######## usb_uart_tx_arbiter ########
### src/rtl/usb_uart_tx_arbiter.sv
// Round-robin arbiter sharing the usb_uart host-bound byte pipeline between N_REQ sources.
// Ownership is held per message (until last), per burst limit, or until the owner goes quiet.
module usb_uart_tx_arbiter #(
   parameter int unsigned N_REQ        = 3,
   parameter int unsigned MAX_BURST    = 64,
   parameter int unsigned IDLE_TIMEOUT = 255
) (
   input  logic                 clk_48mhz,
   input  logic                 reset,
   input  logic [N_REQ*8-1:0]   req_data,
   input  logic [N_REQ-1:0]     req_valid,
   input  logic [N_REQ-1:0]     req_last,
   output logic [N_REQ-1:0]     req_ready,
   output logic [7:0]           uart_in_data,
   output logic                 uart_in_valid,
   input  logic                 uart_in_ready,
   output logic [N_REQ-1:0]     grant,
   output logic                 busy
);

   localparam int unsigned IdxW = $clog2(N_REQ);
   localparam logic [7:0] BurstLast = 8'(MAX_BURST - 1);
   localparam logic [7:0] IdleLast  = 8'(IDLE_TIMEOUT - 1);

   typedef enum logic [0:0] {StIdle, StGrant} state_e;

   state_e            state_q, state_d;
   logic [N_REQ-1:0]  grant_q, grant_d;
   logic [IdxW-1:0]   owner_q, owner_d;
   logic [IdxW-1:0]   rr_ptr_q, rr_ptr_d;
   logic [7:0]        burst_cnt_q, burst_cnt_d;
   logic [7:0]        idle_cnt_q, idle_cnt_d;

   logic              hi_found, lo_found, winner_found;
   logic [IdxW-1:0]   hi_idx, lo_idx, winner;
   logic              owner_valid, owner_last, beat, release_now;

   // Requesters above the pointer take priority; otherwise wrap to the lowest one at or below it.
   always_comb begin
      hi_found = 1'b0;
      lo_found = 1'b0;
      hi_idx   = '0;
      lo_idx   = '0;
      for (int i = int'(N_REQ) - 1; i >= 0; i--) begin
         if (req_valid[i]) begin
            if (IdxW'(i) > rr_ptr_q) begin
               hi_found = 1'b1;
               hi_idx   = IdxW'(i);
            end else begin
               lo_found = 1'b1;
               lo_idx   = IdxW'(i);
            end
         end
      end
      winner_found = hi_found | lo_found;
      winner       = hi_found ? hi_idx : lo_idx;
   end

   // grant_q is all-zero outside GRANT, so the passthrough needs no state qualifier.
   always_comb begin
      uart_in_data = '0;
      for (int i = 0; i < int'(N_REQ); i++) begin
         if (grant_q[i]) uart_in_data = req_data[8*i +: 8];
      end
   end

   assign owner_valid   = |(req_valid & grant_q);
   assign owner_last    = |(req_last & grant_q);
   assign beat          = owner_valid & uart_in_ready;
   assign uart_in_valid = owner_valid;
   assign req_ready     = uart_in_ready ? grant_q : '0;
   assign grant         = grant_q;
   assign busy          = (state_q == StGrant);

   always_comb begin
      state_d     = state_q;
      grant_d     = grant_q;
      owner_d     = owner_q;
      rr_ptr_d    = rr_ptr_q;
      burst_cnt_d = burst_cnt_q;
      idle_cnt_d  = idle_cnt_q;
      release_now = 1'b0;
      unique case (state_q)
         StIdle: begin
            if (winner_found) begin
               state_d     = StGrant;
               grant_d     = {{(N_REQ-1){1'b0}}, 1'b1} << winner;
               owner_d     = winner;
               burst_cnt_d = '0;
               idle_cnt_d  = '0;
            end
         end
         StGrant: begin
            release_now = (beat && (owner_last || burst_cnt_q == BurstLast)) ||
                          (!owner_valid && idle_cnt_q == IdleLast);
            if (release_now) begin
               state_d     = StIdle;
               grant_d     = '0;
               rr_ptr_d    = owner_q;
               burst_cnt_d = '0;
               idle_cnt_d  = '0;
            end else begin
               if (beat) burst_cnt_d = burst_cnt_q + 8'd1;
               idle_cnt_d = owner_valid ? 8'd0 : idle_cnt_q + 8'd1;
            end
         end
         default: state_d = StIdle;
      endcase
   end

   always_ff @(posedge clk_48mhz) begin
      if (reset) begin
         state_q     <= StIdle;
         grant_q     <= '0;
         owner_q     <= '0;
         rr_ptr_q    <= IdxW'(N_REQ - 1);
         burst_cnt_q <= '0;
         idle_cnt_q  <= '0;
      end else begin
         state_q     <= state_d;
         grant_q     <= grant_d;
         owner_q     <= owner_d;
         rr_ptr_q    <= rr_ptr_d;
         burst_cnt_q <= burst_cnt_d;
         idle_cnt_q  <= idle_cnt_d;
      end
   end

endmodule

### config.mk
export PLATFORM = sky130hd
export DESIGN_NAME = usb_uart_tx_arbiter
export DESIGN_NICKNAME = d
export VERILOG_FILES = /design/src/rtl/usb_uart_tx_arbiter.sv
export SDC_FILE = /design/constraint.sdc
export NUM_CORES = 1
export LEC_CHECK = 0
export CAP_MARGIN = 20
export CORE_UTILIZATION = 46
export CTS_CLUSTER_DIAMETER = 60
export DETAILED_ROUTE_END_ITERATION = 8
export PLACE_DENSITY = 0.82
export SKIP_LAST_GASP = 1
export SYNTH_ARGS = -nofsm -noshare
export SYNTH_HDL_FRONTEND = slang
export SYNTH_SLANG_ARGS = --single-unit
### constraint.sdc
create_clock -name clk_48mhz -period 1.95 [get_ports clk_48mhz]
set_input_delay 0.2925 -clock clk_48mhz [delete_from_list [all_inputs] [get_ports clk_48mhz]]
set_output_delay 0.2925 -clock clk_48mhz [all_outputs]
set_load 0.05 [all_outputs]
######## lut_neuron_loader ########
**config.mk**
```make
export PLATFORM = sky130hd
export DESIGN_NAME = lut_neuron_loader
export DESIGN_NICKNAME = d
export VERILOG_FILES = /design/src/rtl/lut_neuron_loader.sv
export SDC_FILE = /design/constraint.sdc
export NUM_CORES = 1
export LEC_CHECK = 0
export CAP_MARGIN = 20
export CORE_UTILIZATION = 25
export CTS_CLUSTER_DIAMETER = 120
export DETAILED_ROUTE_END_ITERATION = 6
export PLACE_DENSITY = 0.38
export RECOVER_POWER = 25
export SLEW_MARGIN = 10
export SYNTH_ARGS = -nofsm -noshare
export SYNTH_HDL_FRONTEND = slang
export SYNTH_SLANG_ARGS = --single-unit
```
**constraint.sdc**
```tcl
create_clock -name clk -period 2.95 [get_ports clk]
set_input_delay 0.59 -clock clk [delete_from_list [all_inputs] [get_ports clk]]
set_output_delay 0.59 -clock clk [all_outputs]
set_load 0.02 [all_outputs]
```
**src/rtl/lut_neuron_loader.sv**
```systemverilog
// Runtime-loadable LogicNets neuron truth table: a valid/ready config writer fills the table beat
// by beat, and a registered one-cycle lookup port serves M0 -> M1 once the table is loaded.
module lut_neuron_loader #(
    parameter int unsigned ADDR_W       = 6,
    parameter int unsigned OUT_W        = 1,
    parameter int unsigned BEAT_ENTRIES = 8
) (
    input  logic                          clk,
    input  logic                          rst,
    input  logic                          cfg_start,
    input  logic                          cfg_valid,
    output logic                          cfg_ready,
    input  logic [OUT_W*BEAT_ENTRIES-1:0] cfg_data,
    input  logic                          cfg_last,
    output logic                          cfg_err,
    output logic                          loaded,
    input  logic [ADDR_W-1:0]             M0,
    input  logic                          M0_valid,
    output logic [OUT_W-1:0]              M1,
    output logic                          M1_valid
);

    localparam int unsigned DEPTH  = 1 << ADDR_W;
    localparam int unsigned NBEATS = DEPTH / BEAT_ENTRIES;
    localparam int unsigned BEAT_W = (NBEATS > 1) ? $clog2(NBEATS) : 1;
    localparam logic [BEAT_W-1:0] LAST_BEAT = BEAT_W'(NBEATS - 1);

    typedef enum logic [1:0] {StIdle, StLoad, StReady} state_e;

    state_e            state_q;
    logic [BEAT_W-1:0] beat_q;
    logic [OUT_W-1:0]  table_q [DEPTH];
    logic              hs;

    // cfg_start wins over a same-cycle beat, so that beat is dropped rather than written
    assign hs = cfg_valid && cfg_ready && !cfg_start;

    always_ff @(posedge clk or posedge rst) begin
        if (rst) begin
            state_q   <= StIdle;
            beat_q    <= '0;
            cfg_ready <= 1'b0;
            cfg_err   <= 1'b0;
            loaded    <= 1'b0;
        end else begin
            case (state_q)
                StIdle: begin
                    if (cfg_start) begin
                        state_q   <= StLoad;
                        beat_q    <= '0;
                        cfg_err   <= 1'b0;
                        cfg_ready <= 1'b1;
                    end
                end
                StLoad: begin
                    if (cfg_start) begin
                        beat_q  <= '0;
                        cfg_err <= 1'b0;
                    end else if (hs) begin
                        if (beat_q == LAST_BEAT) begin
                            // every entry is written, so the table is usable even without cfg_last
                            state_q   <= StReady;
                            cfg_ready <= 1'b0;
                            loaded    <= 1'b1;
                            cfg_err   <= !cfg_last;
                        end else if (cfg_last) begin
                            state_q   <= StIdle;
                            cfg_ready <= 1'b0;
                            cfg_err   <= 1'b1;
                        end else begin
                            beat_q <= beat_q + 1'b1;
                        end
                    end
                end
                StReady: begin
                    if (cfg_start) begin
                        state_q   <= StLoad;
                        beat_q    <= '0;
                        cfg_err   <= 1'b0;
                        cfg_ready <= 1'b1;
                        loaded    <= 1'b0;
                    end
                end
                default: begin
                    state_q   <= StIdle;
                    cfg_ready <= 1'b0;
                    loaded    <= 1'b0;
                end
            endcase
        end
    end

    always_ff @(posedge clk or posedge rst) begin
        if (rst) begin
            for (int i = 0; i < DEPTH; i++) begin
                table_q[i] <= '0;
            end
        end else if (hs) begin
            for (int k = 0; k < BEAT_ENTRIES; k++) begin
                table_q[ADDR_W'(beat_q * BEAT_ENTRIES + k)] <= cfg_data[k*OUT_W +: OUT_W];
            end
        end
    end

    // Asynchronous table read feeding the output register; M1 holds when no lookup fires
    always_ff @(posedge clk or posedge rst) begin
        if (rst) begin
            M1       <= '0;
            M1_valid <= 1'b0;
        end else begin
            M1_valid <= loaded && M0_valid;
            if (loaded && M0_valid) begin
                M1 <= table_q[M0];
            end
        end
    end

endmodule

```
Fig. 1: usb_uart_tx_arbiter, met2 routing
(8 px per µm)
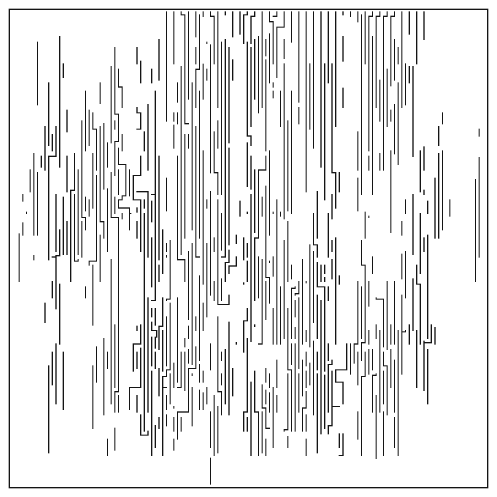
nets with wire on the layer: 255
wire length on this layer: 2630 µm
via count: 1817
wirelength, routed: 5.10 mm
grt met2 use: 0.506

Fig. 2: usb_uart_tx_arbiter, M3 wires
(4 px per µm)
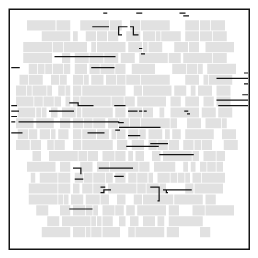
wire length on this layer: 193 µm
nets with wire on the layer: 36
met3 Resource Use GR: 0.0568

==> qor.yml, usb_uart_tx_arbiter <==
outcome: "complete, but fails checks"
violations: "DRC"
peakVddDrop_mv: 0.526
ys_sh_simple: 0.273
lay_top_cells: "29 x clkdlybuf4s50_1, 26 x buf_4, 19 x dfxtp_1"
ys_types: 46
required_ns: 1.66
drc: 2
hold_viol_final: 0
path_common_cell: "buf_4"
worst-path-stages: 5
drv_slew: 0
synthFlopType: "dfxtp_1"
logic_area_um2: 1050
grt_use_met1: 0.341
cts-htree-levels: 1
rr_worst_depth: 7
max_freq_mhz: 543
tns_ns: 0
ys_cells: 189
dp.final_hpwl_mm: 3.84
==> usb_uart_tx_arbiter: state kept, by name, summed over array words and instances, names as in the netlist <==
register,count
burst_cnt_q,8
busy,1
grant,3
idle_cnt_q,8
owner_q,2
rr_ptr_q,2
==> usb_uart_tx_arbiter: area by class of cell <==
cell class	instances	share of cell area
multi-input combinational	150	0.435
sequential	24	0.202
timing repair buffer	70	0.310
clock buffer	3	0.00930
inverter	5	0.00775
tap	44	0.0227
clock inverter	1	0.0124
Fig. 3: lut_neuron_loader, M3 wires
(2 px per µm)
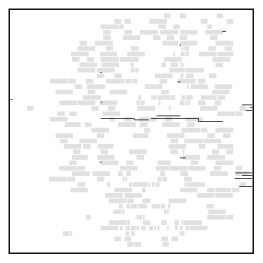
nets with wire on the layer: 10
longest straight run: 23.7 µm
main direction: horizontal
via count: 2099
wirelength, routed: 7.80 mm
met3 Resource Use GR: 0.0169

==> qor.yml, lut_neuron_loader <==
drt_iter0_drc: 63
syn_to_final_growth_pct: 19.5
peakVddDrop_mv: 0.281
switchingPower_uw: 670
place_ws_ns: 0.367
worstSetupPathType: "in -> async"
outcome: "complete, no violations"
clock_buffers: 12
ys.warnings.count: 0
synth-edff-count: 0
worstSetupStartpointType: "input port"
fp_nets: 262
grt_pass1_vias: 2250
inv_count: 4
largest_reg_flops: 64
clockBufferDepth: 2
top_cell_area_share: 0.521
hold_viol_final: 0
setup_viol: 0
track_usage: 0.118
n_fill_cell: 1391
[lut_neuron_loader: cell usage in the layout, fill, tap and decap left out, types with 5 or more instances in the layout]
| master | instances |
|---|---|
| clkbuf_16 | 9 |
| clkdlybuf4s50_1 | 21 |
| nand2_1 | 8 |
| dfrtp_1 | 74 |
| mux4_1 | 6 |
| buf_4 | 8 |
| nor3_1 | 6 |
| mux4_2 | 10 |
| mux2_2 | 65 |
| mux2i_1 | 5 |
| nor2_1 | 5 |
[lut_neuron_loader: worst max-delay path: stages]
cell and delay [ns]:
dlygate4sd3_1 0.53, inv_1 0.68, clkbuf_4 0.80

######## csr_trap_sequencer_flat ########
Fig. 4: csr_trap_sequencer_flat, congestion heat map
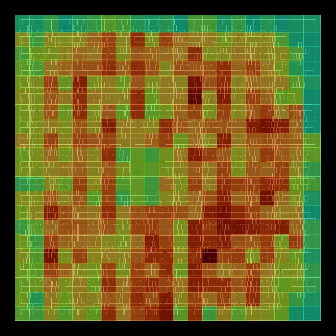

$ cat src/rtl/csr_trap_sequencer_if.sv
`default_nettype none
// ============================================================================
// Module      : csr_trap_sequencer_if
// Description : Core-side request, CSR regfile port and redirect signals
//               shared by the sequencer and its environment.
// Revision    : 1.0 - initial release
// ============================================================================
interface csr_trap_sequencer_if;
    logic        trap_req;
    logic [31:0] trap_cause;
    logic [31:0] trap_pc;
    logic [31:0] trap_val;
    logic        mret_req;
    logic [11:0] inst_csr_addr;
    logic [31:0] inst_csr_w_data;
    logic        inst_csr_w_en;
    logic [31:0] inst_csr_r_data;
    logic [11:0] csr_addr;
    logic [31:0] csr_w_data;
    logic        csr_w_en;
    logic [31:0] csr_r_data;
    logic        busy;
    logic        redirect_valid;
    logic [31:0] redirect_pc;

    // Environment side: core pipeline plus regfile read data.
    modport master (
        output trap_req, trap_cause, trap_pc, trap_val, mret_req,
        output inst_csr_addr, inst_csr_w_data, inst_csr_w_en, csr_r_data,
        input  inst_csr_r_data, csr_addr, csr_w_data, csr_w_en,
        input  busy, redirect_valid, redirect_pc
    );

    modport slave (
        input  trap_req, trap_cause, trap_pc, trap_val, mret_req,
        input  inst_csr_addr, inst_csr_w_data, inst_csr_w_en, csr_r_data,
        output inst_csr_r_data, csr_addr, csr_w_data, csr_w_en,
        output busy, redirect_valid, redirect_pc
    );
endinterface
`default_nettype wire

$ cat src/rtl/csr_trap_sequencer.sv
`default_nettype none
// ============================================================================
// Module      : csr_trap_sequencer
// Description : Arbitrates the CSR port between instructions and trap/mret
//               save-restore sequences, and produces the PC redirect.
// Revision    : 1.0 - initial release
// ============================================================================
module csr_trap_sequencer #(
    parameter logic [11:0] MSTATUS_ADDR = 12'h300,
    parameter logic [11:0] MTVEC_ADDR   = 12'h305,
    parameter logic [11:0] MEPC_ADDR    = 12'h341,
    parameter logic [11:0] MCAUSE_ADDR  = 12'h342,
    parameter logic [11:0] MTVAL_ADDR   = 12'h343
) (
    input  logic                  clock,
    input  logic                  reset,
    csr_trap_sequencer_if.slave   bus
);

    localparam logic [2:0] c_IDLE    = 3'd0;
    localparam logic [2:0] c_T_EPC   = 3'd1;
    localparam logic [2:0] c_T_CAUSE = 3'd2;
    localparam logic [2:0] c_T_VAL   = 3'd3;
    localparam logic [2:0] c_T_STAT  = 3'd4;
    localparam logic [2:0] c_T_VEC   = 3'd5;
    localparam logic [2:0] c_M_STAT  = 3'd6;
    localparam logic [2:0] c_M_EPC   = 3'd7;

    logic [2:0]  state_q, state_d;
    logic [31:0] cause_q, pc_q, val_q, redirect_pc_q;

    logic [11:0] w_addr;
    logic [31:0] w_wdata;
    logic        w_wen;
    logic        w_redirect;
    logic [31:0] w_target;
    logic [31:0] w_rd;
    logic [31:0] w_base;

    assign w_rd   = bus.csr_r_data;
    assign w_base = {w_rd[31:2], 2'b00};

    always_ff @(posedge clock) begin
        if (reset) begin
            state_q <= c_IDLE;
        end else begin
            state_q <= state_d;
        end
    end

    always_ff @(posedge clock) begin
        if (reset) begin
            cause_q       <= 32'h0;
            pc_q          <= 32'h0;
            val_q         <= 32'h0;
            redirect_pc_q <= 32'h0;
        end else begin
            if (state_q == c_IDLE && bus.trap_req) begin
                cause_q <= bus.trap_cause;
                pc_q    <= bus.trap_pc;
                val_q   <= bus.trap_val;
            end
            if (w_redirect) begin
                redirect_pc_q <= w_target;
            end
        end
    end

    always_comb begin
        state_d = state_q;
        case (state_q)
            c_IDLE: begin
                if (bus.trap_req) begin
                    state_d = c_T_EPC;
                end else if (bus.mret_req) begin
                    state_d = c_M_STAT;
                end
            end
            c_T_EPC:   state_d = c_T_CAUSE;
            c_T_CAUSE: state_d = c_T_VAL;
            c_T_VAL:   state_d = c_T_STAT;
            c_T_STAT:  state_d = c_T_VEC;
            c_T_VEC:   state_d = c_IDLE;
            c_M_STAT:  state_d = c_M_EPC;
            c_M_EPC:   state_d = c_IDLE;
            default:   state_d = c_IDLE;
        endcase
    end

    always_comb begin
        w_addr     = bus.inst_csr_addr;
        w_wdata    = bus.inst_csr_w_data;
        w_wen      = 1'b0;
        w_redirect = 1'b0;
        w_target   = w_base;
        case (state_q)
            c_IDLE: begin
                w_wen = bus.inst_csr_w_en & ~bus.trap_req & ~bus.mret_req;
            end
            c_T_EPC: begin
                w_addr  = MEPC_ADDR;
                w_wdata = {pc_q[31:2], 2'b00};
                w_wen   = 1'b1;
            end
            c_T_CAUSE: begin
                w_addr  = MCAUSE_ADDR;
                w_wdata = cause_q;
                w_wen   = 1'b1;
            end
            c_T_VAL: begin
                w_addr  = MTVAL_ADDR;
                w_wdata = val_q;
                w_wen   = 1'b1;
            end
            c_T_STAT: begin
                // Save MIE into MPIE, disable interrupts, record M-mode in MPP.
                w_addr         = MSTATUS_ADDR;
                w_wdata        = w_rd;
                w_wdata[7]     = w_rd[3];
                w_wdata[3]     = 1'b0;
                w_wdata[12:11] = 2'b11;
                w_wen          = 1'b1;
            end
            c_T_VEC: begin
                w_addr     = MTVEC_ADDR;
                w_redirect = 1'b1;
                if (w_rd[1:0] == 2'b01 && cause_q[31]) begin
                    w_target = w_base + {cause_q[29:0], 2'b00};
                end
            end
            c_M_STAT: begin
                w_addr         = MSTATUS_ADDR;
                w_wdata        = w_rd;
                w_wdata[3]     = w_rd[7];
                w_wdata[7]     = 1'b1;
                w_wdata[12:11] = 2'b11;
                w_wen          = 1'b1;
            end
            c_M_EPC: begin
                w_addr     = MEPC_ADDR;
                w_redirect = 1'b1;
            end
            default: begin
                w_wen = 1'b0;
            end
        endcase
    end

    // Reset blocks the write of the in-flight step so an aborted sequence stops cleanly.
    assign bus.csr_addr        = w_addr;
    assign bus.csr_w_data      = w_wdata;
    assign bus.csr_w_en        = w_wen & ~reset;
    assign bus.redirect_valid  = w_redirect & ~reset;
    assign bus.redirect_pc     = bus.redirect_valid ? w_target : redirect_pc_q;
    assign bus.busy            = (state_q != c_IDLE);
    assign bus.inst_csr_r_data = bus.csr_r_data;

endmodule
`default_nettype wire

$ cat src/flat_wrapper.sv
// flat-port wrapper written by rule: the top's interface ports become plain ports
module csr_trap_sequencer_flat 
#(
    parameter logic [11:0] MSTATUS_ADDR = 12'h300,
    parameter logic [11:0] MTVEC_ADDR   = 12'h305,
    parameter logic [11:0] MEPC_ADDR    = 12'h341,
    parameter logic [11:0] MCAUSE_ADDR  = 12'h342,
    parameter logic [11:0] MTVAL_ADDR   = 12'h343
)
  (clock, reset, bus_trap_req, bus_trap_cause, bus_trap_pc, bus_trap_val, bus_mret_req, bus_inst_csr_addr, bus_inst_csr_w_data, bus_inst_csr_w_en, bus_csr_r_data, bus_inst_csr_r_data, bus_csr_addr, bus_csr_w_data, bus_csr_w_en, bus_busy, bus_redirect_valid, bus_redirect_pc);
  csr_trap_sequencer_if bus_i ();
  input  logic clock;
  input  logic reset;
  input wire logic [$bits(bus_i.trap_req)-1:0] bus_trap_req;
  input wire logic [$bits(bus_i.trap_cause)-1:0] bus_trap_cause;
  input wire logic [$bits(bus_i.trap_pc)-1:0] bus_trap_pc;
  input wire logic [$bits(bus_i.trap_val)-1:0] bus_trap_val;
  input wire logic [$bits(bus_i.mret_req)-1:0] bus_mret_req;
  input wire logic [$bits(bus_i.inst_csr_addr)-1:0] bus_inst_csr_addr;
  input wire logic [$bits(bus_i.inst_csr_w_data)-1:0] bus_inst_csr_w_data;
  input wire logic [$bits(bus_i.inst_csr_w_en)-1:0] bus_inst_csr_w_en;
  input wire logic [$bits(bus_i.csr_r_data)-1:0] bus_csr_r_data;
  output wire logic [$bits(bus_i.inst_csr_r_data)-1:0] bus_inst_csr_r_data;
  output wire logic [$bits(bus_i.csr_addr)-1:0] bus_csr_addr;
  output wire logic [$bits(bus_i.csr_w_data)-1:0] bus_csr_w_data;
  output wire logic [$bits(bus_i.csr_w_en)-1:0] bus_csr_w_en;
  output wire logic [$bits(bus_i.busy)-1:0] bus_busy;
  output wire logic [$bits(bus_i.redirect_valid)-1:0] bus_redirect_valid;
  output wire logic [$bits(bus_i.redirect_pc)-1:0] bus_redirect_pc;
  assign bus_i.trap_req = bus_trap_req;
  assign bus_i.trap_cause = bus_trap_cause;
  assign bus_i.trap_pc = bus_trap_pc;
  assign bus_i.trap_val = bus_trap_val;
  assign bus_i.mret_req = bus_mret_req;
  assign bus_i.inst_csr_addr = bus_inst_csr_addr;
  assign bus_i.inst_csr_w_data = bus_inst_csr_w_data;
  assign bus_i.inst_csr_w_en = bus_inst_csr_w_en;
  assign bus_i.csr_r_data = bus_csr_r_data;
  assign bus_inst_csr_r_data = bus_i.inst_csr_r_data;
  assign bus_csr_addr = bus_i.csr_addr;
  assign bus_csr_w_data = bus_i.csr_w_data;
  assign bus_csr_w_en = bus_i.csr_w_en;
  assign bus_busy = bus_i.busy;
  assign bus_redirect_valid = bus_i.redirect_valid;
  assign bus_redirect_pc = bus_i.redirect_pc;
  csr_trap_sequencer #(.MSTATUS_ADDR(MSTATUS_ADDR), .MTVEC_ADDR(MTVEC_ADDR), .MEPC_ADDR(MEPC_ADDR), .MCAUSE_ADDR(MCAUSE_ADDR), .MTVAL_ADDR(MTVAL_ADDR)) u_core (.clock(clock), .reset(reset), .bus(bus_i));
endmodule
$ cat config.mk
export PLATFORM = sky130hd
export DESIGN_NAME = csr_trap_sequencer_flat
export DESIGN_NICKNAME = d
export VERILOG_FILES = /design/src/rtl/csr_trap_sequencer_if.sv /design/src/rtl/csr_trap_sequencer.sv /design/src/flat_wrapper.sv
export SDC_FILE = /design/constraint.sdc
export NUM_CORES = 1
export LEC_CHECK = 0
export ABC_AREA = 1
export ABC_CLOCK_PERIOD_IN_PS = 2500
export CAP_MARGIN = 20
export CORE_MARGIN = 2
export CORE_UTILIZATION = 42
export DETAILED_ROUTE_END_ITERATION = 12
export MAX_ROUTING_LAYER = met4
export PLACE_DENSITY_LB_ADDON = 0.25
export SKIP_CTS_REPAIR_TIMING = 1
export SYNTH_ARGS = -nofsm -noshare
export SYNTH_HDL_FRONTEND = slang
export SYNTH_SLANG_ARGS = --single-unit
$ cat constraint.sdc
create_clock -name clock -period 2.5 [get_ports clock]
set_input_delay 0.5 -clock clock [delete_from_list [all_inputs] [get_ports clock]]
set_output_delay 0.5 -clock clock [all_outputs]
set_load 0.01 [all_outputs]
######## psg_rr_bus_arb ########
**config.mk**
```make
export PLATFORM = sky130hd
export DESIGN_NAME = psg_rr_bus_arb
export DESIGN_NICKNAME = d
export VERILOG_FILES = /design/src/rtl/psg_rr_bus_arb.sv
export SDC_FILE = /design/constraint.sdc
export NUM_CORES = 1
export LEC_CHECK = 0
export CAP_MARGIN = 40
export CORE_UTILIZATION = 45
export DETAILED_ROUTE_END_ITERATION = 10
export GPL_TIMING_DRIVEN = 0
export PLACE_DENSITY_LB_ADDON = 0.05
export SYNTH_ARGS = -nofsm -noshare
export SYNTH_HDL_FRONTEND = slang
export SYNTH_SLANG_ARGS = --single-unit
export TNS_END_PERCENT = 10
```
**constraint.sdc**
```tcl
create_clock -name clk -period 6.6 [get_ports clk]
set_clock_uncertainty 0.1 [all_clocks]
set_input_delay 0.99 -clock clk [delete_from_list [all_inputs] [get_ports clk]]
set_output_delay 0.99 -clock clk [all_outputs]
set_load 0.01 [all_outputs]
```
**src/rtl/psg_rr_bus_arb.sv**
```systemverilog
// Round-robin owner arbiter for the shared PSG wave-table/register bus.
// Optional owner watchdog is built when PSG_ARB_WATCHDOG_EN is defined.
//
//   state | meaning
//   IDLE  | no owner, grant=0, waiting for any req
//   OWN   | grant holds one owner until ack, req drop or watchdog release
module psg_rr_bus_arb #(
  parameter int NREQ       = 8,
  parameter int SELW       = 3,
  parameter int TMO_CYCLES = 255,
  parameter int TMOW       = 8
) (
  input  logic            clk,
  input  logic            rst,
  input  logic            ce,
  input  logic [NREQ-1:0] req,
  input  logic            ack,
  output logic [NREQ-1:0] grant,
  output logic [SELW-1:0] seln,
  output logic            cyc,
  output logic            tmo
);

  typedef enum logic {IDLE, OWN} state_t;

  state_t          state, state_n;
  logic [NREQ-1:0] grant_n;
  logic [SELW-1:0] seln_n, last, last_n;
  logic [NREQ-1:0] cand;
  logic [SELW-1:0] base, win, hi_win, lo_win;
  logic            hi_vld, lo_vld, win_vld;
  logic            owner_req, rel, wd_exp;

  assign cyc       = |grant;
  assign owner_req = |(req & grant);
  assign rel       = ack | ~owner_req | wd_exp;

  // The releasing owner is masked out so it cannot be regranted immediately.
  assign cand = (state == OWN) ? (req & ~grant) : req;
  assign base = (state == OWN) ? seln : last;

  // Two-pass search: indices above base first, then wrap to 0..base.
  always_comb begin
    hi_vld = 1'b0;
    lo_vld = 1'b0;
    hi_win = '0;
    lo_win = '0;
    for (int k = 0; k < NREQ; k++) begin
      if (cand[k] && (k > int'(base)) && !hi_vld) begin
        hi_vld = 1'b1;
        hi_win = SELW'(k);
      end
      if (cand[k] && (k <= int'(base)) && !lo_vld) begin
        lo_vld = 1'b1;
        lo_win = SELW'(k);
      end
    end
  end

  assign win_vld = hi_vld | lo_vld;
  assign win     = hi_vld ? hi_win : lo_win;

  always_comb begin
    state_n = state;
    grant_n = grant;
    seln_n  = seln;
    last_n  = last;
    if (ce) begin
      case (state)
        IDLE: begin
          if (win_vld) begin
            grant_n = NREQ'(1) << win;
            seln_n  = win;
            state_n = OWN;
          end
        end
        OWN: begin
          if (rel) begin
            last_n = seln;
            if (win_vld) begin
              grant_n = NREQ'(1) << win;
              seln_n  = win;
            end else begin
              grant_n = '0;
              state_n = IDLE;
            end
          end
        end
        default: state_n = IDLE;
      endcase
    end
  end

  always_ff @(posedge clk) begin
    if (rst) begin
      state <= IDLE;
      grant <= '0;
      seln  <= '0;
      last  <= SELW'(NREQ - 1);
    end else begin
      state <= state_n;
      grant <= grant_n;
      seln  <= seln_n;
      last  <= last_n;
    end
  end

`ifdef PSG_ARB_WATCHDOG_EN
  logic [TMOW-1:0] wdog, wdog_n;
  logic            tmo_n;

  // ack on the expiry cycle is a normal release, so it suppresses the timeout.
  assign wd_exp = (state == OWN) && (wdog == TMOW'(TMO_CYCLES)) && !ack;
  assign tmo_n  = ce && wd_exp;

  always_comb begin
    wdog_n = wdog;
    if (ce) begin
      if ((state == IDLE) || rel) wdog_n = '0;
      else if (wdog != '1)        wdog_n = wdog + 1'b1;
    end
  end

  // tmo clears on the following clk regardless of ce so it is a single-clk pulse.
  always_ff @(posedge clk) begin
    if (rst) begin
      wdog <= '0;
      tmo  <= 1'b0;
    end else begin
      wdog <= wdog_n;
      tmo  <= tmo_n;
    end
  end
`else
  localparam int unused_tmo_cfg = TMO_CYCLES + TMOW;
  assign wd_exp = 1'b0;
  assign tmo    = 1'b0;
`endif

endmodule

```

==> layout pictures side by side <==
Met1 routing.
(a)
(2 px per µm)
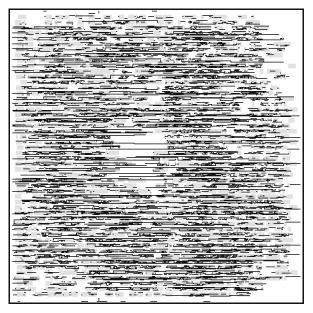
(b)
(8 px per µm)
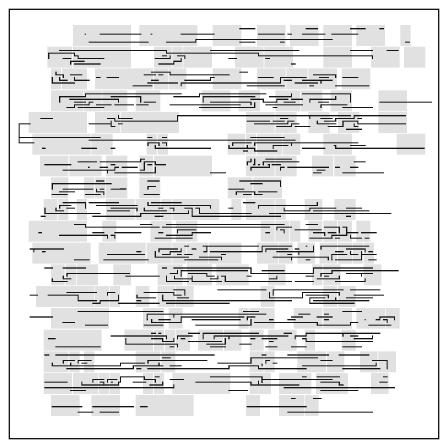
- largest die: (a)
| from | picture |
|---|---|
| psg_rr_bus_arb | (b) |
| csr_trap_sequencer_flat | (a) |

Fig. 5: psg_rr_bus_arb, M3 wires
(4 px per µm)
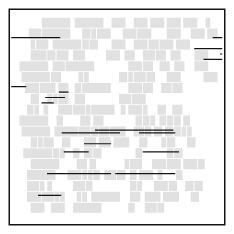
wire length on this layer: 138 µm
main direction: horizontal
nets with wire on the layer: 16
longest straight run: 19.3 µm
met3 Resource Use GR: 0.00862
via count: 1275
wirelength, routed: 3.39 mm

==> qor.yml, psg_rr_bus_arb <==
worstHoldPathType: "reg -> reg"
largest_class: "multi-input combinational cells"
p_per_area_nw_per_um2: 200
hold_start: "grant[7]$_SDFFE_PP0P_"
max_freq_mhz: 293
switchingPower_uw: 110
root_buffer: "clkbuf_4"
ys_sh_simple: 0.269
path_delay_family: "AND-OR/OR-AND gates"
place_area_um2: 1460
outcome: "complete, no violations"
ys_types: 53
layout.nets: 189
postSynthSeqShare: 0.252
synth-area-yosys_um2: 1190
layout_top_cell: "clkdlybuf4s50_1"
clockBufferDepth: 2
syn_to_final_growth_pct: 24.6
drc: 0
peakVddDrop_mv: 0.184
worstSetupStartpointType: "input port"
portBuffers: 23
rr_worst_depth: 8
logic_area_um2: 852
synth_top_cell_by_count: "dfxtp_1"
-- psg_rr_bus_arb: sequential cells by signal (all words and copies together) (netlist names) --
register and count:
seln 3, state 1, grant 8, last 3
-- psg_rr_bus_arb: worst reg2reg max path, cell delays in order (launching register included) --
cell	delay, ns
dfxtp_1	0.33
buf_2	0.19
a21boi_0	0.54
a21oi_1	0.15
o22ai_1	0.34
nand4b_1	0.28
a21o_1	0.17
nor3b_1	0.36
a32o_2	0.23
-- psg_rr_bus_arb: layer usage --
metal	global-route usage	wire length [µm]
met2	0.440	1640
met1	0.369	1600
met5	0	0
met4	0.0658	13
met3	0.00862	137
Fig. 6: csr_trap_sequencer_flat, met4 routing
(2 px per µm)
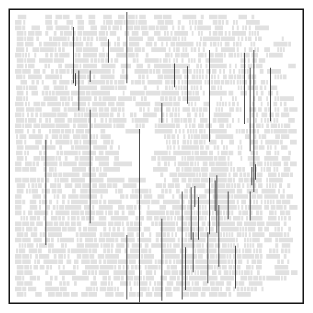
main direction: vertical
nets with wire on the layer: 27
share of all routed wire: 2.7%
longest straight run: 86.4 µm
wirelength, routed: 36.8 mm
via count: 10500

## Picture notes: Fig. 4
DR WL/cell: 18.4 µm
most used routing layer in global routing: met2
overall routing resource usage: 0.312
grt met2 use: 0.513

==> qor.yml, csr_trap_sequencer_flat <==
globalplace.congestion: 0.927
avgSynthCellArea_um2: 6.35
peakVddDrop_mv: 0.931
top_layer_used: "met4"
synthFlopType: "dfxtp_1"
slowest_stage: "fa_2"
grt_overflow: 0
die_area_um2: 21400
violations: "setup timing"
rsz0062_at_grt: "yes"
setup_viol: 29
postSynthSeqShare: 0.299
outcome: "complete, but fails checks"
fin_ws_ns: -0.401
ios: 288
comb_share: 0.409
## csr_trap_sequencer_flat: cells by family (layout without fill, tap and decap cells)
kind of cell             after synthesis  in the layout  share of synthesized area
other                                  1              2                   0.000441
AND/OR/NAND/NOR                      598            598                      0.286
flip-flops                           127            127                      0.299
XOR/XNOR                              14             14                     0.0144
buffers and inverters                279            666                      0.149
adder cells (fa/ha/maj)               30             30                     0.0450
AND-OR/OR-AND                        290            290                      0.206
## csr_trap_sequencer_flat: registers in the layout, summed over array words and instances (netlist names)
signal and count:
u_core.cause_q 32, u_core.val_q 32, u_core.pc_q 30, u_core.redirect_pc_q 30, u_core.state_q 3

######## clock_ctrl ########
`config.mk`:
```
export PLATFORM = sky130hd
export DESIGN_NAME = clock_ctrl
export DESIGN_NICKNAME = d
export VERILOG_FILES = /design/src/rtl/clock_ctrl.sv
export SDC_FILE = /design/constraint.sdc
export NUM_CORES = 1
export LEC_CHECK = 0
export ABC_AREA = 1
export CAP_MARGIN = 20
export CELL_PAD_IN_SITES_DETAIL_PLACEMENT = 0
export CELL_PAD_IN_SITES_GLOBAL_PLACEMENT = 2
export CORE_ASPECT_RATIO = 0.5
export CORE_UTILIZATION = 29
export CTS_CLUSTER_SIZE = 14
export DETAILED_ROUTE_END_ITERATION = 10
export PLACE_DENSITY_LB_ADDON = 0.1
export SLEW_MARGIN = 25
export SYNTH_ARGS = -nofsm -noshare
export SYNTH_HDL_FRONTEND = slang
export SYNTH_SLANG_ARGS = --single-unit
```
`constraint.sdc`:
```
create_clock -name clk -period 2.2 [get_ports clk]
set_clock_uncertainty 0.2 [all_clocks]
set_input_delay 0.66 -clock clk [delete_from_list [all_inputs] [get_ports clk]]
set_output_delay 0.66 -clock clk [all_outputs]
set_load 0.005 [all_outputs]
```
`src/rtl/clock_ctrl.sv`:
```
// clock_ctrl: CPU clock-enable controller.
// Issues a registered one-cycle cpu_en strobe in free-run (programmable rate),
// manual single-step (debounced push-button) or holds it off while halted.
module clock_ctrl #(
  parameter int unsigned DEBOUNCE_CYCLES = 16
) (
  input  logic       clk,
  input  logic       rst,
  input  logic [3:0] limit,
  input  logic       mode_manual,
  input  logic       step_btn,
  input  logic       hlt,
  input  logic       resume,
  output logic       cpu_en,
  output logic       halted,
  output logic [7:0] pulse_count
);

  localparam int unsigned DW = $clog2(DEBOUNCE_CYCLES + 1);
  localparam logic [DW-1:0] DEB_MAX = DW'(DEBOUNCE_CYCLES);

  typedef enum logic [1:0] {
    ST_RUN,
    ST_MANUAL,
    ST_HALTED
  } state_t;

  state_t        r_state;
  logic [3:0]    r_cnt;
  logic          r_cpu_en;
  logic          r_halted;
  logic [7:0]    r_pulse_count;

  logic          r_sync1;
  logic          r_sync2;
  logic          r_deb;
  logic [DW-1:0] r_deb_cnt;
  logic          r_step_req;

  logic          w_rate_hit;

  // A count at or above the limit strobes on this cycle, which also covers
  // the case where limit was lowered beneath the running count.
  assign w_rate_hit = (limit != 4'd0) && (r_cnt >= limit);

  // Step button: 2-flop synchronizer, stability counter, rising-edge pulse.
  always_ff @(posedge clk) begin
    if (rst) begin
      r_sync1    <= 1'b0;
      r_sync2    <= 1'b0;
      r_deb      <= 1'b0;
      r_deb_cnt  <= '0;
      r_step_req <= 1'b0;
    end else begin
      r_sync1    <= step_btn;
      r_sync2    <= r_sync1;
      r_step_req <= 1'b0;
      if (r_sync2 == r_deb) begin
        r_deb_cnt <= '0;
      end else if (r_deb_cnt == DEB_MAX) begin
        r_deb      <= r_sync2;
        r_deb_cnt  <= '0;
        r_step_req <= r_sync2;
      end else begin
        r_deb_cnt <= r_deb_cnt + DW'(1);
      end
    end
  end

  // Mode FSM, rate counter and registered outputs; hlt overrides everything.
  always_ff @(posedge clk) begin
    if (rst) begin
      r_state       <= ST_RUN;
      r_cnt         <= '0;
      r_cpu_en      <= 1'b0;
      r_halted      <= 1'b0;
      r_pulse_count <= '0;
    end else begin
      r_cpu_en <= 1'b0;
      if (hlt) begin
        r_state  <= ST_HALTED;
        r_halted <= 1'b1;
        r_cnt    <= '0;
      end else begin
        case (r_state)
          ST_RUN: begin
            if (mode_manual) begin
              r_state <= ST_MANUAL;
              r_cnt   <= '0;
            end else if (w_rate_hit) begin
              r_cpu_en      <= 1'b1;
              r_pulse_count <= r_pulse_count + 8'd1;
              r_cnt         <= '0;
            end else if (limit == 4'd0) begin
              r_cnt <= '0;
            end else begin
              r_cnt <= r_cnt + 4'd1;
            end
          end
          ST_MANUAL: begin
            if (!mode_manual) begin
              r_state <= ST_RUN;
              r_cnt   <= '0;
            end else if (r_step_req) begin
              r_cpu_en      <= 1'b1;
              r_pulse_count <= r_pulse_count + 8'd1;
            end
          end
          ST_HALTED: begin
            if (resume) begin
              r_state  <= mode_manual ? ST_MANUAL : ST_RUN;
              r_halted <= 1'b0;
              r_cnt    <= '0;
            end
          end
          default: begin
            r_state  <= ST_RUN;
            r_halted <= 1'b0;
            r_cnt    <= '0;
          end
        endcase
      end
    end
  end

  assign cpu_en      = r_cpu_en;
  assign halted      = r_halted;
  assign pulse_count = r_pulse_count;

endmodule
```
######## rf_bank_arbiter ########
===== src/rtl/rf_bank_arbiter.sv =====
// Register-file read/write scheduler: per-bank round-robin read arbitration
// with writeback priority and same-register slot merging.
module rf_bank_arbiter #(
  parameter int NUM_OC = 8,
  parameter int REG_W  = 5,
  parameter int DATA_W = 256,
  localparam int NE = 2 * NUM_OC,
  localparam int IW = $clog2(NE),
  localparam int RW = REG_W - 2
) (
  input  logic                    clk,
  input  logic                    rst,
  input  logic [NUM_OC-1:0]       alloc_valid,
  input  logic [NE-1:0]           alloc_src_valid,
  input  logic [NE*REG_W-1:0]     alloc_reg,
  output logic [NUM_OC-1:0]       alloc_ready,
  output logic [NE-1:0]           grant,
  input  logic                    wb_valid,
  input  logic [REG_W-1:0]        wb_reg,
  input  logic [7:0]              wb_mask,
  input  logic [DATA_W-1:0]       wb_data,
  output logic [RW-1:0]           RF_Addr_0,
  output logic [RW-1:0]           RF_Addr_1,
  output logic [RW-1:0]           RF_Addr_2,
  output logic [RW-1:0]           RF_Addr_3,
  output logic                    RF_WR_0,
  output logic                    RF_WR_1,
  output logic                    RF_WR_2,
  output logic                    RF_WR_3,
  output logic [7:0]              RF_WR_MASK,
  output logic [DATA_W-1:0]       WriteData,
  output logic [IW-1:0]           ocid_out_0,
  output logic [IW-1:0]           ocid_out_1,
  output logic [IW-1:0]           ocid_out_2,
  output logic [IW-1:0]           ocid_out_3,
  output logic                    same_0,
  output logic                    same_1,
  output logic                    same_2,
  output logic                    same_3
);

  logic [NE-1:0]     pend_q, pend_d;
  logic [REG_W-1:0]  rnum_q [NE];
  logic [REG_W-1:0]  rnum_d [NE];
  logic [IW-1:0]     ptr_q [4];
  logic [IW-1:0]     ptr_d [4];
  logic [RW-1:0]     addr_q [4];
  logic [RW-1:0]     addr_d [4];
  logic [IW-1:0]     ocid_q [4];
  logic [IW-1:0]     ocid_d [4];
  logic [3:0]        wr_q, wr_d;
  logic [3:0]        same_q, same_d;
  logic [NE-1:0]     grant_q, grant_d;
  logic [7:0]        mask_q, mask_d;
  logic [DATA_W-1:0] wdata_q, wdata_d;

  always_comb begin
    for (int i = 0; i < NUM_OC; i++) begin
      alloc_ready[i] = ~(pend_q[2*i] | pend_q[2*i+1]);
    end
  end

  always_comb begin
    logic          found;
    logic [IW-1:0] idx;
    logic [IW-1:0] win;
    logic [IW-1:0] mate;
    pend_d  = pend_q;
    rnum_d  = rnum_q;
    ptr_d   = ptr_q;
    addr_d  = addr_q;
    ocid_d  = ocid_q;
    wr_d    = '0;
    same_d  = '0;
    grant_d = '0;
    mask_d  = mask_q;
    wdata_d = wdata_q;
    found   = 1'b0;
    idx     = '0;
    win     = '0;
    mate    = '0;
    for (int b = 0; b < 4; b++) begin
      found = 1'b0;
      win   = '0;
      if (wb_valid && wb_reg[1:0] == 2'(b)) begin
        wr_d[b]   = 1'b1;
        addr_d[b] = wb_reg[REG_W-1:2];
      end else begin
        for (int k = 0; k < NE; k++) begin
          idx  = ptr_q[b] + IW'(k);
          mate = {idx[IW-1:1], 1'b0};
          // slot1 sharing slot0's register rides along with slot0
          if (!found && pend_q[idx] && rnum_q[idx][1:0] == 2'(b) &&
              !(idx[0] && pend_q[mate] && rnum_q[mate] == rnum_q[idx])) begin
            found = 1'b1;
            win   = idx;
          end
        end
        if (found) begin
          mate          = {win[IW-1:1], 1'b1};
          grant_d[win]  = 1'b1;
          pend_d[win]   = 1'b0;
          addr_d[b]     = rnum_q[win][REG_W-1:2];
          ocid_d[b]     = win;
          ptr_d[b]      = win + IW'(1);
          if (!win[0] && pend_q[mate] && rnum_q[mate] == rnum_q[win]) begin
            grant_d[mate] = 1'b1;
            pend_d[mate]  = 1'b0;
            same_d[b]     = 1'b1;
          end
        end
      end
    end
    for (int i = 0; i < NUM_OC; i++) begin
      if (alloc_valid[i] && alloc_ready[i]) begin
        for (int s = 0; s < 2; s++) begin
          if (alloc_src_valid[2*i+s]) begin
            pend_d[2*i+s] = 1'b1;
            rnum_d[2*i+s] = alloc_reg[(2*i+s)*REG_W +: REG_W];
          end
        end
      end
    end
    if (wb_valid) begin
      mask_d  = wb_mask;
      wdata_d = wb_data;
    end
  end

  always_ff @(posedge clk) begin
    if (rst) begin
      pend_q  <= '0;
      wr_q    <= '0;
      same_q  <= '0;
      grant_q <= '0;
      mask_q  <= '0;
      wdata_q <= '0;
      for (int e = 0; e < NE; e++) rnum_q[e] <= '0;
      for (int b = 0; b < 4; b++) begin
        ptr_q[b]  <= '0;
        addr_q[b] <= '0;
        ocid_q[b] <= '0;
      end
    end else begin
      pend_q  <= pend_d;
      rnum_q  <= rnum_d;
      ptr_q   <= ptr_d;
      addr_q  <= addr_d;
      ocid_q  <= ocid_d;
      wr_q    <= wr_d;
      same_q  <= same_d;
      grant_q <= grant_d;
      mask_q  <= mask_d;
      wdata_q <= wdata_d;
    end
  end

  assign grant      = grant_q;
  assign RF_Addr_0  = addr_q[0];
  assign RF_Addr_1  = addr_q[1];
  assign RF_Addr_2  = addr_q[2];
  assign RF_Addr_3  = addr_q[3];
  assign RF_WR_0    = wr_q[0];
  assign RF_WR_1    = wr_q[1];
  assign RF_WR_2    = wr_q[2];
  assign RF_WR_3    = wr_q[3];
  assign RF_WR_MASK = mask_q;
  assign WriteData  = wdata_q;
  assign ocid_out_0 = ocid_q[0];
  assign ocid_out_1 = ocid_q[1];
  assign ocid_out_2 = ocid_q[2];
  assign ocid_out_3 = ocid_q[3];
  assign same_0     = same_q[0];
  assign same_1     = same_q[1];
  assign same_2     = same_q[2];
  assign same_3     = same_q[3];

endmodule

===== config.mk =====
export PLATFORM = sky130hd
export DESIGN_NAME = rf_bank_arbiter
export DESIGN_NICKNAME = d
export VERILOG_FILES = /design/src/rtl/rf_bank_arbiter.sv
export SDC_FILE = /design/constraint.sdc
export NUM_CORES = 2
export LEC_CHECK = 0
export CELL_PAD_IN_SITES_DETAIL_PLACEMENT = 0
export CELL_PAD_IN_SITES_GLOBAL_PLACEMENT = 1
export CORE_MARGIN = 4
export CORE_UTILIZATION = 30
export DETAILED_ROUTE_END_ITERATION = 10
export PLACE_DENSITY_LB_ADDON = 0.1
export SLEW_MARGIN = 20
export SYNTH_ARGS = -nofsm -noshare
export SYNTH_HDL_FRONTEND = slang
export SYNTH_SLANG_ARGS = --single-unit
export TNS_END_PERCENT = 1

===== constraint.sdc =====
create_clock -name clk -period 14.2 [get_ports clk]
set_input_delay 2.13 -clock clk [delete_from_list [all_inputs] [get_ports clk]]
set_output_delay 2.13 -clock clk [all_outputs]
set_load 0.1 [all_outputs]

######## calc_sequencer ########
`src/rtl/calc_pkg.sv`:
```
`default_nettype none
// +-----------------------------------------------------------------------+
// | calc_pkg                                                              |
// | Shared opcodes, error codes, FSM states and instruction type for the  |
// | stack-calculator program sequencer.                                   |
// | Revision: 1.0                                                         |
// +-----------------------------------------------------------------------+
package calc_pkg;

  localparam int unsigned CALC_DW = 8;

  typedef enum logic [2:0] {
    OP_PUSH    = 3'd0,
    OP_POP     = 3'd1,
    OP_ADD     = 3'd2,
    OP_MUL     = 3'd3,
    OP_SUB     = 3'd4,
    OP_DIV     = 3'd5,
    OP_MOD     = 3'd6,
    OP_ILLEGAL = 3'd7
  } op_e;

  localparam logic [1:0] ERR_NONE     = 2'd0;
  localparam logic [1:0] ERR_INVALID  = 2'd1;
  localparam logic [1:0] ERR_EMPTY    = 2'd2;
  localparam logic [1:0] ERR_ZERO_LEN = 2'd3;

  typedef enum logic [2:0] {
    ST_IDLE   = 3'd0,
    ST_CLEAR  = 3'd1,
    ST_ISSUE  = 3'd2,
    ST_CHECK  = 3'd3,
    ST_FINISH = 3'd4,
    ST_ERROR  = 3'd5
  } state_e;

  typedef struct packed {
    op_e                op;
    logic [CALC_DW-1:0] data;
  } instr_t;

endpackage
`default_nettype wire

```
`src/rtl/calc_prog_store.sv`:
```
`default_nettype none
// +-----------------------------------------------------------------------+
// | calc_prog_store                                                       |
// | Program register file: one synchronous write port, one combinational  |
// | read port, no reset.                                                  |
// | Revision: 1.0                                                         |
// +-----------------------------------------------------------------------+
module calc_prog_store #(
  parameter int PROG_DEPTH = 8,
  parameter int WIDTH      = 11
) (
  input  logic                          clk,
  input  logic                          we,
  input  logic [$clog2(PROG_DEPTH)-1:0] waddr,
  input  logic [WIDTH-1:0]              wdata,
  input  logic [$clog2(PROG_DEPTH)-1:0] raddr,
  output logic [WIDTH-1:0]              rdata
);

  logic [WIDTH-1:0] mem_q [PROG_DEPTH];

  always_ff @(posedge clk) begin
    if (we) begin
      mem_q[waddr] <= wdata;
    end
  end

  assign rdata = mem_q[raddr];

endmodule
`default_nettype wire

```
`src/rtl/calc_sequencer.sv`:
```
`default_nettype none
// +-----------------------------------------------------------------------+
// | calc_sequencer                                                        |
// | Runs a loaded (op, operand) program on the stack calculator one step  |
// | at a time and reports done / result / error code.                     |
// | Revision: 1.0                                                         |
// +-----------------------------------------------------------------------+
module calc_sequencer
  import calc_pkg::*;
#(
  parameter int PROG_DEPTH = 8,
  parameter int DATA_WIDTH = 8
) (
  input  logic                          clk,
  input  logic                          reset,
  input  logic                          prog_we,
  input  logic [$clog2(PROG_DEPTH)-1:0] prog_addr,
  input  logic [2:0]                    prog_op,
  input  logic [DATA_WIDTH-1:0]         prog_data,
  input  logic [$clog2(PROG_DEPTH):0]   prog_len,
  input  logic                          start,
  output logic                          busy,
  output logic                          done,
  output logic                          error,
  output logic [1:0]                    err_code,
  output logic [DATA_WIDTH-1:0]         result,
  output logic [$clog2(PROG_DEPTH)-1:0] pc,
  output logic [DATA_WIDTH-1:0]         calc_in,
  output logic [2:0]                    calc_op,
  output logic                          calc_apply,
  output logic                          calc_reset,
  input  logic [DATA_WIDTH-1:0]         calc_tail,
  input  logic                          calc_valid,
  input  logic                          calc_empty
);

  localparam int AW = $clog2(PROG_DEPTH);
  localparam int LW = AW + 1;
  localparam int IW = 3 + DATA_WIDTH;
  localparam logic [LW-1:0] DEPTH_LEN = LW'(PROG_DEPTH);
  localparam logic [LW-1:0] LEN_ONE   = LW'(1);

  state_e                state_q, state_d;
  logic [LW-1:0]         len_q, len_d;
  logic [AW-1:0]         pc_q, pc_d;
  logic [1:0]            fail_q, fail_d;
  logic                  busy_q, busy_d;
  logic                  done_q, done_d;
  logic                  error_q, error_d;
  logic [1:0]            err_code_q, err_code_d;
  logic [DATA_WIDTH-1:0] result_q, result_d;
  logic [DATA_WIDTH-1:0] calc_in_q, calc_in_d;
  logic [2:0]            calc_op_q, calc_op_d;
  logic                  calc_apply_q, calc_apply_d;
  logic                  calc_reset_q, calc_reset_d;

  logic [IW-1:0]         rd_word;
  logic [LW-1:0]         len_clamped;
  logic                  is_last;

  // Read address follows pc_d so the slot is ready on the edge entering ISSUE.
  calc_prog_store #(
    .PROG_DEPTH (PROG_DEPTH),
    .WIDTH      (IW)
  ) u_store (
    .clk   (clk),
    .we    (prog_we & ~busy_q),
    .waddr (prog_addr),
    .wdata ({prog_op, prog_data}),
    .raddr (pc_d),
    .rdata (rd_word)
  );

  assign len_clamped = (prog_len > DEPTH_LEN) ? DEPTH_LEN : prog_len;
  assign is_last     = ({1'b0, pc_q} == (len_q - LEN_ONE));

  always_ff @(posedge clk or posedge reset) begin
    if (reset) begin
      state_q <= ST_IDLE;
    end else begin
      state_q <= state_d;
    end
  end

  always_comb begin
    state_d = state_q;
    case (state_q)
      ST_IDLE:   if (start) state_d = (prog_len == '0) ? ST_ERROR : ST_CLEAR;
      ST_CLEAR:  state_d = ST_ISSUE;
      ST_ISSUE:  state_d = ST_CHECK;
      ST_CHECK: begin
        if (!calc_valid)  state_d = ST_ERROR;
        else if (is_last) state_d = ST_FINISH;
        else              state_d = ST_ISSUE;
      end
      ST_FINISH: state_d = calc_empty ? ST_ERROR : ST_IDLE;
      ST_ERROR:  state_d = ST_IDLE;
      default:   state_d = ST_IDLE;
    endcase
  end

  // The failing reason is parked in fail_q and published when ERROR exits.
  always_comb begin
    len_d        = len_q;
    pc_d         = pc_q;
    fail_d       = fail_q;
    error_d      = error_q;
    err_code_d   = err_code_q;
    result_d     = result_q;
    calc_op_d    = calc_op_q;
    calc_in_d    = calc_in_q;
    done_d       = 1'b0;
    busy_d       = (state_d inside {ST_CLEAR, ST_ISSUE, ST_CHECK, ST_FINISH});
    calc_apply_d = (state_d == ST_ISSUE);
    calc_reset_d = (state_d == ST_CLEAR);
    case (state_q)
      ST_IDLE: begin
        if (start) begin
          if (prog_len == '0) begin
            fail_d = ERR_ZERO_LEN;
          end else begin
            len_d      = len_clamped;
            error_d    = 1'b0;
            err_code_d = ERR_NONE;
            pc_d       = '0;
          end
        end
      end
      ST_CHECK: begin
        if (!calc_valid)  fail_d = ERR_INVALID;
        else if (!is_last) pc_d  = pc_q + AW'(1);
      end
      ST_FINISH: begin
        if (calc_empty) begin
          fail_d = ERR_EMPTY;
        end else begin
          result_d = calc_tail;
          done_d   = 1'b1;
        end
      end
      ST_ERROR: begin
        error_d    = 1'b1;
        err_code_d = fail_q;
      end
      default: ;
    endcase
    if (state_d == ST_ISSUE) begin
      calc_op_d = rd_word[IW-1 -: 3];
      calc_in_d = rd_word[DATA_WIDTH-1:0];
    end
  end

  always_ff @(posedge clk or posedge reset) begin
    if (reset) begin
      len_q        <= '0;
      pc_q         <= '0;
      fail_q       <= ERR_NONE;
      busy_q       <= 1'b0;
      done_q       <= 1'b0;
      error_q      <= 1'b0;
      err_code_q   <= ERR_NONE;
      result_q     <= '0;
      calc_in_q    <= '0;
      calc_op_q    <= '0;
      calc_apply_q <= 1'b0;
      calc_reset_q <= 1'b0;
    end else begin
      len_q        <= len_d;
      pc_q         <= pc_d;
      fail_q       <= fail_d;
      busy_q       <= busy_d;
      done_q       <= done_d;
      error_q      <= error_d;
      err_code_q   <= err_code_d;
      result_q     <= result_d;
      calc_in_q    <= calc_in_d;
      calc_op_q    <= calc_op_d;
      calc_apply_q <= calc_apply_d;
      calc_reset_q <= calc_reset_d;
    end
  end

  assign busy       = busy_q;
  assign done       = done_q;
  assign error      = error_q;
  assign err_code   = err_code_q;
  assign result     = result_q;
  assign pc         = pc_q;
  assign calc_in    = calc_in_q;
  assign calc_op    = calc_op_q;
  assign calc_apply = calc_apply_q;
  assign calc_reset = calc_reset_q;

endmodule
`default_nettype wire

```
`config.mk`:
```
export PLATFORM = sky130hd
export DESIGN_NAME = calc_sequencer
export DESIGN_NICKNAME = d
export VERILOG_FILES = /design/src/rtl/calc_pkg.sv /design/src/rtl/calc_prog_store.sv /design/src/rtl/calc_sequencer.sv
export SDC_FILE = /design/constraint.sdc
export NUM_CORES = 1
export LEC_CHECK = 0
export CAP_MARGIN = 25
export CORE_MARGIN = 2
export CORE_UTILIZATION = 35
export CTS_CLUSTER_DIAMETER = 30
export CTS_CLUSTER_SIZE = 8
export DETAILED_ROUTE_END_ITERATION = 12
export PLACE_DENSITY_LB_ADDON = 0.12
export SLEW_MARGIN = 30
export SYNTH_ARGS = -nofsm -noshare
export SYNTH_HDL_FRONTEND = slang
export SYNTH_SLANG_ARGS = --single-unit
export TNS_END_PERCENT = 1
```
`constraint.sdc`:
```
create_clock -name clk -period 3.1 [get_ports clk]
set_input_delay 0.31 -clock clk [delete_from_list [all_inputs] [get_ports clk]]
set_output_delay 0.31 -clock clk [all_outputs]
set_load 0.005 [all_outputs]
```
######## core_scheduler_flat ########
### src/rtl/core_scheduler_pkg.sv
// ============================================================================
// Module : core_scheduler_pkg
// Brief  : Core FSM state codes, LSU state codes and shared helpers.
// Rev    : 1.0
// ============================================================================
`default_nettype none

package core_scheduler_pkg;

  localparam logic [2:0] CORE_IDLE    = 3'b000;
  localparam logic [2:0] CORE_FETCH   = 3'b001;
  localparam logic [2:0] CORE_DECODE  = 3'b010;
  localparam logic [2:0] CORE_REQUEST = 3'b011;
  localparam logic [2:0] CORE_WAIT    = 3'b100;
  localparam logic [2:0] CORE_EXECUTE = 3'b101;
  localparam logic [2:0] CORE_UPDATE  = 3'b110;
  localparam logic [2:0] CORE_DONE    = 3'b111;

  localparam logic [1:0] LSU_IDLE       = 2'b00;
  localparam logic [1:0] LSU_REQUESTING = 2'b01;
  localparam logic [1:0] LSU_WAITING    = 2'b10;
  localparam logic [1:0] LSU_DONE       = 2'b11;

  localparam logic [15:0] INSTR_COUNT_MAX = 16'hFFFF;

  typedef enum logic [2:0] {
    ST_IDLE    = CORE_IDLE,
    ST_FETCH   = CORE_FETCH,
    ST_DECODE  = CORE_DECODE,
    ST_REQUEST = CORE_REQUEST,
    ST_WAIT    = CORE_WAIT,
    ST_EXECUTE = CORE_EXECUTE,
    ST_UPDATE  = CORE_UPDATE,
    ST_DONE    = CORE_DONE
  } core_state_e;

  // An LSU still owes the core a result while requesting or waiting.
  function automatic logic lsu_busy(input logic [1:0] s);
    logic busy;
    case (s)
      LSU_IDLE, LSU_DONE:           busy = 1'b0;
      LSU_REQUESTING, LSU_WAITING:  busy = 1'b1;
      default:                      busy = 1'b0;
    endcase
    return busy;
  endfunction

  function automatic logic [15:0] sat_inc16(input logic [15:0] v);
    return (v == INSTR_COUNT_MAX) ? v : v + 16'd1;
  endfunction

endpackage

`default_nettype wire

### src/rtl/core_scheduler_if.sv
// ============================================================================
// Module : core_scheduler_if
// Brief  : Control/status bundle between a core's scheduler and its neighbours.
// Rev    : 1.0
// ============================================================================
`default_nettype none

interface core_scheduler_if #(
  parameter int NUM_THREADS = 4,
  parameter int ADDR_BITS   = 8
);
  logic                                  start;
  logic [NUM_THREADS-1:0]                thread_mask;
  logic                                  decoded_ret;
  logic                                  decoded_mem;
  logic [NUM_THREADS-1:0][1:0]           lsu_state;
  logic [NUM_THREADS-1:0][ADDR_BITS-1:0] current_pc;
  logic [2:0]                            core_state;
  logic [NUM_THREADS-1:0]                active_mask;
  logic                                  done;
  logic                                  diverged;
  logic [15:0]                           instr_count;

  modport master (
    output start, thread_mask, decoded_ret, decoded_mem, lsu_state, current_pc,
    input  core_state, active_mask, done, diverged, instr_count
  );

  modport slave (
    input  start, thread_mask, decoded_ret, decoded_mem, lsu_state, current_pc,
    output core_state, active_mask, done, diverged, instr_count
  );
endinterface

`default_nettype wire

### src/rtl/core_scheduler_lsu_wait_check.sv
// ============================================================================
// Module : core_scheduler_lsu_wait_check
// Brief  : Combinational check that every active thread's LSU is idle or done.
// Rev    : 1.0
// ============================================================================
`default_nettype none

module core_scheduler_lsu_wait_check
  import core_scheduler_pkg::*;
#(
  parameter int NUM_THREADS = 4
) (
  input  logic [NUM_THREADS-1:0][1:0] lsu_state,
  input  logic [NUM_THREADS-1:0]      active_mask,
  output logic                        all_ready
);

  always_comb begin
    all_ready = 1'b1;
    for (int t = 0; t < NUM_THREADS; t++) begin
      if (active_mask[t] && lsu_busy(lsu_state[t])) begin
        all_ready = 1'b0;
      end
    end
  end

endmodule

`default_nettype wire

### src/rtl/core_scheduler.sv
// ============================================================================
// Module : core_scheduler
// Brief  : Per-core FSM sequencing one instruction at a time, FETCH..UPDATE.
// Rev    : 1.0
// ============================================================================
`default_nettype none

module core_scheduler
  import core_scheduler_pkg::*;
#(
  parameter int NUM_THREADS = 4,
  parameter int ADDR_BITS   = 8
) (
  input  logic              clk,
  input  logic              reset,
  core_scheduler_if.slave   bus
);

  core_state_e            state_q, state_d;
  logic [NUM_THREADS-1:0] active_mask_q, active_mask_d;
  logic                   done_q, done_d;
  logic                   diverged_q, diverged_d;
  logic [15:0]            instr_count_q, instr_count_d;

  logic                   all_ready;
  logic                   pc_mismatch;
  logic                   ref_found;
  logic [ADDR_BITS-1:0]   ref_pc;

  core_scheduler_lsu_wait_check #(
    .NUM_THREADS (NUM_THREADS)
  ) u_wait_check (
    .lsu_state   (bus.lsu_state),
    .active_mask (active_mask_q),
    .all_ready   (all_ready)
  );

  // The lowest-index active thread is the reference PC for divergence.
  always_comb begin
    ref_pc      = '0;
    ref_found   = 1'b0;
    pc_mismatch = 1'b0;
    for (int t = 0; t < NUM_THREADS; t++) begin
      if (active_mask_q[t]) begin
        if (!ref_found) begin
          ref_pc    = bus.current_pc[t];
          ref_found = 1'b1;
        end else if (bus.current_pc[t] != ref_pc) begin
          pc_mismatch = 1'b1;
        end
      end
    end
  end

  always_comb begin
    state_d       = state_q;
    active_mask_d = active_mask_q;
    done_d        = done_q;
    diverged_d    = diverged_q;
    instr_count_d = instr_count_q;

    case (state_q)
      ST_IDLE: begin
        if (bus.start) begin
          active_mask_d = bus.thread_mask;
          instr_count_d = '0;
          diverged_d    = 1'b0;
          done_d        = 1'b0;
          if (bus.thread_mask == '0) begin
            state_d = ST_DONE;
            done_d  = 1'b1;
          end else begin
            state_d = ST_FETCH;
          end
        end
      end
      ST_FETCH:   state_d = ST_DECODE;
      ST_DECODE:  state_d = ST_REQUEST;
      ST_REQUEST: state_d = ST_WAIT;
      // WAIT is always entered for at least one cycle, even for non-memory ops.
      ST_WAIT: begin
        if (all_ready) begin
          state_d = ST_EXECUTE;
        end
      end
      ST_EXECUTE: state_d = ST_UPDATE;
      ST_UPDATE: begin
        instr_count_d = sat_inc16(instr_count_q);
        if (pc_mismatch) begin
          diverged_d = 1'b1;
        end
        if (bus.decoded_ret) begin
          state_d = ST_DONE;
          done_d  = 1'b1;
        end else begin
          state_d = ST_FETCH;
        end
      end
      ST_DONE: begin
        if (!bus.start) begin
          state_d = ST_IDLE;
          done_d  = 1'b0;
        end
      end
      default: begin
        state_d = ST_IDLE;
        done_d  = 1'b0;
      end
    endcase
  end

  always_ff @(posedge clk or negedge reset) begin
    if (!reset) begin
      state_q       <= ST_IDLE;
      active_mask_q <= '0;
      done_q        <= 1'b0;
      diverged_q    <= 1'b0;
      instr_count_q <= '0;
    end else begin
      state_q       <= state_d;
      active_mask_q <= active_mask_d;
      done_q        <= done_d;
      diverged_q    <= diverged_d;
      instr_count_q <= instr_count_d;
    end
  end

  assign bus.core_state  = state_q;
  assign bus.active_mask = active_mask_q;
  assign bus.done        = done_q;
  assign bus.diverged    = diverged_q;
  assign bus.instr_count = instr_count_q;

endmodule

`default_nettype wire

### src/flat_wrapper.sv
// flat-port wrapper written by rule: the top's interface ports become plain ports
module core_scheduler_flat import core_scheduler_pkg::*;
#(
  parameter int NUM_THREADS = 4,
  parameter int ADDR_BITS   = 8
)
  (clk, reset, bus_start, bus_thread_mask, bus_decoded_ret, bus_decoded_mem, bus_lsu_state, bus_current_pc, bus_core_state, bus_active_mask, bus_done, bus_diverged, bus_instr_count);
  core_scheduler_if #(.NUM_THREADS(NUM_THREADS), .ADDR_BITS(ADDR_BITS)) bus_i ();
  input  logic clk;
  input  logic reset;
  input wire logic [$bits(bus_i.start)-1:0] bus_start;
  input wire logic [$bits(bus_i.thread_mask)-1:0] bus_thread_mask;
  input wire logic [$bits(bus_i.decoded_ret)-1:0] bus_decoded_ret;
  input wire logic [$bits(bus_i.decoded_mem)-1:0] bus_decoded_mem;
  input wire logic [$bits(bus_i.lsu_state)-1:0] bus_lsu_state;
  input wire logic [$bits(bus_i.current_pc)-1:0] bus_current_pc;
  output wire logic [$bits(bus_i.core_state)-1:0] bus_core_state;
  output wire logic [$bits(bus_i.active_mask)-1:0] bus_active_mask;
  output wire logic [$bits(bus_i.done)-1:0] bus_done;
  output wire logic [$bits(bus_i.diverged)-1:0] bus_diverged;
  output wire logic [$bits(bus_i.instr_count)-1:0] bus_instr_count;
  assign bus_i.start = bus_start;
  assign bus_i.thread_mask = bus_thread_mask;
  assign bus_i.decoded_ret = bus_decoded_ret;
  assign bus_i.decoded_mem = bus_decoded_mem;
  assign bus_i.lsu_state = bus_lsu_state;
  assign bus_i.current_pc = bus_current_pc;
  assign bus_core_state = bus_i.core_state;
  assign bus_active_mask = bus_i.active_mask;
  assign bus_done = bus_i.done;
  assign bus_diverged = bus_i.diverged;
  assign bus_instr_count = bus_i.instr_count;
  core_scheduler #(.NUM_THREADS(NUM_THREADS), .ADDR_BITS(ADDR_BITS)) u_core (.clk(clk), .reset(reset), .bus(bus_i));
endmodule
### config.mk
export PLATFORM = sky130hd
export DESIGN_NAME = core_scheduler_flat
export DESIGN_NICKNAME = d
export VERILOG_FILES = /design/src/rtl/core_scheduler_pkg.sv /design/src/rtl/core_scheduler_if.sv /design/src/rtl/core_scheduler_lsu_wait_check.sv /design/src/rtl/core_scheduler.sv /design/src/flat_wrapper.sv
export SDC_FILE = /design/constraint.sdc
export NUM_CORES = 1
export LEC_CHECK = 0
export CORE_UTILIZATION = 46
export DETAILED_ROUTE_END_ITERATION = 16
export GPL_TIMING_DRIVEN = 1
export PLACE_DENSITY = 0.82
export RECOVER_POWER = 100
export SETUP_SLACK_MARGIN = 0.2
export SYNTH_ARGS = -nofsm -noshare
export SYNTH_HDL_FRONTEND = slang
export SYNTH_SLANG_ARGS = --single-unit
### constraint.sdc
create_clock -name clk -period 2.35 [get_ports clk]
set_input_delay 0.705 -clock clk [delete_from_list [all_inputs] [get_ports clk]]
set_output_delay 0.705 -clock clk [all_outputs]
set_load 0.005 [all_outputs]

==> notes/layouts.md <==
Pictures saved along the way, in no particular order.

Congestion heat map.
image #1
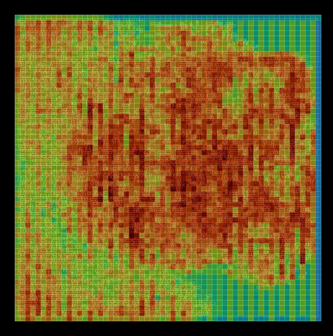
image #2
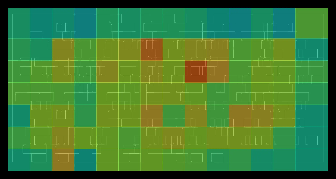
image #3
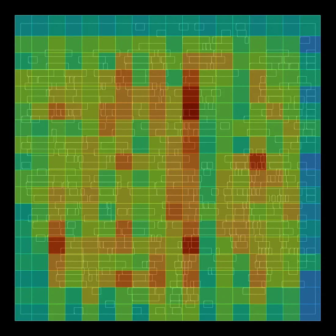
image #4
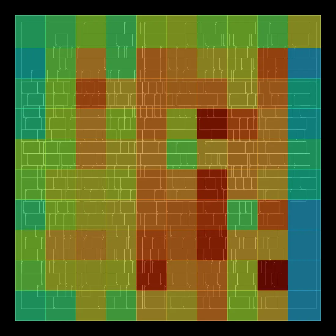
image #1 -> rf_bank_arbiter
image #4 -> core_scheduler_flat
image #2 -> clock_ctrl
image #3 -> calc_sequencer
The one with the highest track usage is image #1.
The one with the most wire per cell is image #1.

Fig. 7: calc_sequencer, pin map
(4 px per µm) Pins as bars across the die edge, other pins in gray.
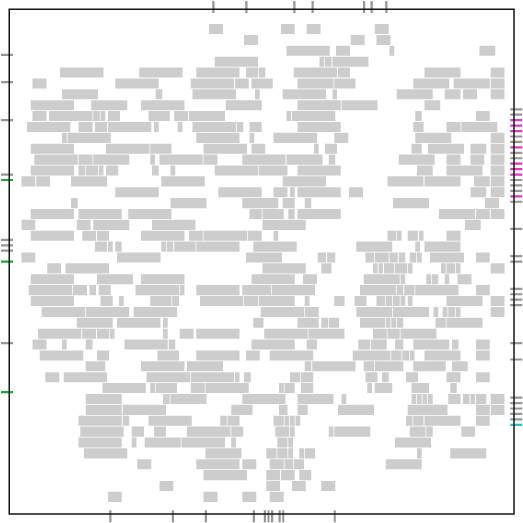
legend:
  green:
    port: `calc_op`
    pins: 3
    direction: output
    edge: west
  magenta:
    port: `result`
    pins: 8
    direction: output
    edge: east
  cyan:
    port: `calc_reset`
    pins: 1
    direction: output
    edge: east
all pins by edge: 33 east, 11 west, 10 south, 7 north
die width: 126 µm
DIE HEIGHT: 126 µm

Fig. 8: calc_sequencer, met1 routing
(3 px per µm)
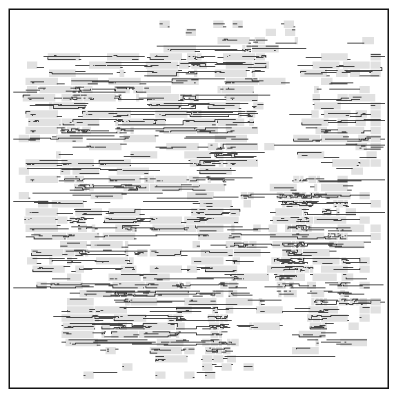
share of all routed wire: 44%
main direction: horizontal
nets with wire on the layer: 415
wirelength, routed: 11.4 mm
via count: 3147

==> qor.yml, calc_sequencer <==
sh_seq_area: 0.539
routed-wl-met3_um: 454
met2_usage: 0.258
use_met3: 0.0463
crit_path_end_kind: "flop"
met1_length_mm: 5.04
antenna_found_initial: 0
n_fill_cell: 1277
yosys.area_share.adder: 0.00482
topCombFamilyByArea: "AND-OR/OR-AND gates"
synth-area-yosys_um2: 5190
numSynthFlops: 126
outcome: "complete, no violations"
cts_sinks: 126
grt_pass1_vias: 3219
place_ws_ns: 0.202
calc_sequencer: critical path, delay by kind of cell (launching register included):
kind,cells,cell delay [ns]
XOR/XNOR,1,0.34
flip-flops,1,0.37
adder cells (fa/ha/maj),1,0.22
AND-OR/OR-AND,4,0.91
AND/OR/NAND/NOR,2,0.57
buffers and inverters,2,0.29
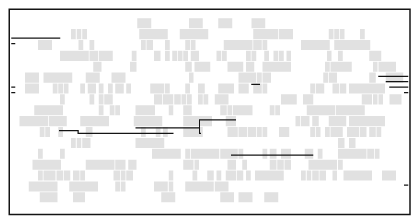
Fig. 9. M3 wires (clock_ctrl).
(4 px per µm)
main direction: horizontal
nets with wire on the layer: 12
longest straight run: 23.7 µm
met3 Resource Use GR: 0.0410
wirelength, routed: 3.08 mm
via count: 1261

Fig. 10: clock_ctrl, pin map
(6 px per µm) Pins as bars across the die edge, other pins in gray.
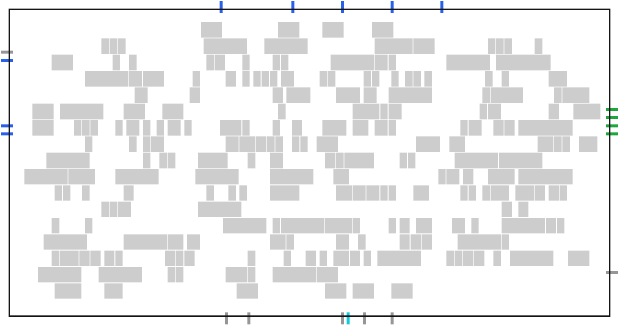
legend:
  blue:
    port: `pulse_count`
    pins: 8
    direction: output
    edge: 5 north, 3 west
  cyan:
    port: `halted`
    pins: 1
    direction: output
    edge: south
  green:
    port: `limit`
    pins: 4
    direction: input
    edge: east
all pins by edge: 6 south, 5 east, 5 north, 4 west
DIE HEIGHT: 50.9 µm
Port Buffer Count: 19
die width: 99.8 µm

==> qor.yml, clock_ctrl <==
flop-count: 25
top_cells_by_area: "dfxtp_1 36%, inv_1 11%, nand2_1 9.5%"
tns_ns: 0
ys.warnings.count: 0
post_cts_buffers: 0
worst-path-stages: 1
ant_nets: 0
holdPathStages: 2
max_cap_violations: 0
rrSetupSlack_ns: 0.40
outcome: "complete, no violations"
dr.pass1.iters: 4
layout.nets: 251
cts.hold.buffers_added: 0
-- clock_ctrl: cells by family (layout without fill, tap and decap cells) --
group                      count (synthesis)  after routing  synth area share
xor gates and xnor gates                   4              4            0.0253
buffers and inverters                     47             78             0.135
and+or+nand+nor                           97             98             0.329
DFF                                       25             25             0.361
AOI/OAI and AO/OA                         19             19            0.0776
adders and majority gates                  8              8            0.0721
-- clock_ctrl: sequential cells by signal, indices dropped and copies added (netlist names) --
register / cells
pulse_count: 8
r_deb_cnt: 5
r_step_req: 1
halted: 1
r_cnt: 4
r_sync1: 1
cpu_en: 1
r_deb: 1
r_sync2: 1
r_state: 2
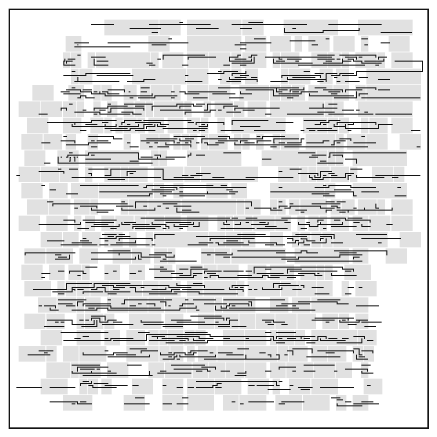
Fig. 11. Met1 routing (core_scheduler_flat).
(6 px per µm)
share of all routed wire: 42%
main direction: horizontal
longest straight run: 22.1 µm
nets with wire on the layer: 369
via count: 2391
wirelength, routed: 6.30 mm
met1 Track Usage GR: 0.321

==> qor.yml, core_scheduler_flat <==
track_usage: 0.249
gr-max-usage-layer: "met2"
whs_endpoint: "u_core.bus.done$_DFFE_PN0P_"
setup.worst_path.end: "bus_core_state[1]"
crit_fanout: 11
viasPerCell: 5.68
slowest_stage: "dlygate4sd3_1"
timing.final.crit_share: 0.908
required_ns: 1.64
ant_nets: 0
place_ws_ns: -0.275
ys_sh_mux: 0.0244
synth-edff-count: 0
ys_sh_simple: 0.285
synth_top_cell_by_count: "nand2_1"
outcome: "complete, no violations"
grt_overflow: 0
-- core_scheduler_flat: layout make-up --
| cell class | count | area share |
|---|---|---|
| Multi-Input combinational cell | 223 | 0.457 |
| Timing Repair Buffer | 111 | 0.315 |
| Sequential cell | 25 | 0.188 |
| Tap cell | 52 | 0.0196 |
| Clock buffer | 3 | 0.0124 |
| Inverter | 6 | 0.00677 |
| Clock inverter | 1 | 0.00150 |
-- core_scheduler_flat: stage by stage --
step | TNS (ns) | util
final | 0 | 0.759
after floorplan | 0 | -
after global placement | -0.282 | 0.710
after global routing | 0 | 0.759
after detailed placement | -0.275 | 0.710
after CTS | 0 | 0.724
Fig. 12: rf_bank_arbiter, met1 routing
(1 px per µm)
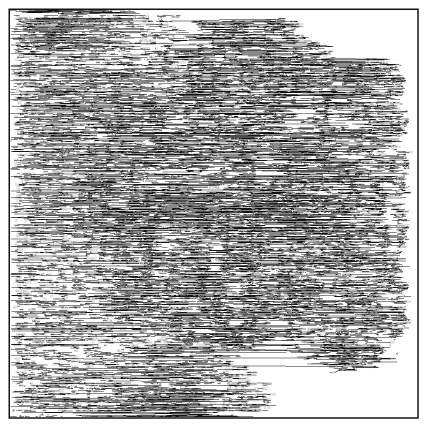
longest straight run: 171 µm
main direction: horizontal
nets with wire on the layer: 5957
wire length on this layer: 132 mm
share of all routed wire: 41%
via count: 53100
wirelength, routed: 325 mm

==> qor.yml, rf_bank_arbiter <==
cts.hold.buffers_added: 0
holdPathStages: 2
numSynthFlops: 428
synth_top_cell_by_count: "nor2_1"
max_freq_mhz: 105
slowest_stage: "nor2b_1"
place_area_um2: 55900
lay_top_cells: "670 x clkdlybuf4s50_1, 654 x nor2_1, 629 x mux2i_1"
postSynthSeqShare: 0.179
yosys.area_share.adder: 0.0115
outcome: "complete, no violations"
fin_crit_ns: 9.51
clock_buffers: 69
stdcell_count: 7989
layout.nets: 6269
grt_pass1_vias: 49800
ant_nets: 0
logic_gates: 4357
warnings: 58
synthCells: 5485
largest_reg_flops: 256
clockBufferDepth: 3
hold_start: "ocid_out_0[3]$_SDFFE_PP0P_"
post-route-util: 0.364
top_cells_by_area: "dfxtp_1 18%, mux4_2 14%, mux2i_1 13%"
fp_nets: 5905
ys_sh_simple: 0.197
cp_cell_sequence: "inv_1 -> buf_4 -> ha_2 -> buf_4 -> nor2b_1 -> a22oi_1 -> a31oi_1 -> nor4_1 -> nor3_1 -> nor4_1 -> a221o_1 -> a221oi_1 -> or2_2 -> and2_1 -> inv_2 -> nor2_2 -> o21ai_0 -> a211o_1 -> xor2_1 -> o22ai_2 -> o41ai_2 -> a2bb2oi_1 -> a41oi_1 -> nor2_1"
## rf_bank_arbiter: layer usage
| layer | global-route usage | part of all wire | up-vias |
|---|---|---|---|
| met5 | 0 | 0.00032 | - |
| met2 | 0.557 | 0.43 | 3883 |
| met1 | 0.487 | 0.41 | 26600 |
| met3 | 0.118 | 0.12 | 927 |
| li1 | - | - | 21600 |
| met4 | 0.163 | 0.051 | 16 |


==> screenshots <==
Met1 routing.
Plate I
(4 px per µm)
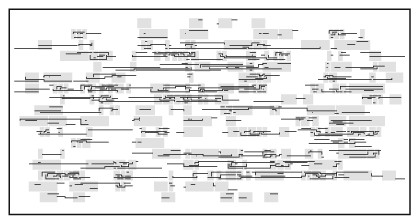
Plate II
(3 px per µm)
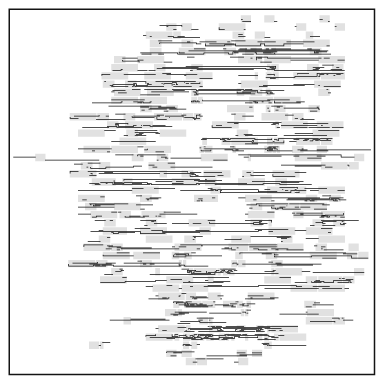
Plate III
(6 px per µm)
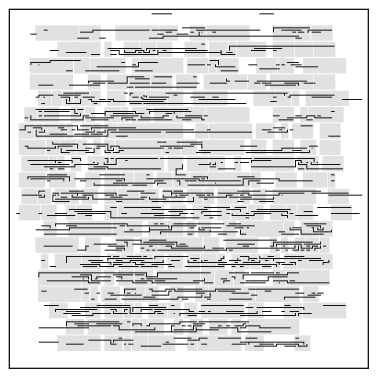
- usb_uart_tx_arbiter = Plate III
- lut_neuron_loader = Plate II
- clock_ctrl = Plate I
Of these, largest die: Plate II
Of these, smallest die: Plate III

Key to Plate I:
main direction: horizontal
longest straight run: 21.2 µm


==> layout pictures side by side <==
M3 wires.
picture 1
(4 px per µm)
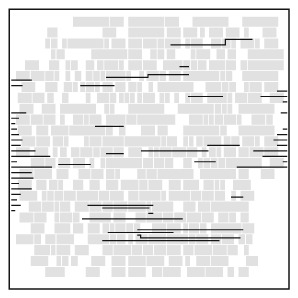
picture 2
(1 px per µm)
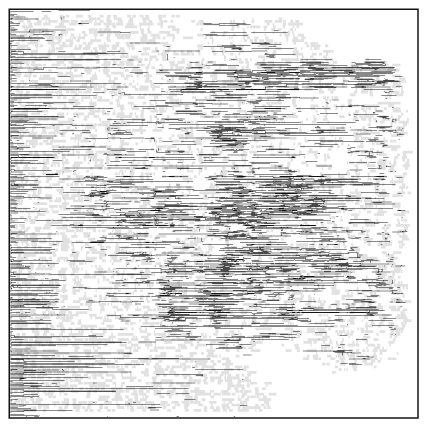
picture 3
(2 px per µm)
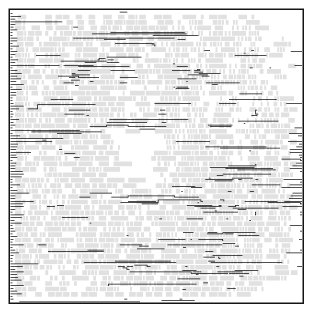
picture 4
(2 px per µm)
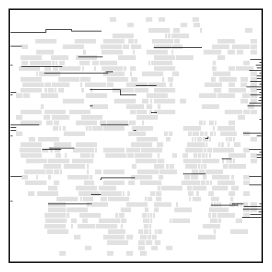
| from | picture |
|---|---|
| calc_sequencer | picture 4 |
| core_scheduler_flat | picture 1 |
| csr_trap_sequencer_flat | picture 3 |
| rf_bank_arbiter | picture 2 |

Key to picture 1:
main direction: horizontal
nets with wire on the layer: 50
share of all routed wire: 6.0%

Power and IR drop assume default switching activity.
